=== ula_alu8 ===
ula_alu8/zoom.png
Window x 95 to 120, y 95 to 120 µm. Cells in grey, sequential cells in the stronger grey; small squares are vias.
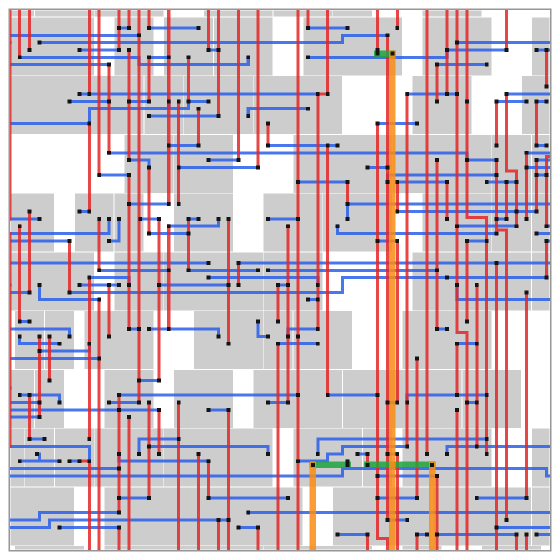

[src/rtl/ula_alu8.sv]
// 8-bit ALU with 16 operations and a registered 16-bit result.
// One-cycle latency; a new operation may be accepted every cycle.
module ula_alu8 (
  input  logic        clk,
  input  logic        rst,
  input  logic        in_valid,
  input  logic [7:0]  A,
  input  logic [7:0]  B,
  input  logic [3:0]  Seletor,
  output logic [15:0] S,
  output logic        out_valid,
  output logic        div_zero
);

  localparam logic [3:0] OpAdd  = 4'b0000;
  localparam logic [3:0] OpSub  = 4'b0001;
  localparam logic [3:0] OpMul  = 4'b0010;
  localparam logic [3:0] OpDiv  = 4'b0011;
  localparam logic [3:0] OpShl  = 4'b0100;
  localparam logic [3:0] OpShr  = 4'b0101;
  localparam logic [3:0] OpRol  = 4'b0110;
  localparam logic [3:0] OpRor  = 4'b0111;
  localparam logic [3:0] OpAnd  = 4'b1000;
  localparam logic [3:0] OpOr   = 4'b1001;
  localparam logic [3:0] OpXor  = 4'b1010;
  localparam logic [3:0] OpNor  = 4'b1011;
  localparam logic [3:0] OpNand = 4'b1100;
  localparam logic [3:0] OpXnor = 4'b1101;
  localparam logic [3:0] OpGt   = 4'b1110;
  localparam logic [3:0] OpEq   = 4'b1111;

  logic [15:0] a_ext;
  logic [15:0] b_ext;
  logic [7:0]  quot;
  logic [8:0]  rem;
  logic [15:0] res;
  logic        res_dz;

  assign a_ext = {8'h00, A};
  assign b_ext = {8'h00, B};

  // Restoring divider; quotient is meaningless for B==0 and is overridden below.
  always_comb begin
    rem  = 9'd0;
    quot = 8'd0;
    for (int i = 7; i >= 0; i--) begin
      rem = {rem[7:0], A[i]};
      if (rem >= {1'b0, B}) begin
        rem     = rem - {1'b0, B};
        quot[i] = 1'b1;
      end
    end
  end

  always_comb begin
    res    = 16'h0000;
    res_dz = 1'b0;
    case (Seletor)
      OpAdd:  res = a_ext + b_ext;
      OpSub:  res = a_ext - b_ext;
      OpMul:  res = a_ext * b_ext;
      OpDiv: begin
        if (B == 8'h00) begin
          res    = 16'hFFFF;
          res_dz = 1'b1;
        end else begin
          res = {8'h00, quot};
        end
      end
      OpShl:  res = a_ext << B[2:0];
      OpShr:  res = {8'h00, A >> B[2:0]};
      OpRol:  res = {8'h00, A[6:0], A[7]};
      OpRor:  res = {8'h00, A[0], A[7:1]};
      OpAnd:  res = {8'h00, A & B};
      OpOr:   res = {8'h00, A | B};
      OpXor:  res = {8'h00, A ^ B};
      OpNor:  res = {8'h00, ~(A | B)};
      OpNand: res = {8'h00, ~(A & B)};
      OpXnor: res = {8'h00, ~(A ^ B)};
      OpGt:   res = {15'd0, A > B};
      OpEq:   res = {15'd0, A == B};
      default: res = 16'h0000;
    endcase
  end

  // S and div_zero only change when an operation is accepted.
  always_ff @(posedge clk or posedge rst) begin
    if (rst) begin
      S         <= 16'h0000;
      out_valid <= 1'b0;
      div_zero  <= 1'b0;
    end else begin
      out_valid <= in_valid;
      if (in_valid) begin
        S        <= res;
        div_zero <= res_dz;
      end
    end
  end

endmodule

[config.mk]
export PLATFORM = sky130hd
export DESIGN_NAME = ula_alu8
export DESIGN_NICKNAME = d
export VERILOG_FILES = /design/src/rtl/ula_alu8.sv
export SDC_FILE = /design/constraint.sdc
export NUM_CORES = 1
export LEC_CHECK = 0
export CAP_MARGIN = 5
export CORE_MARGIN = 2
export CORE_UTILIZATION = 40
export CTS_BUF_LIST = sky130_fd_sc_hd__clkbuf_8
export CTS_CLUSTER_DIAMETER = 100
export DETAILED_ROUTE_END_ITERATION = 10
export GPL_TIMING_DRIVEN = 0
export SYNTH_ARGS = -nofsm -noshare
export SYNTH_HDL_FRONTEND = slang
export SYNTH_SLANG_ARGS = --single-unit
[constraint.sdc]
create_clock -name clk -period 1.06 [get_ports clk]
set_input_delay 0.265 -clock clk [delete_from_list [all_inputs] [get_ports clk]]
set_output_delay 0.265 -clock clk [all_outputs]
set_load 0.02 [all_outputs]
=== score_history_unit_flat ===
File: src/rtl/score_history_unit_pkg.sv
// Shared definitions for the reaction-timer result path: timeout code, view
// encodings and BCD digit validation (also used by the millisecond counter).
package score_history_unit_pkg;

    localparam logic [15:0] TIMEOUT_CODE = 16'h9999;

    typedef enum logic [1:0] {
        VIEW_LAST = 2'd0,
        VIEW_BEST = 2'd1,
        VIEW_HIST = 2'd2
    } view_t;

    function automatic logic bcd_digit_ok(input logic [3:0] digit);
        return digit <= 4'd9;
    endfunction

    function automatic logic bcd_word_ok(input logic [15:0] word);
        return bcd_digit_ok(word[15:12]) && bcd_digit_ok(word[11:8]) &&
               bcd_digit_ok(word[7:4])   && bcd_digit_ok(word[3:0]);
    endfunction

endpackage

File: src/rtl/score_history_unit_if.sv
// Control/data bundle between the game FSM, the score history unit and the
// segment controller. master drives updates and view buttons; slave is the unit.
interface score_history_unit_if #(
    parameter int DEPTH = 4
);
    localparam int IW = $clog2(DEPTH);

    logic          Update;
    logic          Timeout;
    logic [15:0]   ScoreIn;
    logic          ShowBest;
    logic          ShowPrev;
    logic [15:0]   ScoreOut;
    logic          BestValid;
    logic [IW-1:0] HistIdx;
    logic          BadBcd;

    modport master (
        output Update, Timeout, ScoreIn, ShowBest, ShowPrev,
        input  ScoreOut, BestValid, HistIdx, BadBcd
    );

    modport slave (
        input  Update, Timeout, ScoreIn, ShowBest, ShowPrev,
        output ScoreOut, BestValid, HistIdx, BadBcd
    );

endinterface

File: src/rtl/score_history_unit_ring_buffer.sv
// Recent-score ring buffer: write pointer, saturating fill count and a
// read port indexed backwards from the newest entry.
module score_ring_buffer #(
    parameter int DEPTH = 4,
    localparam int IW = $clog2(DEPTH),
    localparam int CW = IW + 1
) (
    input  logic          Clk,
    input  logic          Reset,
    input  logic          wr_en,
    input  logic [15:0]   wr_data,
    input  logic [IW-1:0] rd_idx,
    output logic [15:0]   rd_data,
    output logic [CW-1:0] cnt
);

    logic [15:0]   hist [DEPTH];
    logic [IW-1:0] wp;
    logic [IW-1:0] rd_ptr;

    // DEPTH is a power of two, so pointer arithmetic wraps naturally.
    always_comb begin
        rd_ptr  = wp - 1'b1 - rd_idx;
        rd_data = hist[rd_ptr];
    end

    always_ff @(posedge Clk or posedge Reset) begin
        if (Reset) begin
            for (int i = 0; i < DEPTH; i++) hist[i] <= '0;
            wp  <= '0;
            cnt <= '0;
        end else if (wr_en) begin
            hist[wp] <= wr_data;
            wp       <= wp + 1'b1;
            if (cnt != CW'(DEPTH)) cnt <= cnt + 1'b1;
        end
    end

endmodule

File: src/rtl/score_history_unit.sv
// Captures reaction-time scores, tracks the best valid one and selects the
// BCD word for the display from the last / best / history views.
module score_history_unit #(
    parameter int          DEPTH        = 4,
    parameter logic [15:0] TIMEOUT_CODE = score_history_unit_pkg::TIMEOUT_CODE
) (
    input logic                  Clk,
    input logic                  Reset,
    score_history_unit_if.slave  bus
);
    import score_history_unit_pkg::*;

    localparam int IW = $clog2(DEPTH);
    localparam int CW = IW + 1;

    logic [15:0]   last_q, best_q, score_q;
    logic          best_valid_q, bad_q;
    view_t         view_q, nxt_view;
    logic [IW-1:0] idx_q, nxt_idx;

    logic          capture, accept_valid, discard, take_best;
    logic [15:0]   cap_data, nxt_last, nxt_best, nxt_score, rd_data;
    logic          nxt_best_valid;
    logic [CW-1:0] cnt;

    score_ring_buffer #(.DEPTH(DEPTH)) u_ring (
        .Clk     (Clk),
        .Reset   (Reset),
        .wr_en   (capture),
        .wr_data (cap_data),
        .rd_idx  (nxt_idx),
        .rd_data (rd_data),
        .cnt     (cnt)
    );

    always_comb begin
        accept_valid   = bus.Update && !bus.Timeout && bcd_word_ok(bus.ScoreIn);
        discard        = bus.Update && !bus.Timeout && !bcd_word_ok(bus.ScoreIn);
        capture        = accept_valid || (bus.Update && bus.Timeout);
        cap_data       = bus.Timeout ? TIMEOUT_CODE : bus.ScoreIn;
        take_best      = accept_valid && (!best_valid_q || bus.ScoreIn < best_q);
        nxt_last       = capture ? cap_data : last_q;
        nxt_best       = take_best ? bus.ScoreIn : best_q;
        nxt_best_valid = best_valid_q || take_best;
    end

    // View transitions; an update (even a discarded one) outranks ShowPrev.
    always_comb begin
        nxt_view = view_q;
        nxt_idx  = idx_q;
        if (bus.ShowBest) begin
            nxt_view = VIEW_BEST;
            nxt_idx  = '0;
        end else if (bus.Update || view_q == VIEW_BEST) begin
            nxt_view = VIEW_LAST;
            nxt_idx  = '0;
        end else if (bus.ShowPrev) begin
            if (view_q == VIEW_LAST && cnt >= CW'(2)) begin
                nxt_view = VIEW_HIST;
                nxt_idx  = IW'(1);
            end else if (view_q == VIEW_HIST) begin
                if (CW'(idx_q) + CW'(1) == cnt) begin
                    nxt_view = VIEW_LAST;
                    nxt_idx  = '0;
                end else begin
                    nxt_idx = idx_q + 1'b1;
                end
            end
        end
    end

    // HIST is only entered without a same-cycle write, so rd_data is current.
    always_comb begin
        nxt_score = nxt_last;
        case (nxt_view)
            VIEW_BEST: nxt_score = nxt_best_valid ? nxt_best : 16'h0000;
            VIEW_HIST: nxt_score = rd_data;
            default:   nxt_score = nxt_last;
        endcase
    end

    always_ff @(posedge Clk or posedge Reset) begin
        if (Reset) begin
            last_q       <= '0;
            best_q       <= '0;
            best_valid_q <= 1'b0;
            bad_q        <= 1'b0;
            view_q       <= VIEW_LAST;
            idx_q        <= '0;
            score_q      <= '0;
        end else begin
            last_q       <= nxt_last;
            best_q       <= nxt_best;
            best_valid_q <= nxt_best_valid;
            if (discard) bad_q <= 1'b1;
            view_q       <= nxt_view;
            idx_q        <= nxt_idx;
            score_q      <= nxt_score;
        end
    end

    assign bus.ScoreOut  = score_q;
    assign bus.BestValid = best_valid_q;
    assign bus.HistIdx   = idx_q;
    assign bus.BadBcd    = bad_q;

endmodule

File: src/flat_wrapper.sv
// flat-port wrapper written by rule: the top's interface ports become plain ports
module score_history_unit_flat import score_history_unit_pkg::*;
#(
    parameter int          DEPTH        = 4,
    parameter logic [15:0] TIMEOUT_CODE = score_history_unit_pkg::TIMEOUT_CODE
)
  (Clk, Reset, bus_Update, bus_Timeout, bus_ScoreIn, bus_ShowBest, bus_ShowPrev, bus_ScoreOut, bus_BestValid, bus_HistIdx, bus_BadBcd);
  score_history_unit_if #(.DEPTH(DEPTH)) bus_i ();
  input logic Clk;
  input logic Reset;
  input wire logic [$bits(bus_i.Update)-1:0] bus_Update;
  input wire logic [$bits(bus_i.Timeout)-1:0] bus_Timeout;
  input wire logic [$bits(bus_i.ScoreIn)-1:0] bus_ScoreIn;
  input wire logic [$bits(bus_i.ShowBest)-1:0] bus_ShowBest;
  input wire logic [$bits(bus_i.ShowPrev)-1:0] bus_ShowPrev;
  output wire logic [$bits(bus_i.ScoreOut)-1:0] bus_ScoreOut;
  output wire logic [$bits(bus_i.BestValid)-1:0] bus_BestValid;
  output wire logic [$bits(bus_i.HistIdx)-1:0] bus_HistIdx;
  output wire logic [$bits(bus_i.BadBcd)-1:0] bus_BadBcd;
  assign bus_i.Update = bus_Update;
  assign bus_i.Timeout = bus_Timeout;
  assign bus_i.ScoreIn = bus_ScoreIn;
  assign bus_i.ShowBest = bus_ShowBest;
  assign bus_i.ShowPrev = bus_ShowPrev;
  assign bus_ScoreOut = bus_i.ScoreOut;
  assign bus_BestValid = bus_i.BestValid;
  assign bus_HistIdx = bus_i.HistIdx;
  assign bus_BadBcd = bus_i.BadBcd;
  score_history_unit #(.DEPTH(DEPTH), .TIMEOUT_CODE(TIMEOUT_CODE)) u_core (.Clk(Clk), .Reset(Reset), .bus(bus_i));
endmodule
File: config.mk
export PLATFORM = sky130hd
export DESIGN_NAME = score_history_unit_flat
export DESIGN_NICKNAME = d
export VERILOG_FILES = /design/src/rtl/score_history_unit_pkg.sv /design/src/rtl/score_history_unit_if.sv /design/src/rtl/score_history_unit_ring_buffer.sv /design/src/rtl/score_history_unit.sv /design/src/flat_wrapper.sv
export SDC_FILE = /design/constraint.sdc
export NUM_CORES = 1
export LEC_CHECK = 0
export CAP_MARGIN = 20
export CORE_MARGIN = 4
export CORE_UTILIZATION = 62
export CTS_BUF_LIST = sky130_fd_sc_hd__clkbuf_8
export DETAILED_ROUTE_END_ITERATION = 6
export GPL_TIMING_DRIVEN = 0
export PLACE_DENSITY = 0.84
export SYNTH_ARGS = -nofsm -noshare
export SYNTH_HDL_FRONTEND = slang
export SYNTH_HIERARCHICAL = 1
export SYNTH_SLANG_ARGS = --single-unit
File: constraint.sdc
create_clock -name Clk -period 4.4 [get_ports Clk]
set_input_delay 0.66 -clock Clk [delete_from_list [all_inputs] [get_ports Clk]]
set_output_delay 0.66 -clock Clk [all_outputs]
set_load 0.02 [all_outputs]
=== serial_tx_sched ===
--- config.mk ---
export PLATFORM = sky130hd
export DESIGN_NAME = serial_tx_sched
export DESIGN_NICKNAME = d
export VERILOG_FILES = /design/src/rtl/serial_pkg.sv /design/src/rtl/serial_rr_arb.sv /design/src/rtl/serial_tx_sched.sv
export SDC_FILE = /design/constraint.sdc
export NUM_CORES = 1
export LEC_CHECK = 0
export CAP_MARGIN = 20
export CORE_MARGIN = 2
export CORE_UTILIZATION = 43
export DETAILED_ROUTE_END_ITERATION = 16
export GPL_ROUTABILITY_DRIVEN = 1
export PLACE_DENSITY = 0.91
export REMOVE_ABC_BUFFERS = 1
export SETUP_SLACK_MARGIN = 0.02
export SLEW_MARGIN = 20
export SYNTH_ARGS = -nofsm -noshare
export SYNTH_HDL_FRONTEND = slang
export SYNTH_SLANG_ARGS = --single-unit
--- constraint.sdc ---
create_clock -name clk_4f -period 2.45 [get_ports clk_4f]
set_input_delay 0.49 -clock clk_4f [delete_from_list [all_inputs] [get_ports clk_4f]]
set_output_delay 0.49 -clock clk_4f [all_outputs]
set_load 0.03 [all_outputs]
--- src/rtl/serial_pkg.sv ---
// Shared types and constants for the serial transmit scheduler.
package serial_pkg;

    localparam logic [7:0] COMMA_BYTE = 8'hBC;
    localparam int         NUM_LANES  = 4;
    localparam int         LANE_W     = 2;

    typedef enum logic {SYNC, RUN} state_t;

    typedef logic [NUM_LANES-1:0][7:0] lane_bytes_t;

endpackage

--- src/rtl/serial_rr_arb.sv ---
// Lane arbiter: round-robin when SERIAL_TX_RR_EN is defined, otherwise fixed
// priority (lowest lane wins, no pointer state).
module serial_rr_arb
    import serial_pkg::*;
(
`ifdef SERIAL_TX_RR_EN
    input  logic                 clk_4f,
    input  logic                 reset,
`endif
    input  logic                 en,
    input  logic [NUM_LANES-1:0] req,
    output logic [NUM_LANES-1:0] gnt_oh,
    output logic [LANE_W-1:0]    gnt_idx
);

    logic found;

`ifdef SERIAL_TX_RR_EN
    logic [LANE_W-1:0] ptr;
    logic [LANE_W-1:0] cand;

    // Search starts one past the last winner and wraps through all lanes.
    always_comb begin
        found   = 1'b0;
        gnt_idx = '0;
        cand    = '0;
        for (int i = 1; i <= NUM_LANES; i++) begin
            cand = ptr + LANE_W'(i);
            if (!found && req[cand]) begin
                found   = 1'b1;
                gnt_idx = cand;
            end
        end
    end

    always_ff @(posedge clk_4f or posedge reset) begin
        if (reset)
            ptr <= LANE_W'(NUM_LANES - 1);
        else if (|gnt_oh)
            ptr <= gnt_idx;
    end
`else
    always_comb begin
        found   = 1'b0;
        gnt_idx = '0;
        for (int i = NUM_LANES - 1; i >= 0; i--) begin
            if (req[i]) begin
                found   = 1'b1;
                gnt_idx = LANE_W'(i);
            end
        end
    end
`endif

    always_comb begin
        gnt_oh = '0;
        if (en && found)
            gnt_oh[gnt_idx] = 1'b1;
    end

endmodule

--- src/rtl/serial_tx_sched.sv ---
// Serial transmit scheduler: comma-based link sync, then one lane byte per cycle.
// Arbitration mode selected by SERIAL_TX_RR_EN (round-robin) or default fixed priority.
module serial_tx_sched
    import serial_pkg::*;
#(
    parameter int         SYNC_LEN = 4,
    parameter logic [7:0] COMMA    = COMMA_BYTE
) (
    input  logic                   clk_4f,
    input  logic                   reset,
    input  logic                   link_en,
    input  logic [NUM_LANES-1:0]   req_valid,
    input  logic [NUM_LANES*8-1:0] req_data,
    output logic [NUM_LANES-1:0]   req_ready,
    output logic [7:0]             data_out,
    output logic                   valid_out,
    output logic [LANE_W-1:0]      grant,
    output logic                   sync_done,
    output logic                   err_comma
);

    localparam int CNT_W = $clog2(SYNC_LEN + 1);

    state_t              state;
    logic [CNT_W-1:0]    sync_cnt;
    logic [NUM_LANES-1:0] gnt_oh;
    logic [LANE_W-1:0]   gnt_idx;
    lane_bytes_t         lanes;
    logic [7:0]          sel_byte;
    logic                arb_en;
    logic                xfer;

    assign lanes     = req_data;
    assign sel_byte  = lanes[gnt_idx];
    assign arb_en    = (state == RUN) && link_en;
    assign req_ready = gnt_oh;
    assign xfer      = |gnt_oh;

    serial_rr_arb u_arb (
`ifdef SERIAL_TX_RR_EN
        .clk_4f  (clk_4f),
        .reset   (reset),
`endif
        .en      (arb_en),
        .req     (req_valid),
        .gnt_oh  (gnt_oh),
        .gnt_idx (gnt_idx)
    );

    // Every non-payload cycle drives COMMA; payload only replaces it on a clean transfer.
    always_ff @(posedge clk_4f or posedge reset) begin
        if (reset) begin
            state     <= SYNC;
            sync_cnt  <= '0;
            data_out  <= 8'h00;
            valid_out <= 1'b0;
            grant     <= '0;
            sync_done <= 1'b0;
            err_comma <= 1'b0;
        end else begin
            data_out  <= COMMA;
            valid_out <= 1'b0;
            err_comma <= 1'b0;
            if (!link_en) begin
                state     <= SYNC;
                sync_cnt  <= '0;
                sync_done <= 1'b0;
            end else begin
                case (state)
                    SYNC: begin
                        if (sync_cnt == CNT_W'(SYNC_LEN - 1)) begin
                            state     <= RUN;
                            sync_cnt  <= '0;
                            sync_done <= 1'b1;
                        end else begin
                            sync_cnt <= sync_cnt + 1'b1;
                        end
                    end
                    RUN: begin
                        if (xfer) begin
                            // A comma offered as payload is swallowed and flagged.
                            if (sel_byte == COMMA) begin
                                err_comma <= 1'b1;
                            end else begin
                                data_out  <= sel_byte;
                                valid_out <= 1'b1;
                                grant     <= gnt_idx;
                            end
                        end
                    end
                    default: state <= SYNC;
                endcase
            end
        end
    end

endmodule
=== micro_sequencer ===
### config.mk
export PLATFORM = sky130hd
export DESIGN_NAME = micro_sequencer
export DESIGN_NICKNAME = d
export VERILOG_FILES = /design/src/rtl/mseq_pkg.sv /design/src/rtl/micro_next_addr.sv /design/src/rtl/micro_sequencer.sv
export SDC_FILE = /design/constraint.sdc
export NUM_CORES = 1
export LEC_CHECK = 0
export CAP_MARGIN = 20
export CORE_MARGIN = 2
export CORE_UTILIZATION = 44
export DETAILED_ROUTE_END_ITERATION = 16
export GPL_TIMING_DRIVEN = 0
export PLACE_DENSITY = 0.82
export REMOVE_ABC_BUFFERS = 1
export SLEW_MARGIN = 20
export SYNTH_ARGS = -nofsm -noshare
export SYNTH_HDL_FRONTEND = slang
export SYNTH_HIERARCHICAL = 1
export SYNTH_SLANG_ARGS = --single-unit
### constraint.sdc
create_clock -name MSEQ_CLOCK_50 -period 2.7 [get_ports MSEQ_CLOCK_50]
set_input_delay 0.27 -clock MSEQ_CLOCK_50 [delete_from_list [all_inputs] [get_ports MSEQ_CLOCK_50]]
set_output_delay 0.27 -clock MSEQ_CLOCK_50 [all_outputs]
set_load 0.02 [all_outputs]
### src/rtl/mseq_pkg.sv
// Shared definitions for the ARC microprogram sequencer: microword field
// positions, branch condition encodings, sequencer states and DECODE dispatch.
package mseq_pkg;

  localparam int A_HI     = 40;
  localparam int A_LO     = 35;
  localparam int AMUX_BIT = 34;
  localparam int B_HI     = 33;
  localparam int B_LO     = 28;
  localparam int BMUX_BIT = 27;
  localparam int C_HI     = 26;
  localparam int C_LO     = 21;
  localparam int CMUX_BIT = 20;
  localparam int RD_BIT   = 19;
  localparam int WR_BIT   = 18;
  localparam int ALU_HI   = 17;
  localparam int ALU_LO   = 14;
  localparam int COND_HI  = 13;
  localparam int COND_LO  = 11;
  localparam int JADDR_HI = 10;
  localparam int JADDR_LO = 0;

  localparam int DECODE_W = 11;

  typedef enum logic [2:0] {
    COND_NEXT   = 3'b000,
    COND_N      = 3'b001,
    COND_Z      = 3'b010,
    COND_V      = 3'b011,
    COND_C      = 3'b100,
    COND_IR13   = 3'b101,
    COND_JUMP   = 3'b110,
    COND_DECODE = 3'b111
  } cond_e;

  typedef enum logic [1:0] {
    BOOT = 2'd0,
    RUN  = 2'd1,
    WAIT = 2'd2
  } state_e;

  // Dispatch target: op selects a 256-word bank above 1024, op3 a 4-word slot.
  function automatic logic [DECODE_W-1:0] decode_addr(input logic [31:0] ir);
    return {1'b1, ir[31:30], ir[24:19], 2'b00};
  endfunction

endpackage

### src/rtl/micro_next_addr.sv
// Combinational next control-store address: sequential, conditional branch,
// unconditional jump or DECODE dispatch, chosen by the microword COND field.
module micro_next_addr
  import mseq_pkg::*;
#(
  parameter int CSAI_W = 11
) (
  input  logic [2:0]        cond,
  input  logic [CSAI_W-1:0] jaddr,
  input  logic [CSAI_W-1:0] csai,
  input  logic [31:0]       ir,
  input  logic [3:0]        psr,
  output logic [CSAI_W-1:0] next_addr
);

  logic [CSAI_W-1:0] seq_addr;
  logic              flag_n;
  logic              flag_z;
  logic              flag_v;
  logic              flag_c;
  logic              unused_ir;

  assign flag_n = psr[3];
  assign flag_z = psr[2];
  assign flag_v = psr[1];
  assign flag_c = psr[0];

  assign seq_addr  = csai + CSAI_W'(1);
  assign unused_ir = ^{ir[29:25], ir[18:14], ir[12:0]};

  always_comb begin
    next_addr = seq_addr;
    case (cond)
      COND_N:      next_addr = flag_n ? jaddr : seq_addr;
      COND_Z:      next_addr = flag_z ? jaddr : seq_addr;
      COND_V:      next_addr = flag_v ? jaddr : seq_addr;
      COND_C:      next_addr = flag_c ? jaddr : seq_addr;
      COND_IR13:   next_addr = ir[13] ? jaddr : seq_addr;
      COND_JUMP:   next_addr = jaddr;
      COND_DECODE: next_addr = CSAI_W'(decode_addr(ir));
      default:     next_addr = seq_addr;
    endcase
  end

endmodule

### src/rtl/micro_sequencer.sv
// ARC microprogram sequencer: owns MIR/CSAI, addresses the control-store ROM,
// stalls on pending memory operations and counts dispatched instructions.
//
// state | meaning
// BOOT  | after reset; ROM addressed at 0, MIR empty
// RUN   | one microword committed per cycle
// WAIT  | RD/WR pending; MIR/CSAI held until MemReady
module micro_sequencer
  import mseq_pkg::*;
#(
  parameter int CSAI_W = 11,
  parameter int MIR_W  = 41,
  parameter int CNT_W  = 16
) (
  input  logic              MSEQ_CLOCK_50,
  input  logic              MSEQ_RESET_InHigh,
  input  logic [MIR_W-1:0]  MSEQ_ROM_DataBUS_In,
  output logic [CSAI_W-1:0] MSEQ_ROMAddr_Out,
  input  logic [31:0]       MSEQ_IR_In,
  input  logic [3:0]        MSEQ_PSR_In,
  input  logic              MSEQ_MemReady_In,
  output logic [MIR_W-1:0]  MSEQ_MIR_Out,
  output logic              MSEQ_Valid_Out,
  output logic              MSEQ_Stall_Out,
  output logic [CNT_W-1:0]  MSEQ_InstrCount_Out
);

  state_e            state_q;
  state_e            state_d;
  logic [MIR_W-1:0]  mir_q;
  logic [CSAI_W-1:0] csai_q;
  logic [CNT_W-1:0]  count_q;
  logic [CSAI_W-1:0] next_addr;
  logic [2:0]        cond;
  logic [CSAI_W-1:0] jaddr;
  logic              mem_op;
  logic              stall;
  logic              commit;
  logic              load_mir;
  logic              rom_addr_hold;

  assign cond   = mir_q[COND_HI:COND_LO];
  assign jaddr  = CSAI_W'(mir_q[JADDR_HI:JADDR_LO]);
  assign mem_op = mir_q[RD_BIT] | mir_q[WR_BIT];

  // Same condition in RUN and WAIT: the held word still carries RD/WR.
  assign stall  = (state_q != BOOT) && mem_op && !MSEQ_MemReady_In;
  assign commit = (state_q != BOOT) && !stall;

  micro_next_addr #(
    .CSAI_W (CSAI_W)
  ) u_next_addr (
    .cond      (cond),
    .jaddr     (jaddr),
    .csai      (csai_q),
    .ir        (MSEQ_IR_In),
    .psr       (MSEQ_PSR_In),
    .next_addr (next_addr)
  );

  always_ff @(posedge MSEQ_CLOCK_50 or posedge MSEQ_RESET_InHigh) begin
    if (MSEQ_RESET_InHigh) begin
      state_q <= BOOT;
    end else begin
      state_q <= state_d;
    end
  end

  always_comb begin
    state_d = state_q;
    case (state_q)
      BOOT:    state_d = RUN;
      RUN:     state_d = stall ? WAIT : RUN;
      WAIT:    state_d = stall ? WAIT : RUN;
      default: state_d = BOOT;
    endcase
  end

  always_comb begin
    MSEQ_ROMAddr_Out = '0;
    MSEQ_Valid_Out   = 1'b0;
    MSEQ_Stall_Out   = 1'b0;
    load_mir         = 1'b0;
    rom_addr_hold    = 1'b0;
    case (state_q)
      BOOT: begin
        load_mir = 1'b1;
      end
      RUN, WAIT: begin
        MSEQ_Valid_Out   = 1'b1;
        MSEQ_Stall_Out   = stall;
        load_mir         = commit;
        rom_addr_hold    = stall;
        MSEQ_ROMAddr_Out = rom_addr_hold ? csai_q : next_addr;
      end
      default: ;
    endcase
  end

  // In BOOT the ROM is addressed at 0, so the loaded word is ROM[0].
  always_ff @(posedge MSEQ_CLOCK_50 or posedge MSEQ_RESET_InHigh) begin
    if (MSEQ_RESET_InHigh) begin
      mir_q  <= '0;
      csai_q <= '0;
    end else if (load_mir) begin
      mir_q  <= MSEQ_ROM_DataBUS_In;
      csai_q <= (state_q == BOOT) ? '0 : next_addr;
    end
  end

  always_ff @(posedge MSEQ_CLOCK_50 or posedge MSEQ_RESET_InHigh) begin
    if (MSEQ_RESET_InHigh) begin
      count_q <= '0;
    end else if (commit && (cond == COND_DECODE)) begin
      count_q <= count_q + CNT_W'(1);
    end
  end

  assign MSEQ_MIR_Out        = mir_q;
  assign MSEQ_InstrCount_Out = count_q;

endmodule

score_history_unit_flat/zoom.png
Window x 71 to 96, y 71 to 96 µm. Cells in grey, sequential cells in the stronger grey; small squares are vias.
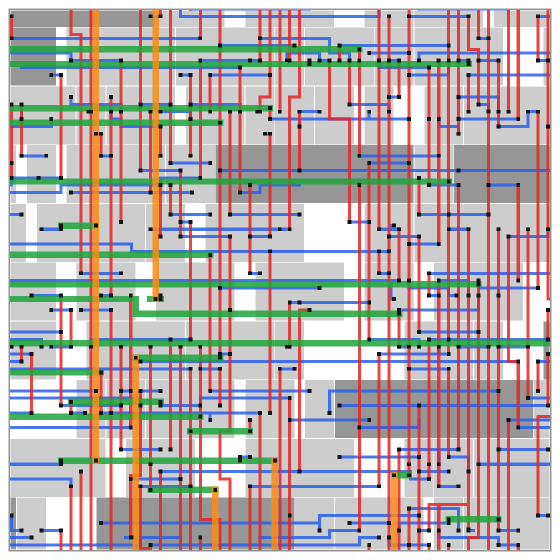
Key: green = met3; red = met2; orange = met4; blue = met1
Sequential cells in the window: 3. Netlist names of flops here include u_core/best_q (2), u_core/bus.BestValid (1). 56 logic cells have their middle in the window. Most frequent: inv_1 (6), o21ai_0 (5).

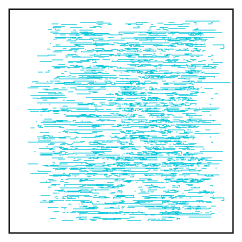
score_history_unit_flat/met1.png
Drawn at 2 px/µm.
The layer holds 39% of the routed length. The longest straight run is 35.4 µm. 633 nets have wire on it.

==> results.yml, score_history_unit_flat <==
# synthesis and place-and-route metrics
pwr:
  power_density_nw_per_um2: 627.7
  p_total_mw: 4.788
job:
  cap_violations: 0
layout:
  seqCellArea_um2: 3078
  finalCoreUtilization: 0.7388
  largest_reg_flops: 64
status:
  status: "finished, violations left"
  failed_checks: "design-rule violations"
min_path:
  hold_depth: 1
logic_synthesis:
  syn-cell-area_um2: 6598
  yosys.area.top_type_share: 0.4665
  ys_sh_simple: 0.1070
critical_path:
  r2r_end: "u_core/bus.ScoreOut[13]$_DFF_PP0_"
  max_stage_delay_ns: 0.63
final_timing:
  hold_ws_ns: 0.4708
route:
  drc_errors: 1
grt:
  grt_pass1_vias: 5245
==> score_history_unit_flat: critical path: cells and delay by family <==
kind	cells	cell delay, ns
AND/OR/NAND/NOR	4	1.06
AND-OR/OR-AND	3	0.68
XOR/XNOR	1	0.23
buffers and inverters	5	1.21
multiplexers	1	0.49
adder cells (fa/ha/maj)	1	0.23
==> score_history_unit_flat: cells by family after synthesis <==
| group | count (synthesis) |
|---|---|
| simple gates | 140 |
| flops | 123 |
| compound gates | 109 |
| mux | 106 |
| buf+inv | 58 |
| fa+ha+maj | 25 |
| xor+xnor | 7 |
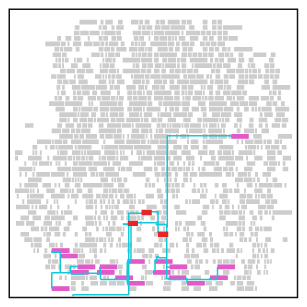
ula_alu8/clock_map.png
Drawn at 2 px/µm.
Key: cyan = clock wires [length 386 µm]; red = cells driving clock nets [count 3]; magenta = flip-flops [count 18]
There are 4 routed clock nets.
Clock group: 628 µW
clock power share: 0.043
Latency at later pin: 0.27 ns

## Picture notes: ula_alu8/zoom.png
Key: blue = met1; green = met3; orange = met4; red = met2
Sequential cells in the window: 0. Most frequent: ha_1 (6), buf_4 (6). 51 logic cells have their middle in the window.

==> results.yml, ula_alu8 <==
# synthesis and place-and-route metrics
final_timing:
  final-setup-viol-count: 27
  finalMaxSlewViolations: 0
  fin_crit_sh: 12.15
  setup_slack_ns: -11.82
pwr:
  seq_power_uw: 866
  power_switching_mw: 6.752
  p_comb_mw: 13.1
  power.group.top: "combinational cells"
critical_path:
  r2r_cells: 4
  max_stage_delay_ns: 0.38
  cp_slowest_cell: "o311a_4"
logic_synthesis:
  yosys.area.top_type_share: 0.2012
  yosys_cells: 1007
  syn-cell-area_um2: 7774
  most_common_cell: "ha_1"
  yosys_warnings: 0
  flop_cell: "dfrtp_1"
  ys_sh_mux: 0.06937
  ys_sh_simple: 0.1911
route:
  top_layer: "met4"
  routed_via_density: 5.684
  wire_per_inst_um: 19.98
layout:
  fin_cells: 1471
  finalCoreUtilization: 0.5828
  logic_area_um2: 7576
  n_clock_buffer: 4
  buffer_area_frac: 0.1924
  logic_gates: 840
status:
  failed_checks: "negative setup slack"
  status: "finished, violations left"
die:
  die_x_um: 143.4
placement:
  post-place-ws_ns: -15.15
  dp.cells: 1306
clock_tree:
  h-tree-depth: 1
## ula_alu8: sequential cells by signal, indices dropped and copies added, names as in the netlist
name	flops
div_zero	1
S	16
out_valid	1
## ula_alu8: worst min-delay path by stage
stage	start	end	cells past startpoint
after floorplan	rst	S[0]$_DFFE_PP0P_	1
after global placement	S[15]$_DFFE_PP0P_	S[15]$_DFFE_PP0P_	1
after detailed placement	S[15]$_DFFE_PP0P_	S[15]$_DFFE_PP0P_	1
after CTS	in_valid	out_valid$_DFF_PP0_	1
after global routing	rst	S[1]$_DFFE_PP0P_	2
final	rst	out_valid$_DFF_PP0_	2
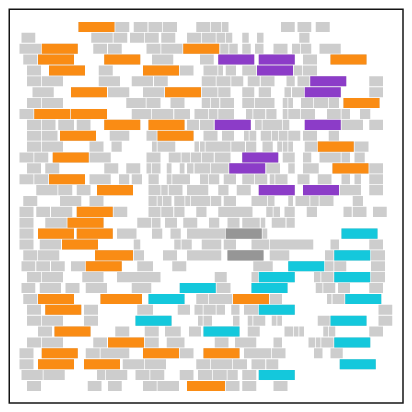
micro_sequencer/registers.png
Drawn at 4 px/µm. Other sequential cells in the stronger grey, the rest of the logic in the fainter grey.
Key: orange = MSEQ_MIR_Out [placed flops 41]; purple = csai_q [placed flops 11]; cyan = MSEQ_InstrCount_Out [placed flops 16]
Another 2 sequential cells are not coloured.

==> results.yml, micro_sequencer <==
# synthesis and place-and-route metrics
logic_synthesis:
  syn-cell-area_um2: 3894
  edf_count: 0
  area_leaders: "dfrtp_1 (45%), mux2_4 (15%), mux2i_1 (3.6%), xnor2_1 (3.6%), a221o_1 (2.3%)"
  postSynthSeqShare: 0.4499
  flop_cell: "dfrtp_1"
  netlist_instances: 311
final_timing:
  finalHoldViolations: 0
  fin_crit_sh: 1.007
  final-setup-viol-count: 1
  setup_slack_ns: -0.01832
clock_tree:
  cts_tree: "built"
  insertion_delay_ns: 0.33
  ctsResizeCount: 58
layout:
  finalCoreUtilization: 0.6491
  layout.cells.most_common_list: "clkdlybuf4s50_1 (115), dfrtp_1 (67), mux2_4 (39)"
  layout_top_cell: "clkdlybuf4s50_1"
  n_all_inverters: 8
  seqCellArea_um2: 1758
  fin_cells: 569
critical_path:
  cp-start-kind: "register"
  crit_arrival_ns: 2.45
  r2r_start: "state_q[0]$_DFF_PP0_"
  criticalPathCategory: "register to output pin"
placement:
  placed_cell_area_um2: 5180
  dp.cells: 532
  port_buffers: 126
route:
  routed_via_density: 5.385
  wl_met3_um: 624
  routed-wl-met2_mm: 4.708
die:
  chip_area_um2: 9618
  well_tap_count: 108
  core_um2: 8636
pwr:
  power_switching_mw: 3.056
  power_density_nw_per_um2: 1372
  seq_power_share: 0.239
job:
  warnings: 50
  cap_violations: 0
grt:
  grt_pass1_vias: 3162
  grt_first_pass_wirelength_mm: 15.28
status:
  status: "finished, violations left"
  failed_checks: "negative setup slack"
-- micro_sequencer: cell families (layout without fill, tap and decap cells) --
family	count (synthesis)	in the layout	share of synthesized area
AOI/OAI and AO/OA	45	45	0.1006
xor gates and xnor gates	24	24	0.05398
adders and majority gates	4	4	0.01285
buffers and inverters	22	171	0.04370
DFF	70	70	0.4499
muxes	56	56	0.1950
and+or+nand+nor	90	91	0.1440
-- micro_sequencer: state kept, by name, indices dropped and copies added, names as in the netlist --
| signal | flops |
|---|---|
| state_q | 2 |
| csai_q | 11 |
| MSEQ_InstrCount_Out | 16 |
| MSEQ_MIR_Out | 41 |
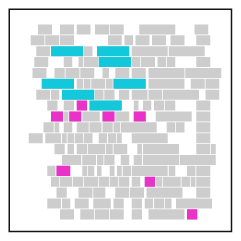
serial_tx_sched/gate_families.png
Drawn at 4 px/µm.
Key: cyan = multiplexers [cells 7]; magenta = AND-OR and OR-AND gates [cells 8]

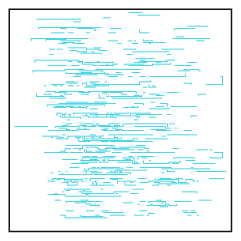
serial_tx_sched/met1.png
Drawn at 4 px/µm.
The longest straight run is 14.3 µm. 190 nets have wire on it. The wires run mostly horizontal.
Vias: 1144
WL final: 3.348 mm
GR met1 Demand/Resource: 0.3231

==> results.yml, serial_tx_sched <==
# synthesis and place-and-route metrics
layout:
  layout.cells.most_common_list: "clkdlybuf4s50_1 (50), dfrtp_1 (17), buf_4 (13)"
  antenna_cells: 0
  n_all_buffers: 64
  fin_area_um2: 1763
  seq_area_frac: 0.2413
critical_path:
  cp-start-kind: "input pin"
clock_tree:
  clk_pin_slew_ns: 0.08
  ctsResizeCount: 0
  insertion_delay_ns: 0.29
die:
  io_pins: 56
  die_h_um: 55.18
logic_synthesis:
  avgSynthCellArea_um2: 10.83
  edf_count: 0
grt:
  use_met2: 0.4464
  grt_pass1_vias: 1152
route:
  ant_nets: 0
  wire_per_inst_um: 16.91
pwr:
  intPower_uw: 564.0
  sw_frac_of_total: 0.3276
  power_density_nw_per_um2: 475.7
status:
  status: "finished, final reports clean"
placement:
  post-place-ws_ns: -0.01925
## serial_tx_sched: per-layer routing
layer	part of all wire	up-vias
met1	0.40	565
met3	0.051	8
met2	0.53	47
li1	-	524
met5	0	-
met4	0.018	0
## serial_tx_sched: kinds of logic (layout without fill, tap and decap cells)
group	Yosys count	after routing	share of synthesized area
adder cells (fa/ha/maj)	1	1	0.01111
AND/OR/NAND/NOR	49	49	0.2722
flip-flops	17	17	0.3778
multiplexers	7	7	0.1400
AND-OR/OR-AND	22	22	0.1522
buffers and inverters	8	72	0.04666

==> layout pictures side by side <==
Routing congestion.
image #1
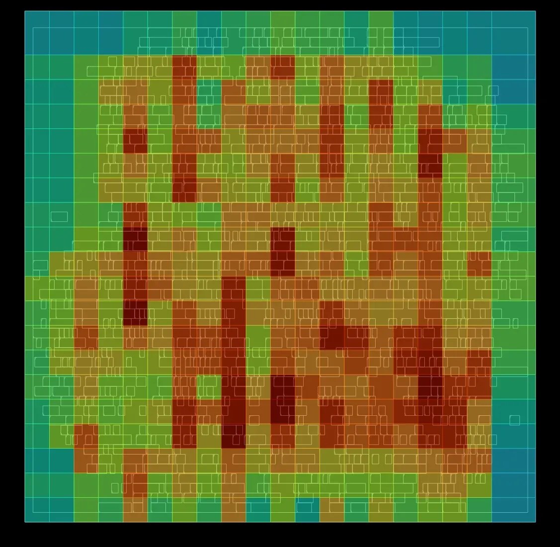
image #2
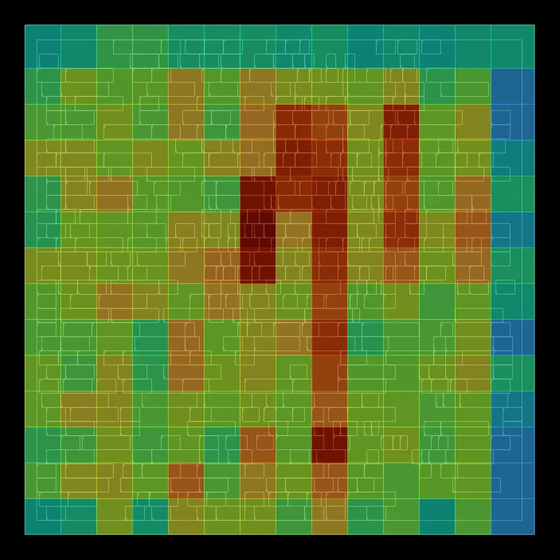
image #3
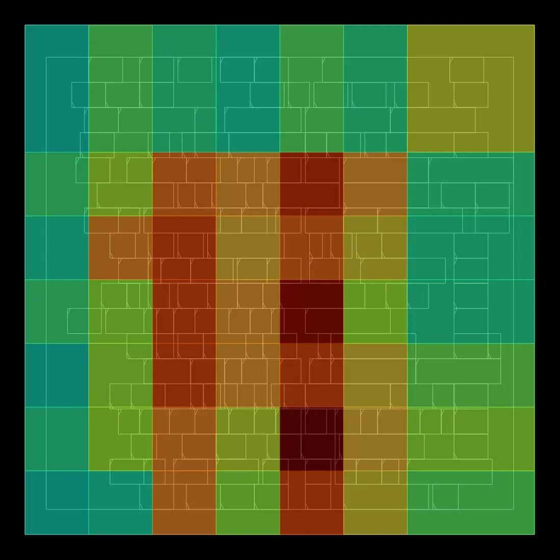
image #4
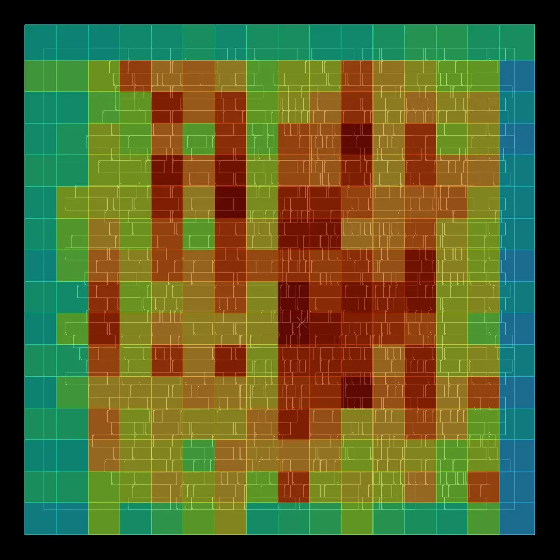
Of these, lowest track usage: image #2
image #2 -> micro_sequencer
image #3 -> serial_tx_sched
image #1 -> ula_alu8
image #4 -> score_history_unit_flat


=== puck_mover_n ===
puck_mover_n/gate_families.png
Drawn at 2 px/µm.
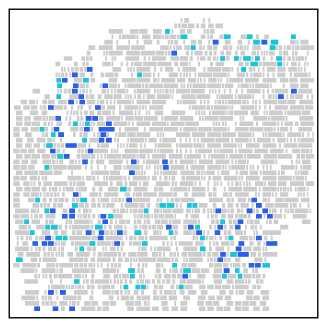

--- src/rtl/puck_mover_n.sv ---
// Air-hockey puck physics: scans N_PAD paddles for collisions each movement tick, then
// moves the puck with wall reflection, periodic friction and goal detection.
module puck_mover_n #(
   parameter int XW         = 10,
   parameter int VW         = 5,
   parameter int N_PAD      = 2,
   parameter int R2         = 700,
   parameter int VMAX       = 15,
   parameter int X_LO       = 234,
   parameter int X_HI       = 694,
   parameter int Y_LO       = 111,
   parameter int Y_HI       = 431,
   parameter int G_YLO      = 246,
   parameter int G_YHI      = 296,
   parameter int CX         = 464,
   parameter int CY         = 271,
   parameter int FRIC_TICKS = 8,
   parameter int HOLD_TICKS = 60,
   parameter int SERVE_V    = 4
) (
   input  logic                    clk,
   input  logic                    clr,
   input  logic                    tick,
   input  logic [N_PAD*XW-1:0]     pad_x,
   input  logic [N_PAD*XW-1:0]     pad_y,
   output logic [XW-1:0]           dot_x,
   output logic [XW-1:0]           dot_y,
   output logic signed [VW-1:0]    vel_x,
   output logic signed [VW-1:0]    vel_y,
   output logic                    goal_l,
   output logic                    goal_r,
   output logic                    busy
);

   localparam int KW  = (N_PAD > 1) ? $clog2(N_PAD) : 1;
   localparam int FW  = $clog2(FRIC_TICKS + 1);
   localparam int HW  = $clog2(HOLD_TICKS + 1);
   localparam int SW  = VW + XW;
   localparam int D2W = 2 * XW + 2;

   localparam logic [D2W-1:0]       R2_T    = D2W'(R2);
   localparam logic signed [SW-1:0] SAT_HI  = SW'(VMAX);
   localparam logic signed [SW-1:0] SAT_LO  = -(SW'(VMAX));
   localparam logic signed [VW-1:0] V_HI    = VW'(VMAX);
   localparam logic signed [VW-1:0] V_LO    = -(VW'(VMAX));
   localparam logic signed [VW-1:0] V_SERVE = VW'(SERVE_V);
   localparam logic signed [VW-1:0] V_ONE   = VW'(1);
   localparam logic signed [VW-1:0] V_ZERO  = '0;
   localparam logic signed [XW+1:0] NX_LO   = (XW+2)'(X_LO);
   localparam logic signed [XW+1:0] NX_HI   = (XW+2)'(X_HI);
   localparam logic signed [XW+1:0] NY_LO   = (XW+2)'(Y_LO);
   localparam logic signed [XW+1:0] NY_HI   = (XW+2)'(Y_HI);
   localparam logic [XW-1:0]        XLO_T   = XW'(X_LO);
   localparam logic [XW-1:0]        XHI_T   = XW'(X_HI);
   localparam logic [XW-1:0]        YLO_T   = XW'(Y_LO);
   localparam logic [XW-1:0]        YHI_T   = XW'(Y_HI);
   localparam logic [XW-1:0]        GLO_T   = XW'(G_YLO);
   localparam logic [XW-1:0]        GHI_T   = XW'(G_YHI);
   localparam logic [XW-1:0]        CX_T    = XW'(CX);
   localparam logic [XW-1:0]        CY_T    = XW'(CY);

   typedef enum logic [1:0] {IDLE, SCAN, MOVE, HOLD} state_t;

   state_t         state;
   logic [KW-1:0]  k;
   logic           hit_done;
   logic [FW-1:0]  fric_cnt;
   logic [HW-1:0]  hold_cnt;
   logic           serve_pos;

   logic [XW-1:0]        cur_px, cur_py;
   logic signed [XW:0]   dx, dy;
   logic [XW:0]          adx, ady;
   logic [D2W-1:0]       d2;
   logic signed [VW-1:0] hit_vx, hit_vy;

   logic signed [XW+1:0] nx, ny;
   logic                 in_win, go_l, go_r, fric_hit;
   logic [XW-1:0]        mv_x, mv_y;
   logic signed [VW-1:0] mv_vx, mv_vy, fr_vx, fr_vy;

   // Velocity plus paddle offset, computed wide so a large offset clamps instead of wrapping.
   function automatic logic signed [VW-1:0] sat_add(input logic signed [VW-1:0] v,
                                                    input logic signed [XW:0]   d);
      logic signed [SW-1:0] s;
      s = SW'(v) + SW'(d);
      if (s > SAT_HI)
         return V_HI;
      else if (s < SAT_LO)
         return V_LO;
      else
         return $signed(s[VW-1:0]);
   endfunction

   function automatic logic signed [VW-1:0] step0(input logic signed [VW-1:0] v);
      if (v > V_ZERO)
         return v - V_ONE;
      else if (v < V_ZERO)
         return v + V_ONE;
      else
         return v;
   endfunction

   always_comb begin
      cur_px = pad_x[int'(k)*XW +: XW];
      cur_py = pad_y[int'(k)*XW +: XW];
      dx     = $signed({1'b0, dot_x}) - $signed({1'b0, cur_px});
      dy     = $signed({1'b0, dot_y}) - $signed({1'b0, cur_py});
      adx    = dx[XW] ? $unsigned(-dx) : $unsigned(dx);
      ady    = dy[XW] ? $unsigned(-dy) : $unsigned(dy);
      d2     = D2W'(adx) * D2W'(adx) + D2W'(ady) * D2W'(ady);
      hit_vx = sat_add(vel_x, dx);
      hit_vy = sat_add(vel_y, dy);
   end

   // Goal test uses the pre-move y so the mouth window matches where the puck crossed.
   always_comb begin
      nx       = $signed({2'b00, dot_x}) + (XW+2)'(vel_x);
      ny       = $signed({2'b00, dot_y}) + (XW+2)'(vel_y);
      in_win   = (dot_y >= GLO_T) && (dot_y <= GHI_T);
      go_l     = (nx < NX_LO) && in_win;
      go_r     = (nx > NX_HI) && in_win;
      fric_hit = (fric_cnt == FW'(FRIC_TICKS - 1));

      mv_x  = nx[XW-1:0];
      mv_vx = vel_x;
      if (nx < NX_LO) begin
         mv_x  = XLO_T;
         mv_vx = -vel_x;
      end else if (nx > NX_HI) begin
         mv_x  = XHI_T;
         mv_vx = -vel_x;
      end

      mv_y  = ny[XW-1:0];
      mv_vy = vel_y;
      if (ny < NY_LO) begin
         mv_y  = YLO_T;
         mv_vy = -vel_y;
      end else if (ny > NY_HI) begin
         mv_y  = YHI_T;
         mv_vy = -vel_y;
      end

      fr_vx = fric_hit ? step0(mv_vx) : mv_vx;
      fr_vy = fric_hit ? step0(mv_vy) : mv_vy;
   end

   always_ff @(posedge clk) begin
      if (clr) begin
         state     <= IDLE;
         dot_x     <= CX_T;
         dot_y     <= CY_T;
         vel_x     <= VW'(7);
         vel_y     <= VW'(3);
         goal_l    <= 1'b0;
         goal_r    <= 1'b0;
         busy      <= 1'b0;
         k         <= '0;
         hit_done  <= 1'b0;
         fric_cnt  <= '0;
         hold_cnt  <= '0;
         serve_pos <= 1'b0;
      end else begin
         goal_l <= 1'b0;
         goal_r <= 1'b0;
         case (state)
            IDLE: begin
               if (tick) begin
                  state    <= SCAN;
                  busy     <= 1'b1;
                  k        <= '0;
                  hit_done <= 1'b0;
               end
            end
            SCAN: begin
               if (!hit_done && (d2 <= R2_T)) begin
                  vel_x    <= hit_vx;
                  vel_y    <= hit_vy;
                  hit_done <= 1'b1;
               end
               if (k == KW'(N_PAD - 1))
                  state <= MOVE;
               else
                  k <= k + 1'b1;
            end
            MOVE: begin
               busy     <= 1'b0;
               fric_cnt <= fric_hit ? '0 : fric_cnt + 1'b1;
               if (go_l || go_r) begin
                  goal_l    <= go_l;
                  goal_r    <= go_r;
                  dot_x     <= CX_T;
                  dot_y     <= CY_T;
                  vel_x     <= V_ZERO;
                  vel_y     <= V_ZERO;
                  hold_cnt  <= '0;
                  serve_pos <= go_l;
                  state     <= HOLD;
               end else begin
                  dot_x <= mv_x;
                  dot_y <= mv_y;
                  vel_x <= fr_vx;
                  vel_y <= fr_vy;
                  state <= IDLE;
               end
            end
            HOLD: begin
               if (tick) begin
                  if (hold_cnt == HW'(HOLD_TICKS - 1)) begin
                     hold_cnt <= '0;
                     vel_x    <= serve_pos ? V_SERVE : -V_SERVE;
                     vel_y    <= V_ZERO;
                     state    <= IDLE;
                  end else begin
                     hold_cnt <= hold_cnt + 1'b1;
                  end
               end
            end
            default: state <= IDLE;
         endcase
      end
   end

endmodule

--- config.mk ---
export PLATFORM = sky130hd
export DESIGN_NAME = puck_mover_n
export DESIGN_NICKNAME = d
export VERILOG_FILES = /design/src/rtl/puck_mover_n.sv
export SDC_FILE = /design/constraint.sdc
export NUM_CORES = 1
export LEC_CHECK = 0
export CAP_MARGIN = 20
export CORE_UTILIZATION = 60
export CTS_CLUSTER_DIAMETER = 40
export CTS_CLUSTER_SIZE = 25
export DETAILED_ROUTE_END_ITERATION = 10
export PLACE_DENSITY = 0.83
export SLEW_MARGIN = 0
export SYNTH_ARGS = -nofsm -noshare
export SYNTH_HDL_FRONTEND = slang
export SYNTH_SLANG_ARGS = --single-unit
--- constraint.sdc ---
create_clock -name clk -period 18.9 [get_ports clk]
set_input_delay 3.78 -clock clk [delete_from_list [all_inputs] [get_ports clk]]
set_output_delay 3.78 -clock clk [all_outputs]
set_load 0.01 [all_outputs]
=== writeback_prim_assembler ===
$ cat src/rtl/writeback_prim_assembler_pkg.sv
// Shared opcode, primitive-mode and FSM encodings for the writeback/primitive-assembly stage.
// Pure declarations only, so the package adds no latency and has no back-pressure behaviour.
package writeback_prim_assembler_pkg;

   localparam logic [7:0] OP_ADD            = 8'h01;
   localparam logic [7:0] OP_SETVERTEX      = 8'h70;
   localparam logic [7:0] OP_SETCOLOR       = 8'h71;
   localparam logic [7:0] OP_ROTATE         = 8'h72;
   localparam logic [7:0] OP_TRANSLATE      = 8'h73;
   localparam logic [7:0] OP_SCALE          = 8'h74;
   localparam logic [7:0] OP_BEGINPRIMITIVE = 8'h75;
   localparam logic [7:0] OP_ENDPRIMITIVE   = 8'h76;

   localparam int VERTEX_WIDTH_DEF = 30;
   localparam int GSR_WIDTH_DEF    = 6;

   typedef enum logic [1:0] {
      ST_IDLE    = 2'd0,
      ST_COLLECT = 2'd1,
      ST_EMIT    = 2'd2
   } state_e;

   typedef enum logic {
      PRIM_INDEP = 1'b0,
      PRIM_STRIP = 1'b1
   } prim_mode_e;

   function automatic logic is_gsr_op(input logic [7:0] op);
      return (op == OP_SETCOLOR) || (op == OP_ROTATE) ||
             (op == OP_TRANSLATE) || (op == OP_SCALE);
   endfunction

endpackage

$ cat src/rtl/writeback_prim_assembler_prim_vertex_buffer.sv
// Vertex slot storage: indexed write or strip shift-in, updated on the falling edge.
// Flattened slots are combinational from the flops; no back-pressure of its own.
module writeback_prim_assembler_prim_vertex_buffer #(
   parameter int VERTEX_WIDTH   = 30,
   parameter int VERTS_PER_PRIM = 3,
   parameter int IDX_WIDTH      = 2
) (
   input  logic                                   clk,
   input  logic                                   rst,
   input  logic                                   wr_vld,
   input  logic [IDX_WIDTH-1:0]                   wr_idx,
   input  logic [VERTEX_WIDTH-1:0]                wr_dat,
   input  logic                                   shift_vld,
   output logic [VERTS_PER_PRIM*VERTEX_WIDTH-1:0] slots_dat
);

   logic [VERTEX_WIDTH-1:0] slot_q [VERTS_PER_PRIM];
   logic [VERTEX_WIDTH-1:0] slot_d [VERTS_PER_PRIM];

   always_comb begin
      slot_d = slot_q;
      if (shift_vld) begin
         // strip mode: oldest vertex falls out of slot 0, newest lands on top
         for (int i = 0; i < VERTS_PER_PRIM - 1; i++) begin
            slot_d[i] = slot_q[i+1];
         end
         slot_d[VERTS_PER_PRIM-1] = wr_dat;
      end else if (wr_vld) begin
         slot_d[wr_idx] = wr_dat;
      end
   end

   always_ff @(negedge clk or posedge rst) begin
      if (rst) begin
         for (int i = 0; i < VERTS_PER_PRIM; i++) begin
            slot_q[i] <= '0;
         end
      end else begin
         slot_q <= slot_d;
      end
   end

   always_comb begin
      slots_dat = '0;
      for (int i = 0; i < VERTS_PER_PRIM; i++) begin
         slots_dat[i*VERTEX_WIDTH +: VERTEX_WIDTH] = slot_q[i];
      end
   end

endmodule

$ cat src/rtl/writeback_prim_assembler.sv
// Writeback to decode plus primitive assembly for the GPU; 1-cycle registered outputs on the falling edge.
// Stalls upstream only while a primitive waits in EMIT against GPU stall; WB_PRIM_COUNTER_EN adds O_PrimCount.
module writeback_prim_assembler
   import writeback_prim_assembler_pkg::*;
#(
   parameter int REG_WIDTH      = 16,
   parameter int VREG_WIDTH     = 64,
   parameter int VREG_ID_WIDTH  = 6,
   parameter int VERTEX_WIDTH   = VERTEX_WIDTH_DEF,
   parameter int VERTS_PER_PRIM = 3,
   parameter int GSR_WIDTH      = GSR_WIDTH_DEF,
   parameter int PC_WIDTH       = 16
) (
   input  logic                                   I_CLOCK,
   input  logic                                   I_RESET,
   input  logic                                   I_LOCK,
   input  logic [7:0]                             I_Opcode,
   input  logic [31:0]                            I_IR,
   input  logic [PC_WIDTH-1:0]                    I_PC,
   input  logic [3:0]                             I_DestRegIdx,
   input  logic [REG_WIDTH-1:0]                   I_DestValue,
   input  logic                                   I_RegWEn,
   input  logic [2:0]                             I_CCValue,
   input  logic                                   I_CCWEn,
   input  logic [VREG_ID_WIDTH-1:0]               I_DestVRegIdx,
   input  logic [VREG_WIDTH-1:0]                  I_VecDestValue,
   input  logic                                   I_VRegWEn,
   input  logic [VREG_WIDTH-1:0]                  I_VecSrc1Value,
   input  logic                                   I_GPUStallSignal,
   output logic                                   O_LOCK,
   output logic [PC_WIDTH-1:0]                    O_PC,
   output logic [REG_WIDTH-1:0]                   O_WriteBackData,
   output logic [3:0]                             O_WriteBackRegIdx,
   output logic                                   O_RegWEn,
   output logic [2:0]                             O_CCValue,
   output logic                                   O_CCWEn,
   output logic [VREG_ID_WIDTH-1:0]               O_WriteBackVRegIdx,
   output logic [VREG_WIDTH-1:0]                  O_VecDestValue,
   output logic                                   O_VRegWEn,
   output logic                                   O_Stall,
   output logic [VERTS_PER_PRIM*VERTEX_WIDTH-1:0] O_Prim,
   output logic                                   O_PrimValid,
   output logic [GSR_WIDTH-1:0]                   O_GSRValue,
   output logic                                   O_GSRValue_Valid,
   output logic [15:0]                            O_PrimCount
);

   localparam int CW = (VERTS_PER_PRIM > 2) ? $clog2(VERTS_PER_PRIM) : 1;
   localparam logic [CW-1:0] LAST_IDX = CW'(VERTS_PER_PRIM - 1);
   localparam int PW = VERTS_PER_PRIM * VERTEX_WIDTH;

   typedef struct packed {
      logic                     lock;
      logic [PC_WIDTH-1:0]      pc;
      logic [REG_WIDTH-1:0]     data;
      logic [3:0]               idx;
      logic                     reg_wen;
      logic [2:0]               cc;
      logic                     cc_wen;
      logic [VREG_ID_WIDTH-1:0] vidx;
      logic [VREG_WIDTH-1:0]    vdata;
      logic                     vreg_wen;
   } wb_t;

   wb_t            wb_q, wb_d;
   state_e         state_q, state_d;
   prim_mode_e     mode_q, mode_d;
   logic [CW-1:0]  count_q, count_d;
   logic           primed_q, primed_d;
   logic [PW-1:0]  prim_q, prim_d;
   logic           prim_vld_q, prim_vld_d;
   logic [GSR_WIDTH-1:0] gsr_q, gsr_d;
   logic           gsr_vld_q, gsr_vld_d;

   logic           stall, accept, emit;
   logic           wr_vld, shift_vld;
   logic [CW-1:0]  wr_idx;
   logic [PW-1:0]  slots_dat;
   logic           unused_bits;

   assign unused_bits = ^{I_IR[31:2], I_VecSrc1Value[VREG_WIDTH-1:VERTEX_WIDTH]};

   assign stall  = (state_q == ST_EMIT) & I_GPUStallSignal;
   assign accept = I_LOCK & ~stall;

   always_comb begin
      state_d   = state_q;
      mode_d    = mode_q;
      count_d   = count_q;
      primed_d  = primed_q;
      emit      = 1'b0;
      wr_vld    = 1'b0;
      shift_vld = 1'b0;
      wr_idx    = count_q;

      // retire the pending primitive first; this cycle's opcode sees the post-emit state
      if ((state_q == ST_EMIT) && !I_GPUStallSignal) begin
         emit    = 1'b1;
         state_d = ST_COLLECT;
         if (mode_q == PRIM_INDEP) count_d = '0;
         else                      primed_d = 1'b1;
      end

      if (accept) begin
         if (I_Opcode == OP_BEGINPRIMITIVE) begin
            mode_d   = (I_IR[1:0] == 2'd1) ? PRIM_STRIP : PRIM_INDEP;
            count_d  = '0;
            primed_d = 1'b0;
            state_d  = ST_COLLECT;
         end else if ((I_Opcode == OP_SETVERTEX) && (state_d == ST_COLLECT)) begin
            if ((mode_d == PRIM_STRIP) && primed_d) begin
               shift_vld = 1'b1;
               state_d   = ST_EMIT;
            end else begin
               wr_vld = 1'b1;
               wr_idx = count_d;
               if (count_d == LAST_IDX) state_d = ST_EMIT;
               else                     count_d = count_d + 1'b1;
            end
         end else if ((I_Opcode == OP_ENDPRIMITIVE) && (state_d == ST_COLLECT)) begin
            state_d  = ST_IDLE;
            count_d  = '0;
            primed_d = 1'b0;
         end
      end
   end

   always_comb begin
      wb_d.lock     = accept;
      wb_d.pc       = I_PC;
      wb_d.data     = I_DestValue;
      wb_d.idx      = I_DestRegIdx;
      wb_d.reg_wen  = accept & I_RegWEn;
      wb_d.cc       = I_CCValue;
      wb_d.cc_wen   = accept & I_CCWEn;
      wb_d.vidx     = I_DestVRegIdx;
      wb_d.vdata    = I_VecDestValue;
      wb_d.vreg_wen = accept & I_VRegWEn;

      prim_vld_d = emit;
      prim_d     = emit ? slots_dat : prim_q;
      gsr_vld_d  = accept & is_gsr_op(I_Opcode);
      gsr_d      = gsr_vld_d ? I_VecSrc1Value[GSR_WIDTH-1:0] : gsr_q;
   end

   always_ff @(negedge I_CLOCK or posedge I_RESET) begin
      if (I_RESET) begin
         wb_q       <= '0;
         state_q    <= ST_IDLE;
         mode_q     <= PRIM_INDEP;
         count_q    <= '0;
         primed_q   <= 1'b0;
         prim_q     <= '0;
         prim_vld_q <= 1'b0;
         gsr_q      <= '0;
         gsr_vld_q  <= 1'b0;
      end else begin
         wb_q       <= wb_d;
         state_q    <= state_d;
         mode_q     <= mode_d;
         count_q    <= count_d;
         primed_q   <= primed_d;
         prim_q     <= prim_d;
         prim_vld_q <= prim_vld_d;
         gsr_q      <= gsr_d;
         gsr_vld_q  <= gsr_vld_d;
      end
   end

   writeback_prim_assembler_prim_vertex_buffer #(
      .VERTEX_WIDTH   (VERTEX_WIDTH),
      .VERTS_PER_PRIM (VERTS_PER_PRIM),
      .IDX_WIDTH      (CW)
   ) u_vbuf (
      .clk       (I_CLOCK),
      .rst       (I_RESET),
      .wr_vld    (wr_vld),
      .wr_idx    (wr_idx),
      .wr_dat    (I_VecSrc1Value[VERTEX_WIDTH-1:0]),
      .shift_vld (shift_vld),
      .slots_dat (slots_dat)
   );

`ifdef WB_PRIM_COUNTER_EN
   logic [15:0] prim_count_q, prim_count_d;

   // counts alongside the strobe so O_PrimCount already includes the primitive on O_Prim
   always_comb begin
      prim_count_d = emit ? (prim_count_q + 16'd1) : prim_count_q;
   end

   always_ff @(negedge I_CLOCK or posedge I_RESET) begin
      if (I_RESET) prim_count_q <= '0;
      else         prim_count_q <= prim_count_d;
   end

   assign O_PrimCount = prim_count_q;
`else
   assign O_PrimCount = '0;
`endif

   assign O_LOCK             = wb_q.lock;
   assign O_PC               = wb_q.pc;
   assign O_WriteBackData    = wb_q.data;
   assign O_WriteBackRegIdx  = wb_q.idx;
   assign O_RegWEn           = wb_q.reg_wen;
   assign O_CCValue          = wb_q.cc;
   assign O_CCWEn            = wb_q.cc_wen;
   assign O_WriteBackVRegIdx = wb_q.vidx;
   assign O_VecDestValue     = wb_q.vdata;
   assign O_VRegWEn          = wb_q.vreg_wen;
   assign O_Stall            = stall;
   assign O_Prim             = prim_q;
   assign O_PrimValid        = prim_vld_q;
   assign O_GSRValue         = gsr_q;
   assign O_GSRValue_Valid   = gsr_vld_q;

endmodule

$ cat config.mk
export PLATFORM = sky130hd
export DESIGN_NAME = writeback_prim_assembler
export DESIGN_NICKNAME = d
export VERILOG_FILES = /design/src/rtl/writeback_prim_assembler_pkg.sv /design/src/rtl/writeback_prim_assembler_prim_vertex_buffer.sv /design/src/rtl/writeback_prim_assembler.sv
export SDC_FILE = /design/constraint.sdc
export NUM_CORES = 1
export LEC_CHECK = 0
export ABC_AREA = 1
export CORE_MARGIN = 4
export CORE_UTILIZATION = 35
export DETAILED_ROUTE_END_ITERATION = 10
export HOLD_SLACK_MARGIN = 0.1
export PLACE_DENSITY = 0.64
export SKIP_CTS_REPAIR_TIMING = 1
export SYNTH_ARGS = -nofsm -noshare
export SYNTH_HDL_FRONTEND = slang
export SYNTH_SLANG_ARGS = --single-unit
$ cat constraint.sdc
create_clock -name I_CLOCK -period 13 [get_ports I_CLOCK]
set_input_delay 2.6 -clock I_CLOCK [delete_from_list [all_inputs] [get_ports I_CLOCK]]
set_output_delay 2.6 -clock I_CLOCK [all_outputs]
set_load 0.05 [all_outputs]
=== pipe_ctrl ===
`src/rtl/header.vh`:
```
// rtl/header.vh - shared widths, FSM state encodings and NOP encoding for pipe_ctrl
`ifndef PIPE_CTRL_HEADER_VH
`define PIPE_CTRL_HEADER_VH

`define ADDR_WIDTH      5
`define VIRT_ADDR_WIDTH 32

`define PCTL_RUN      2'd0
`define PCTL_DC_WAIT  2'd1
`define PCTL_IC_WAIT  2'd2
`define PCTL_REDIRECT 2'd3

`define PCTL_NOP 32'h0000_0013

`endif

```
`src/rtl/pipe_ctrl_pkg.sv`:
```
// rtl/pipe_ctrl_pkg.sv - state type, widths and load-use hazard helper for pipe_ctrl
`include "header.vh"

package pipe_ctrl_pkg;

  localparam int ADDR_W  = `ADDR_WIDTH;
  localparam int VADDR_W = `VIRT_ADDR_WIDTH;

  typedef enum logic [1:0] {
    ST_RUN      = `PCTL_RUN,
    ST_DC_WAIT  = `PCTL_DC_WAIT,
    ST_IC_WAIT  = `PCTL_IC_WAIT,
    ST_REDIRECT = `PCTL_REDIRECT
  } pctl_state_e;

  // Register 0 is hardwired, so a load targeting it never creates a dependency.
  function automatic logic load_use_hazard(
    input logic              mem_r_en_ex,
    input logic [ADDR_W-1:0] reg_d_ex,
    input logic              use_a,
    input logic [ADDR_W-1:0] addr_a,
    input logic              use_b,
    input logic [ADDR_W-1:0] addr_b
  );
    return mem_r_en_ex && (reg_d_ex != '0) &&
           ((use_a && (addr_a == reg_d_ex)) || (use_b && (addr_b == reg_d_ex)));
  endfunction

endpackage

```
`src/rtl/pipe_ctrl_watchdog.sv`:
```
// rtl/pipe_ctrl_watchdog.sv - saturating blocked-cycle counter with sticky timeout flag
module pipe_stall_watchdog #(
  parameter int STALL_TIMEOUT = 1024
) (
  input  logic clk,
  input  logic reset,
  input  logic blocked,
  output logic stall_timeout
);

  localparam int CW = $clog2(STALL_TIMEOUT + 1);
  localparam logic [CW-1:0] LIMIT = CW'(STALL_TIMEOUT);

  logic [CW-1:0] count;

  always_ff @(posedge clk or negedge reset) begin
    if (!reset) begin
      count         <= '0;
      stall_timeout <= 1'b0;
    end else if (blocked) begin
      if (count != LIMIT) count <= count + 1'b1;
      // This edge makes count reach LIMIT, so the flag rises together with it.
      if (count >= LIMIT - 1'b1) stall_timeout <= 1'b1;
    end else begin
      count <= '0;
    end
  end

endmodule

```
`src/rtl/pipe_ctrl.sv`:
```
// rtl/pipe_ctrl.sv - pipeline stall/flush/redirect scheduler; PIPE_PERF_CNT_EN adds perf counters
`include "header.vh"

module pipe_ctrl
  import pipe_ctrl_pkg::*;
#(
  parameter int STALL_TIMEOUT = 1024
) (
  input  logic               clk,
  input  logic               reset,
  input  logic [ADDR_W-1:0]  addrA_d,
  input  logic [ADDR_W-1:0]  addrB_d,
  input  logic               useA_d,
  input  logic               useB_d,
  input  logic [ADDR_W-1:0]  regD_ex,
  input  logic               mem_r_en_ex,
  input  logic               branch_taken_ex,
  input  logic [VADDR_W-1:0] branch_target_ex,
  input  logic               block_pipe_data_cache,
  input  logic               block_pipe_instr_cache,
  output logic               en_pc,
  output logic               en_if_id,
  output logic               en_id_ex,
  output logic               en_ex_mem,
  output logic               en_mem_wb,
  output logic               flush_if_id,
  output logic               inject_nop_id_ex,
  output logic               pc_redirect,
  output logic [VADDR_W-1:0] pc_redirect_target,
  output logic [1:0]         state,
`ifdef PIPE_PERF_CNT_EN
  output logic [31:0]        stall_cycles,
  output logic [31:0]        flush_count,
`endif
  output logic               stall_timeout
);

  pctl_state_e        state_q, state_d;
  logic               pend, pend_set, pend_clr;
  logic [VADDR_W-1:0] pend_target;
  logic               lu;

  assign lu = load_use_hazard(mem_r_en_ex, regD_ex, useA_d, addrA_d, useB_d, addrB_d);
  assign state = state_q;

  always_comb begin
    en_pc              = 1'b1;
    en_if_id           = 1'b1;
    en_id_ex           = 1'b1;
    en_ex_mem          = 1'b1;
    en_mem_wb          = 1'b1;
    flush_if_id        = 1'b0;
    inject_nop_id_ex   = 1'b0;
    pc_redirect        = 1'b0;
    pc_redirect_target = '0;
    pend_set           = 1'b0;
    pend_clr           = 1'b0;
    if (!reset) begin
      {en_pc, en_if_id, en_id_ex, en_ex_mem, en_mem_wb} = '0;
      flush_if_id      = 1'b1;
      inject_nop_id_ex = 1'b1;
    end else if (block_pipe_data_cache) begin
      // Branch stays held in the frozen ALU register and is acted on after the freeze.
      {en_pc, en_if_id, en_id_ex, en_ex_mem, en_mem_wb} = '0;
    end else if (state_q == ST_REDIRECT) begin
      pc_redirect        = 1'b1;
      pc_redirect_target = pend_target;
      flush_if_id        = 1'b1;
      pend_clr           = 1'b1;
    end else if (branch_taken_ex) begin
      flush_if_id      = 1'b1;
      inject_nop_id_ex = 1'b1;
      if (block_pipe_instr_cache) begin
        en_pc    = 1'b0;
        pend_set = 1'b1;
      end else begin
        pc_redirect        = 1'b1;
        pc_redirect_target = branch_target_ex;
        pend_clr           = 1'b1;
      end
    end else if (lu) begin
      en_pc            = 1'b0;
      en_if_id         = 1'b0;
      inject_nop_id_ex = 1'b1;
    end else if (block_pipe_instr_cache) begin
      en_pc       = 1'b0;
      flush_if_id = 1'b1;
    end
  end

  always_comb begin
    state_d = ST_RUN;
    if (block_pipe_data_cache)                              state_d = ST_DC_WAIT;
    else if (state_q == ST_REDIRECT)                        state_d = ST_RUN;
    else if (block_pipe_instr_cache)                        state_d = ST_IC_WAIT;
    else if (pend)                                          state_d = ST_REDIRECT;
  end

  always_ff @(posedge clk or negedge reset) begin
    if (!reset) begin
      state_q     <= ST_RUN;
      pend        <= 1'b0;
      pend_target <= '0;
    end else begin
      state_q <= state_d;
      if (pend_set) begin
        pend        <= 1'b1;
        pend_target <= branch_target_ex;
      end else if (pend_clr) begin
        pend <= 1'b0;
      end
    end
  end

  pipe_stall_watchdog #(.STALL_TIMEOUT(STALL_TIMEOUT)) u_watchdog (
    .clk           (clk),
    .reset         (reset),
    .blocked       (block_pipe_data_cache | block_pipe_instr_cache),
    .stall_timeout (stall_timeout)
  );

`ifdef PIPE_PERF_CNT_EN
  always_ff @(posedge clk or negedge reset) begin
    if (!reset) begin
      stall_cycles <= '0;
      flush_count  <= '0;
    end else begin
      if (!en_pc && (stall_cycles != '1))      stall_cycles <= stall_cycles + 1'b1;
      if (pc_redirect && (flush_count != '1))  flush_count  <= flush_count + 1'b1;
    end
  end
`endif

endmodule

```
`config.mk`:
```
export PLATFORM = sky130hd
export DESIGN_NAME = pipe_ctrl
export DESIGN_NICKNAME = d
export VERILOG_FILES = /design/src/rtl/pipe_ctrl_pkg.sv /design/src/rtl/pipe_ctrl_watchdog.sv /design/src/rtl/pipe_ctrl.sv
export VERILOG_INCLUDE_DIRS = /design/src /design/src/rtl
export SDC_FILE = /design/constraint.sdc
export NUM_CORES = 1
export LEC_CHECK = 0
export CELL_PAD_IN_SITES_DETAIL_PLACEMENT = 1
export CELL_PAD_IN_SITES_GLOBAL_PLACEMENT = 2
export CORE_ASPECT_RATIO = 2
export CORE_UTILIZATION = 36
export CTS_CLUSTER_SIZE = 30
export DETAILED_ROUTE_END_ITERATION = 6
export DONT_BUFFER_PORTS = 1
export PLACE_DENSITY_LB_ADDON = 0.1
export SYNTH_ARGS = -nofsm -noshare
export SYNTH_HDL_FRONTEND = slang
export SYNTH_SLANG_ARGS = --single-unit
```
`constraint.sdc`:
```
create_clock -name clk -period 2.15 [get_ports clk]
set_input_delay 0.43 -clock clk [delete_from_list [all_inputs] [get_ports clk]]
set_output_delay 0.43 -clock clk [all_outputs]
set_load 0.005 [all_outputs]
```
=== digit_collector_32x2 ===
==> config.mk <==
export PLATFORM = sky130hd
export DESIGN_NAME = digit_collector_32x2
export DESIGN_NICKNAME = d
export VERILOG_FILES = /design/src/rtl/digit_collector_32x2_pkg.sv /design/src/rtl/digit_collector_32x2_demux.sv /design/src/rtl/digit_collector_32x2.sv
export SDC_FILE = /design/constraint.sdc
export NUM_CORES = 1
export LEC_CHECK = 0
export ABC_AREA = 1
export CORE_ASPECT_RATIO = 1.25
export CORE_UTILIZATION = 50
export DETAILED_ROUTE_END_ITERATION = 8
export GPL_TIMING_DRIVEN = 0
export HOLD_SLACK_MARGIN = 0.05
export PLACE_DENSITY = 0.79
export REMOVE_ABC_BUFFERS = 1
export SYNTH_ARGS = -nofsm -noshare
export SYNTH_HDL_FRONTEND = slang
export SYNTH_SLANG_ARGS = --single-unit
==> constraint.sdc <==
create_clock -name clk -period 3.75 [get_ports clk]
set_input_delay 0.375 -clock clk [delete_from_list [all_inputs] [get_ports clk]]
set_output_delay 0.375 -clock clk [all_outputs]
set_load 0.05 [all_outputs]
==> src/rtl/digit_collector_32x2_pkg.sv <==
// Shared definitions for the 32-slot, 2-bit digit collector.
// Contents:
//   DIGIT_W, SLOTS, IDX_W, WORD_W - geometry of the slot register
//   state_t                       - collector FSM encoding
package digit_collector_32x2_pkg;

    localparam int DIGIT_W = 2;                 // width of one digit slot
    localparam int SLOTS   = 32;                // number of slots
    localparam int IDX_W   = 5;                 // slot index width, log2(SLOTS)
    localparam int WORD_W  = DIGIT_W * SLOTS;   // assembled word width

    typedef enum logic [1:0] {
        IDLE    = 2'b00,
        COLLECT = 2'b01,
        FULL    = 2'b10
    } state_t;

endpackage : digit_collector_32x2_pkg

==> src/rtl/digit_collector_32x2_demux.sv <==
// demux1to32_2bit: write-side decoder for the slot register. It is the
// counterpart of the 32-to-1 2-bit read selector. Each slot receives a
// 2-bit load enable, so the enables can be used directly as a bit mask.
// Ports:
//   idx     in  5   slot to be loaded
//   en      in  1   load request
//   load_en out 64  per-slot enables; slot k drives bits [2k+1:2k]
module demux1to32_2bit
    import digit_collector_32x2_pkg::*;
(
    input  logic [IDX_W-1:0]  idx,
    input  logic              en,
    output logic [WORD_W-1:0] load_en
);

    // NOTE: assign a default before any conditional assignment in
    // combinational logic, otherwise unassigned paths infer latches.
    always_comb begin
        load_en = '0;
        for (int k = 0; k < SLOTS; k++) begin
            load_en[k*DIGIT_W +: DIGIT_W] = {DIGIT_W{en && (idx == IDX_W'(k))}};
        end
    end

endmodule : demux1to32_2bit

==> src/rtl/digit_collector_32x2.sv <==
// digit_collector_32x2: collects 32 two-bit digits into one 64-bit word.
// A start pulse clears the word and begins a collection; each accepted
// digit is written into slot wr_idx; once slot 31 is written the word is
// presented with out_valid until the consumer takes it.
// Ports:
//   clk       in  1   clock, rising edge
//   rst_n     in  1   asynchronous active-low reset
//   start     in  1   clear and begin (ignored while a full word waits)
//   in_valid  in  1   in_data carries a digit
//   in_data   in  2   digit for slot wr_idx
//   in_ready  out 1   digit accepted this cycle (COLLECT)
//   out_valid out 1   word complete and stable (FULL)
//   out_ready in  1   consumer takes out
//   out       out 64  assembled word, slot k at bits [2k+1:2k]
//   wr_idx    out 5   next slot to be written
module digit_collector_32x2
    import digit_collector_32x2_pkg::*;
#(
    // Only the defaults are supported; they fix the 5-bit index.
    parameter int DIGIT_W = digit_collector_32x2_pkg::DIGIT_W,
    parameter int SLOTS   = digit_collector_32x2_pkg::SLOTS
) (
    input  logic                       clk,
    input  logic                       rst_n,
    input  logic                       start,
    input  logic                       in_valid,
    input  logic [DIGIT_W-1:0]         in_data,
    output logic                       in_ready,
    output logic                       out_valid,
    input  logic                       out_ready,
    output logic [DIGIT_W*SLOTS-1:0]   out,
    output logic [IDX_W-1:0]           wr_idx
);

    state_t                   state_q, state_d;
    logic [WORD_W-1:0]        word_q;
    logic [IDX_W-1:0]         idx_q;
    logic [WORD_W-1:0]        load_en;
    logic                     clear;
    logic                     accept;

    // A start in COLLECT wins over a digit presented in the same cycle.
    assign clear  = start && (state_q != FULL);
    assign accept = (state_q == COLLECT) && in_valid && !start;

    demux1to32_2bit u_demux (
        .idx     (idx_q),
        .en      (accept),
        .load_en (load_en)
    );

    // NOTE: sequential state uses non-blocking assignments so every flop
    // samples pre-edge values regardless of statement order.
    always_ff @(posedge clk or negedge rst_n) begin
        if (!rst_n) begin
            state_q <= IDLE;
        end else begin
            state_q <= state_d;
        end
    end

    always_comb begin
        state_d = state_q;
        unique case (state_q)
            IDLE:    if (start) state_d = COLLECT;
            COLLECT: if (!start && in_valid && (idx_q == IDX_W'(SLOTS - 1)))
                         state_d = FULL;
            FULL:    if (out_ready) state_d = IDLE;
            default: state_d = IDLE;
        endcase
    end

    // The word is a plain 64-bit register, so reset clears it completely;
    // no partial word survives a reset.
    always_ff @(posedge clk or negedge rst_n) begin
        if (!rst_n) begin
            word_q <= '0;
            idx_q  <= '0;
        end else if (clear) begin
            word_q <= '0;
            idx_q  <= '0;
        end else if (accept) begin
            word_q <= (word_q & ~load_en) | ({SLOTS{in_data}} & load_en);
            idx_q  <= idx_q + IDX_W'(1);   // wraps to 0 after slot 31
        end
    end

    // Handshake outputs decode registered state only.
    assign in_ready  = (state_q == COLLECT);
    assign out_valid = (state_q == FULL);
    assign out       = word_q;
    assign wr_idx    = idx_q;

endmodule : digit_collector_32x2
pipe_ctrl/gate_families.png
Drawn at 3 px/µm.
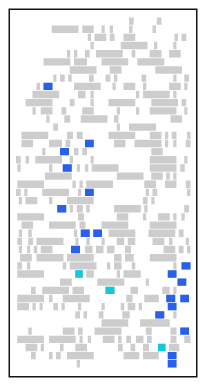
Key: cyan = AND-OR and OR-AND gates [cells 3]; blue = XOR/XNOR gates [cells 19]

==> results.yml, pipe_ctrl <==
# synthesis and place-and-route metrics
final_timing:
  clock-skew-final_ns: 0.007008
  max_slew_margin: 0.7799
  final-setup-viol-count: 0
  hold_ws_ns: 0.2166
route:
  ant_nets: 0
  drc_errors: 0
logic_synthesis:
  synth.logic.top_family: "simple AND/OR/NAND/NOR gates"
  synthDistinctLibCells: 33
  edf_count: 0
  area_leaders: "dfrtp_1 (45%), nand2_1 (10%), mux2_1 (9.1%), a21oi_1 (6.9%), mux2_2 (5.2%)"
  async_flop_share: 1.000
clock_tree:
  hold_buffers: 2
  clk_pin_slew_ns: 0.06
placement:
  post-place-ws_ns: 0.1089
critical_path:
  r2r_cells: 4
  crit_end: "en_pc"
die:
  die_x_um: 62.01
status:
  status: "finished, final reports clean"
grt:
  antenna_found_initial: 0
  grt_first_pass_wirelength_mm: 9.915
layout:
  largest_reg_flops: 32
==> pipe_ctrl: final cells by class <==
type | instances | area [µm²] | area share
multi-input combinational | 211 | 1315 | 0.4572
sequential | 47 | 1176 | 0.4089
tap | 90 | 112.6 | 0.03915
timing repair buffer | 11 | 105.1 | 0.03654
clock buffer | 6 | 128.9 | 0.04480
inverter | 7 | 26.28 | 0.009134
clock inverter | 2 | 12.51 | 0.004350
==> pipe_ctrl: metal layers <==
metal  vias up  share of wire  global-route usage
li1        947              -                   -
met1       977           0.37              0.1850
met2        63           0.56              0.3331
met3         9          0.047             0.03822
met4         0          0.019             0.07778
met5         -              0                   0
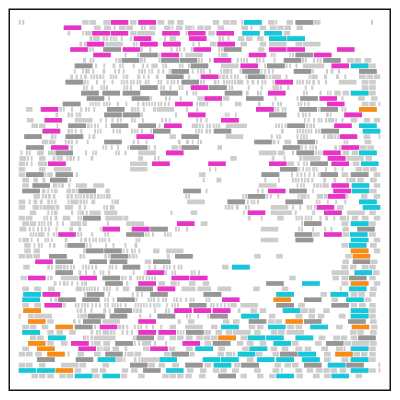
writeback_prim_assembler/registers.png
Drawn at 2 px/µm. Other sequential cells in the stronger grey, the rest of the logic in the fainter grey.
Key: magenta = O_Prim [placed flops 90, where all over the die]; cyan = O_VecDestValue [placed flops 64, where all over the die]; orange = O_WriteBackData [placed flops 16]
Another 137 sequential cells are not coloured.

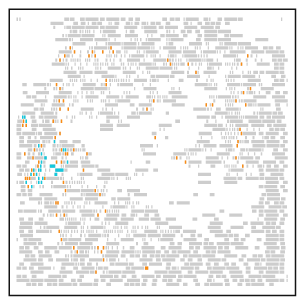
writeback_prim_assembler/gate_families.png
Drawn at 1.5 px/µm.
Key: orange = inverters [cells 89, where all over the die]; cyan = NOR gates [cells 26, where middle left]

==> results.yml, writeback_prim_assembler <==
# synthesis and place-and-route metrics
status:
  status: "finished, final reports clean"
critical_path:
  cp-start-kind: "input pin"
  path_cells: "clkdlybuf4s50_1 -> inv_2 -> nand3_4 -> buf_4 -> a21oi_4 -> inv_2 -> nor3_4 -> buf_4 -> nand2_1 -> nand2_1 -> nand2_1 -> nand2_1"
  r2r_end: "u_vbuf.slots_dat[15]$_DFFE_NP0P_"
  rrSetupSlack_ns: 10.40
  r2r_cells: 9
  cp_top_family: "buffers and inverters"
  r2r_start: "state_q[1]$_DFF_NP0_"
  worstPathMaxFanout: 60
  crit_start: "I_GPUStallSignal"
logic_synthesis:
  yosys_cells: 1255
  netlist_instances: 1255
  postSynthSeqShare: 0.6643
  area_leaders: "dfrtn_1 (66%), nand2_1 (20%), inv_1 (2.7%), o21ai_0 (1.9%), a21oi_1 (1.4%)"
  fa_ha_area_frac: 0.002164
  avgSynthCellArea_um2: 9.215
  yosys.area.top_type_share: 0.6643
  synthDistinctLibCells: 28
job:
  cap_violations: 0
  warnings: 96
final_timing:
  final-setup-viol-count: 0
  clock-skew-final_ns: 0.01620
  max_slew_margin: 0.2543
  tns_ns: 0
route:
  wl_met3_mm: 2.449
  num_vias: 9202
  routed-wl-met2_mm: 16.07
  firstDrtPassIters: 5
layout:
  finalCoreUtilization: 0.5176
  area_growth_syn_to_layout_pct: 45.62
  fillers: 3017
placement:
  dp.cells: 2020
  post-place-ws_ns: 1.219
min_path:
  hold_path_class: "register to register"
grt:
  use_met2: 0.3079
  grt_pass1_vias: 9530
clock_tree:
  clk_pin_slew_ns: 0.04
  insertion_delay_ns: 0.52
  cts_tree: "built"
die:
  initial_utilization: 0.3554
writeback_prim_assembler: layout make-up:
type / instances / area [µm²] / area share
Inverter: 89 / 337.8 / 0.02006
Tap cell: 442 / 553.0 / 0.03284
Sequential cell: 307 / 7682 / 0.4562
Timing Repair Buffer: 380 / 3809 / 0.2262
Clock inverter: 13 / 171.4 / 0.01018
Multi-Input combinational cell: 802 / 3291 / 0.1954
Clock buffer: 48 / 997.2 / 0.05921
writeback_prim_assembler: tightest hold or removal path: stages (launching register included):
cell     delay (ns)
dfrtn_1        0.40
nand2_1        0.06
nand2_1        0.05
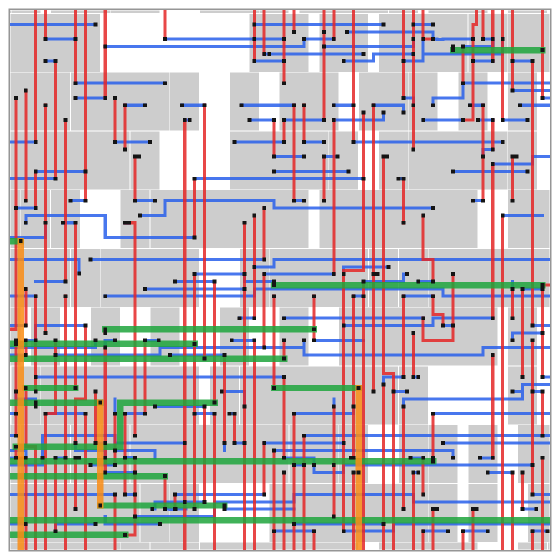
puck_mover_n/zoom.png
Window x 103 to 128, y 103 to 128 µm. Cells in grey, sequential cells in the stronger grey; small squares are vias.
Key: orange = met4; blue = met1; green = met3; red = met2
Most frequent: inv_1 (25), nor2_1 (11), fa_1 (10). Sequential cells in the window: 0. 61 logic cells have their middle in the window.

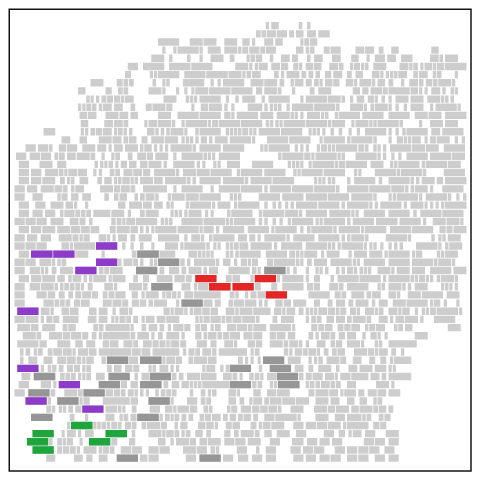
puck_mover_n/registers.png
Drawn at 3 px/µm. Other sequential cells in the stronger grey, the rest of the logic in the fainter grey.
Key: green = hold_cnt [placed flops 6, where lower left]; purple = dot_x [placed flops 10]; red = vel_y [placed flops 5, where centre]
Another 27 sequential cells are not coloured.

## Picture notes: puck_mover_n/gate_families.png
Key: blue = XOR/XNOR gates [cells 83]; cyan = AND-OR and OR-AND gates [cells 73, where all over the die]
logic share of the area: 0.7650
Layout Cells excl Fill: 2039
most frequent logic cell in the layout: inv_1

==> results.yml, puck_mover_n <==
# synthesis and place-and-route metrics
logic_synthesis:
  yosys_register_bits: 48
  aoi_share: 0.1746
  yosys.area.top_type_share: 0.2487
  area_leaders: "fa_1 (25%), ha_1 (15%), inv_1 (8.6%), dfxtp_1 (7.0%), nor2_1 (5.1%)"
  postSynthSeqShare: 0.06982
  ys_area_um2: 13760
  top_cells_by_count: "inv_1 (317), nor2_1 (186), fa_1 (171), ha_1 (168), nand2_1 (82)"
  avgSynthCellArea_um2: 8.168
  ys_sh_mux: 0.02700
  synth.logic.top_family: "adder cells"
  edf_count: 0
  synthDistinctLibCells: 103
clock_tree:
  clk_path_buf_depth: 2
  ctsResizeCount: 0
route:
  routed_via_density: 5.992
  drt_iter0_markers: 721
critical_path:
  max_stage_delay_ns: 0.80
  cp_slowest_cell: "xnor2_1"
  endpoint_kind: "register"
  crit_end: "vel_y[3]$_SDFFE_PP0P_"
grt:
  grtUsageMet1: 0.3655
  overflow: 0
  antenna_found_initial: 0
  use_met2: 0.5514
  grt_pass1_vias: 12440
layout:
  seq_area_frac: 0.06401
  top_area_cell_class: "multi-input combinational cells"
  seqCellArea_um2: 960.9
  logic_area_um2: 11480
final_timing:
  clock-skew-final_ns: 0.007446
  fin_crit_sh: 0.7753
  min_period_ns: 14.65
  max_freq_mhz: 68.24
  tightest_slew_ns: 0.9921
  tns_ns: 0
status:
  status: "finished, final reports clean"
die:
  die_x_um: 153.5
  rows: 55
job:
  cap_violations: 0
[puck_mover_n: critical path: cells and delay by family]
family,cells,cell delay (ns)
fa+ha+maj,10,4.84
buf+inv,5,0.62
xor+xnor,1,0.80
mux,2,0.62
compound gates,11,2.43
simple gates,8,1.76
[puck_mover_n: registers in the layout (all words and copies together) (netlist names), 2 cells and up]
signal	count
fric_cnt	4
vel_x	5
hold_cnt	6
vel_y	5
dot_y	10
state	2
dot_x	10
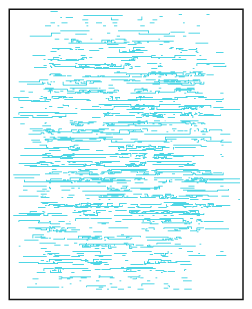
digit_collector_32x2/met1.png
Drawn at 3 px/µm.
The layer holds 42% of the routed length. The longest straight run is 21.6 µm. The wires run mostly horizontal. 480 nets have wire on it. The layer carries 3550 µm of wire.

==> results.yml, digit_collector_32x2 <==
# synthesis and place-and-route metrics
status:
  status: "finished, final reports clean"
route:
  wirelength_mm: 8.427
critical_path:
  r2r_end: "out[30]$_DFFE_PN0P_"
  cp_top_family: "flip-flops"
  crit_cells: 1
final_timing:
  finalHoldViolations: 0
  setup_slack_ns: 1.077
grt:
  grtUsageMet1: 0.2924
  grt_max_degree: 72
clock_tree:
  clk_path_buf_depth: 2
  root_buffer: "clkbuf_8"
  cts_tree: "built"
layout:
  area_growth_syn_to_layout_pct: 26.23
  layout_top_cell: "nor2_1"
  layout.cells.most_common_list: "nor2_1 (123), nand2_1 (94), clkdlybuf4s50_1 (76)"
logic_synthesis:
  top_cells_by_count: "nor2_1 (124), nand2_1 (94), dfrtp_1 (71), nand3_1 (45), inv_1 (29)"
die:
  chip_area_um2: 7450
digit_collector_32x2: final cells by class:
| type | count | area (µm²) |
|---|---|---|
| fillers | 606 | 2449 |
| clock buffers | 12 | 165.2 |
| repair buffers | 78 | 788.3 |
| inverters | 30 | 112.6 |
| well taps | 90 | 112.6 |
| multi-input cells | 338 | 1525 |
| flip-flops and latches | 71 | 1777 |
| clock inverters | 1 | 5.005 |
digit_collector_32x2: per-layer routing:
metal,part of all wire,up-vias
met5,0,-
met2,0.51,80
met1,0.42,1590
met3,0.041,17
li1,-,1613
met4,0.024,0


==> layout pictures side by side <==
Routing congestion.
picture 1
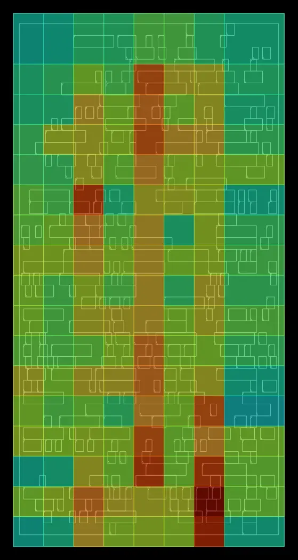
picture 2
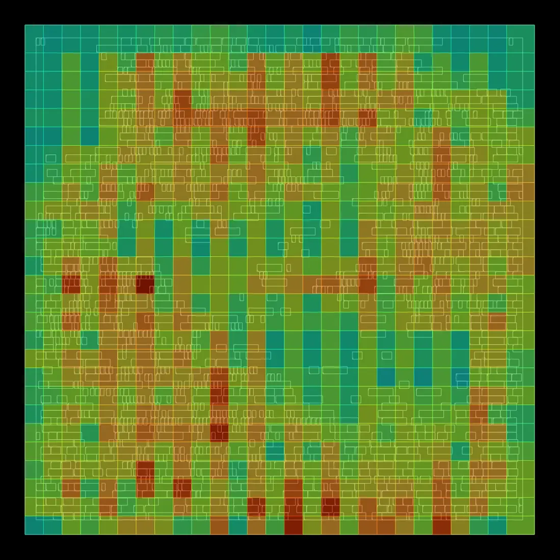
picture 3
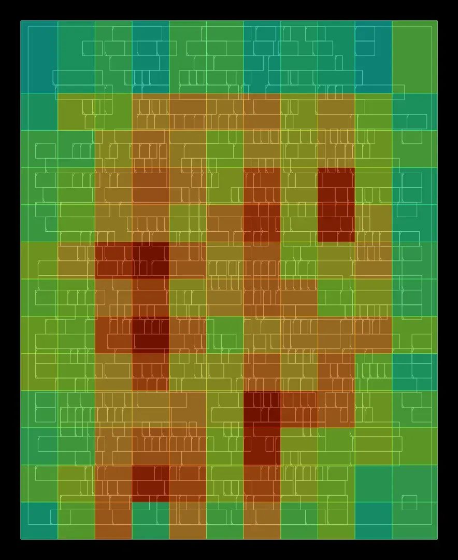
picture 4
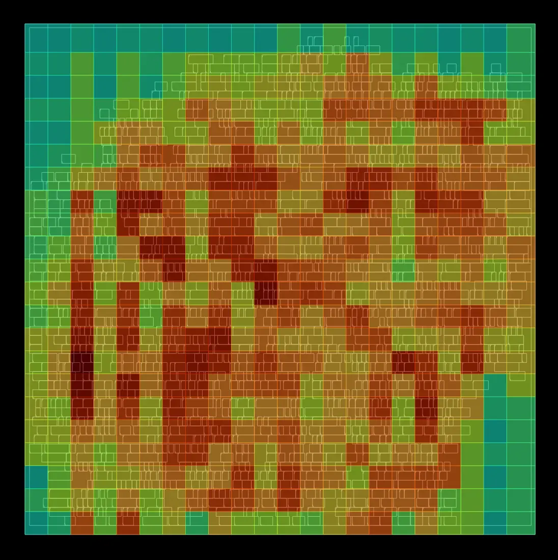
picture 1: pipe_ctrl
picture 3: digit_collector_32x2
picture 2: writeback_prim_assembler
picture 4: puck_mover_n
Of these, highest track usage: picture 4
Of these, lowest utilization: picture 1


==> layout pictures side by side <==
Sequential cells grouped by signal name.
panel A
Drawn at 8 px/µm. Other sequential cells in the stronger grey, the rest of the logic in the fainter grey.
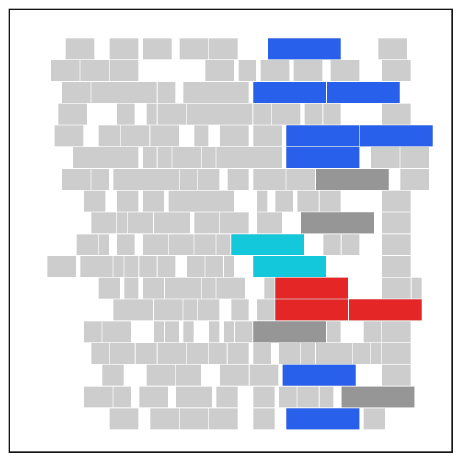
panel B
Drawn at 4 px/µm. Other cells in grey.
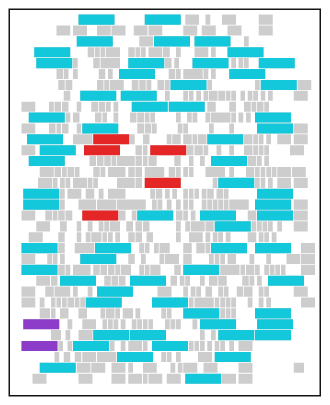
panel C
Drawn at 4 px/µm. Other sequential cells in the stronger grey, the rest of the logic in the fainter grey.
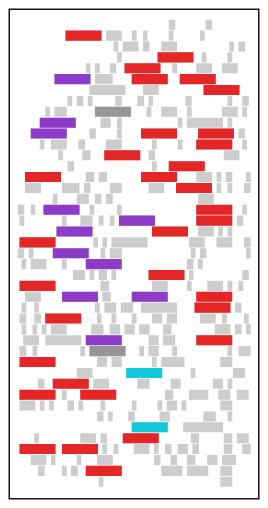
panel D
Drawn at 4 px/µm. Other sequential cells in the stronger grey, the rest of the logic in the fainter grey.
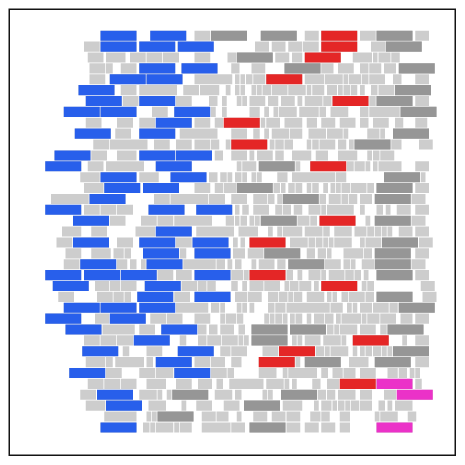
- smallest die: panel A
Panel C comes from pipe_ctrl.
Panel D comes from score_history_unit_flat.
Panel A comes from serial_tx_sched.
Panel B comes from digit_collector_32x2.

Key to panel C:
Key: red = pend_target [placed flops 32, where all over the die]; cyan = state [placed flops 2]; purple = u_watchdog.count [placed flops 11]
Another 2 sequential cells are not coloured.

No activity file was given, so power comes from the tool's default toggle rates.
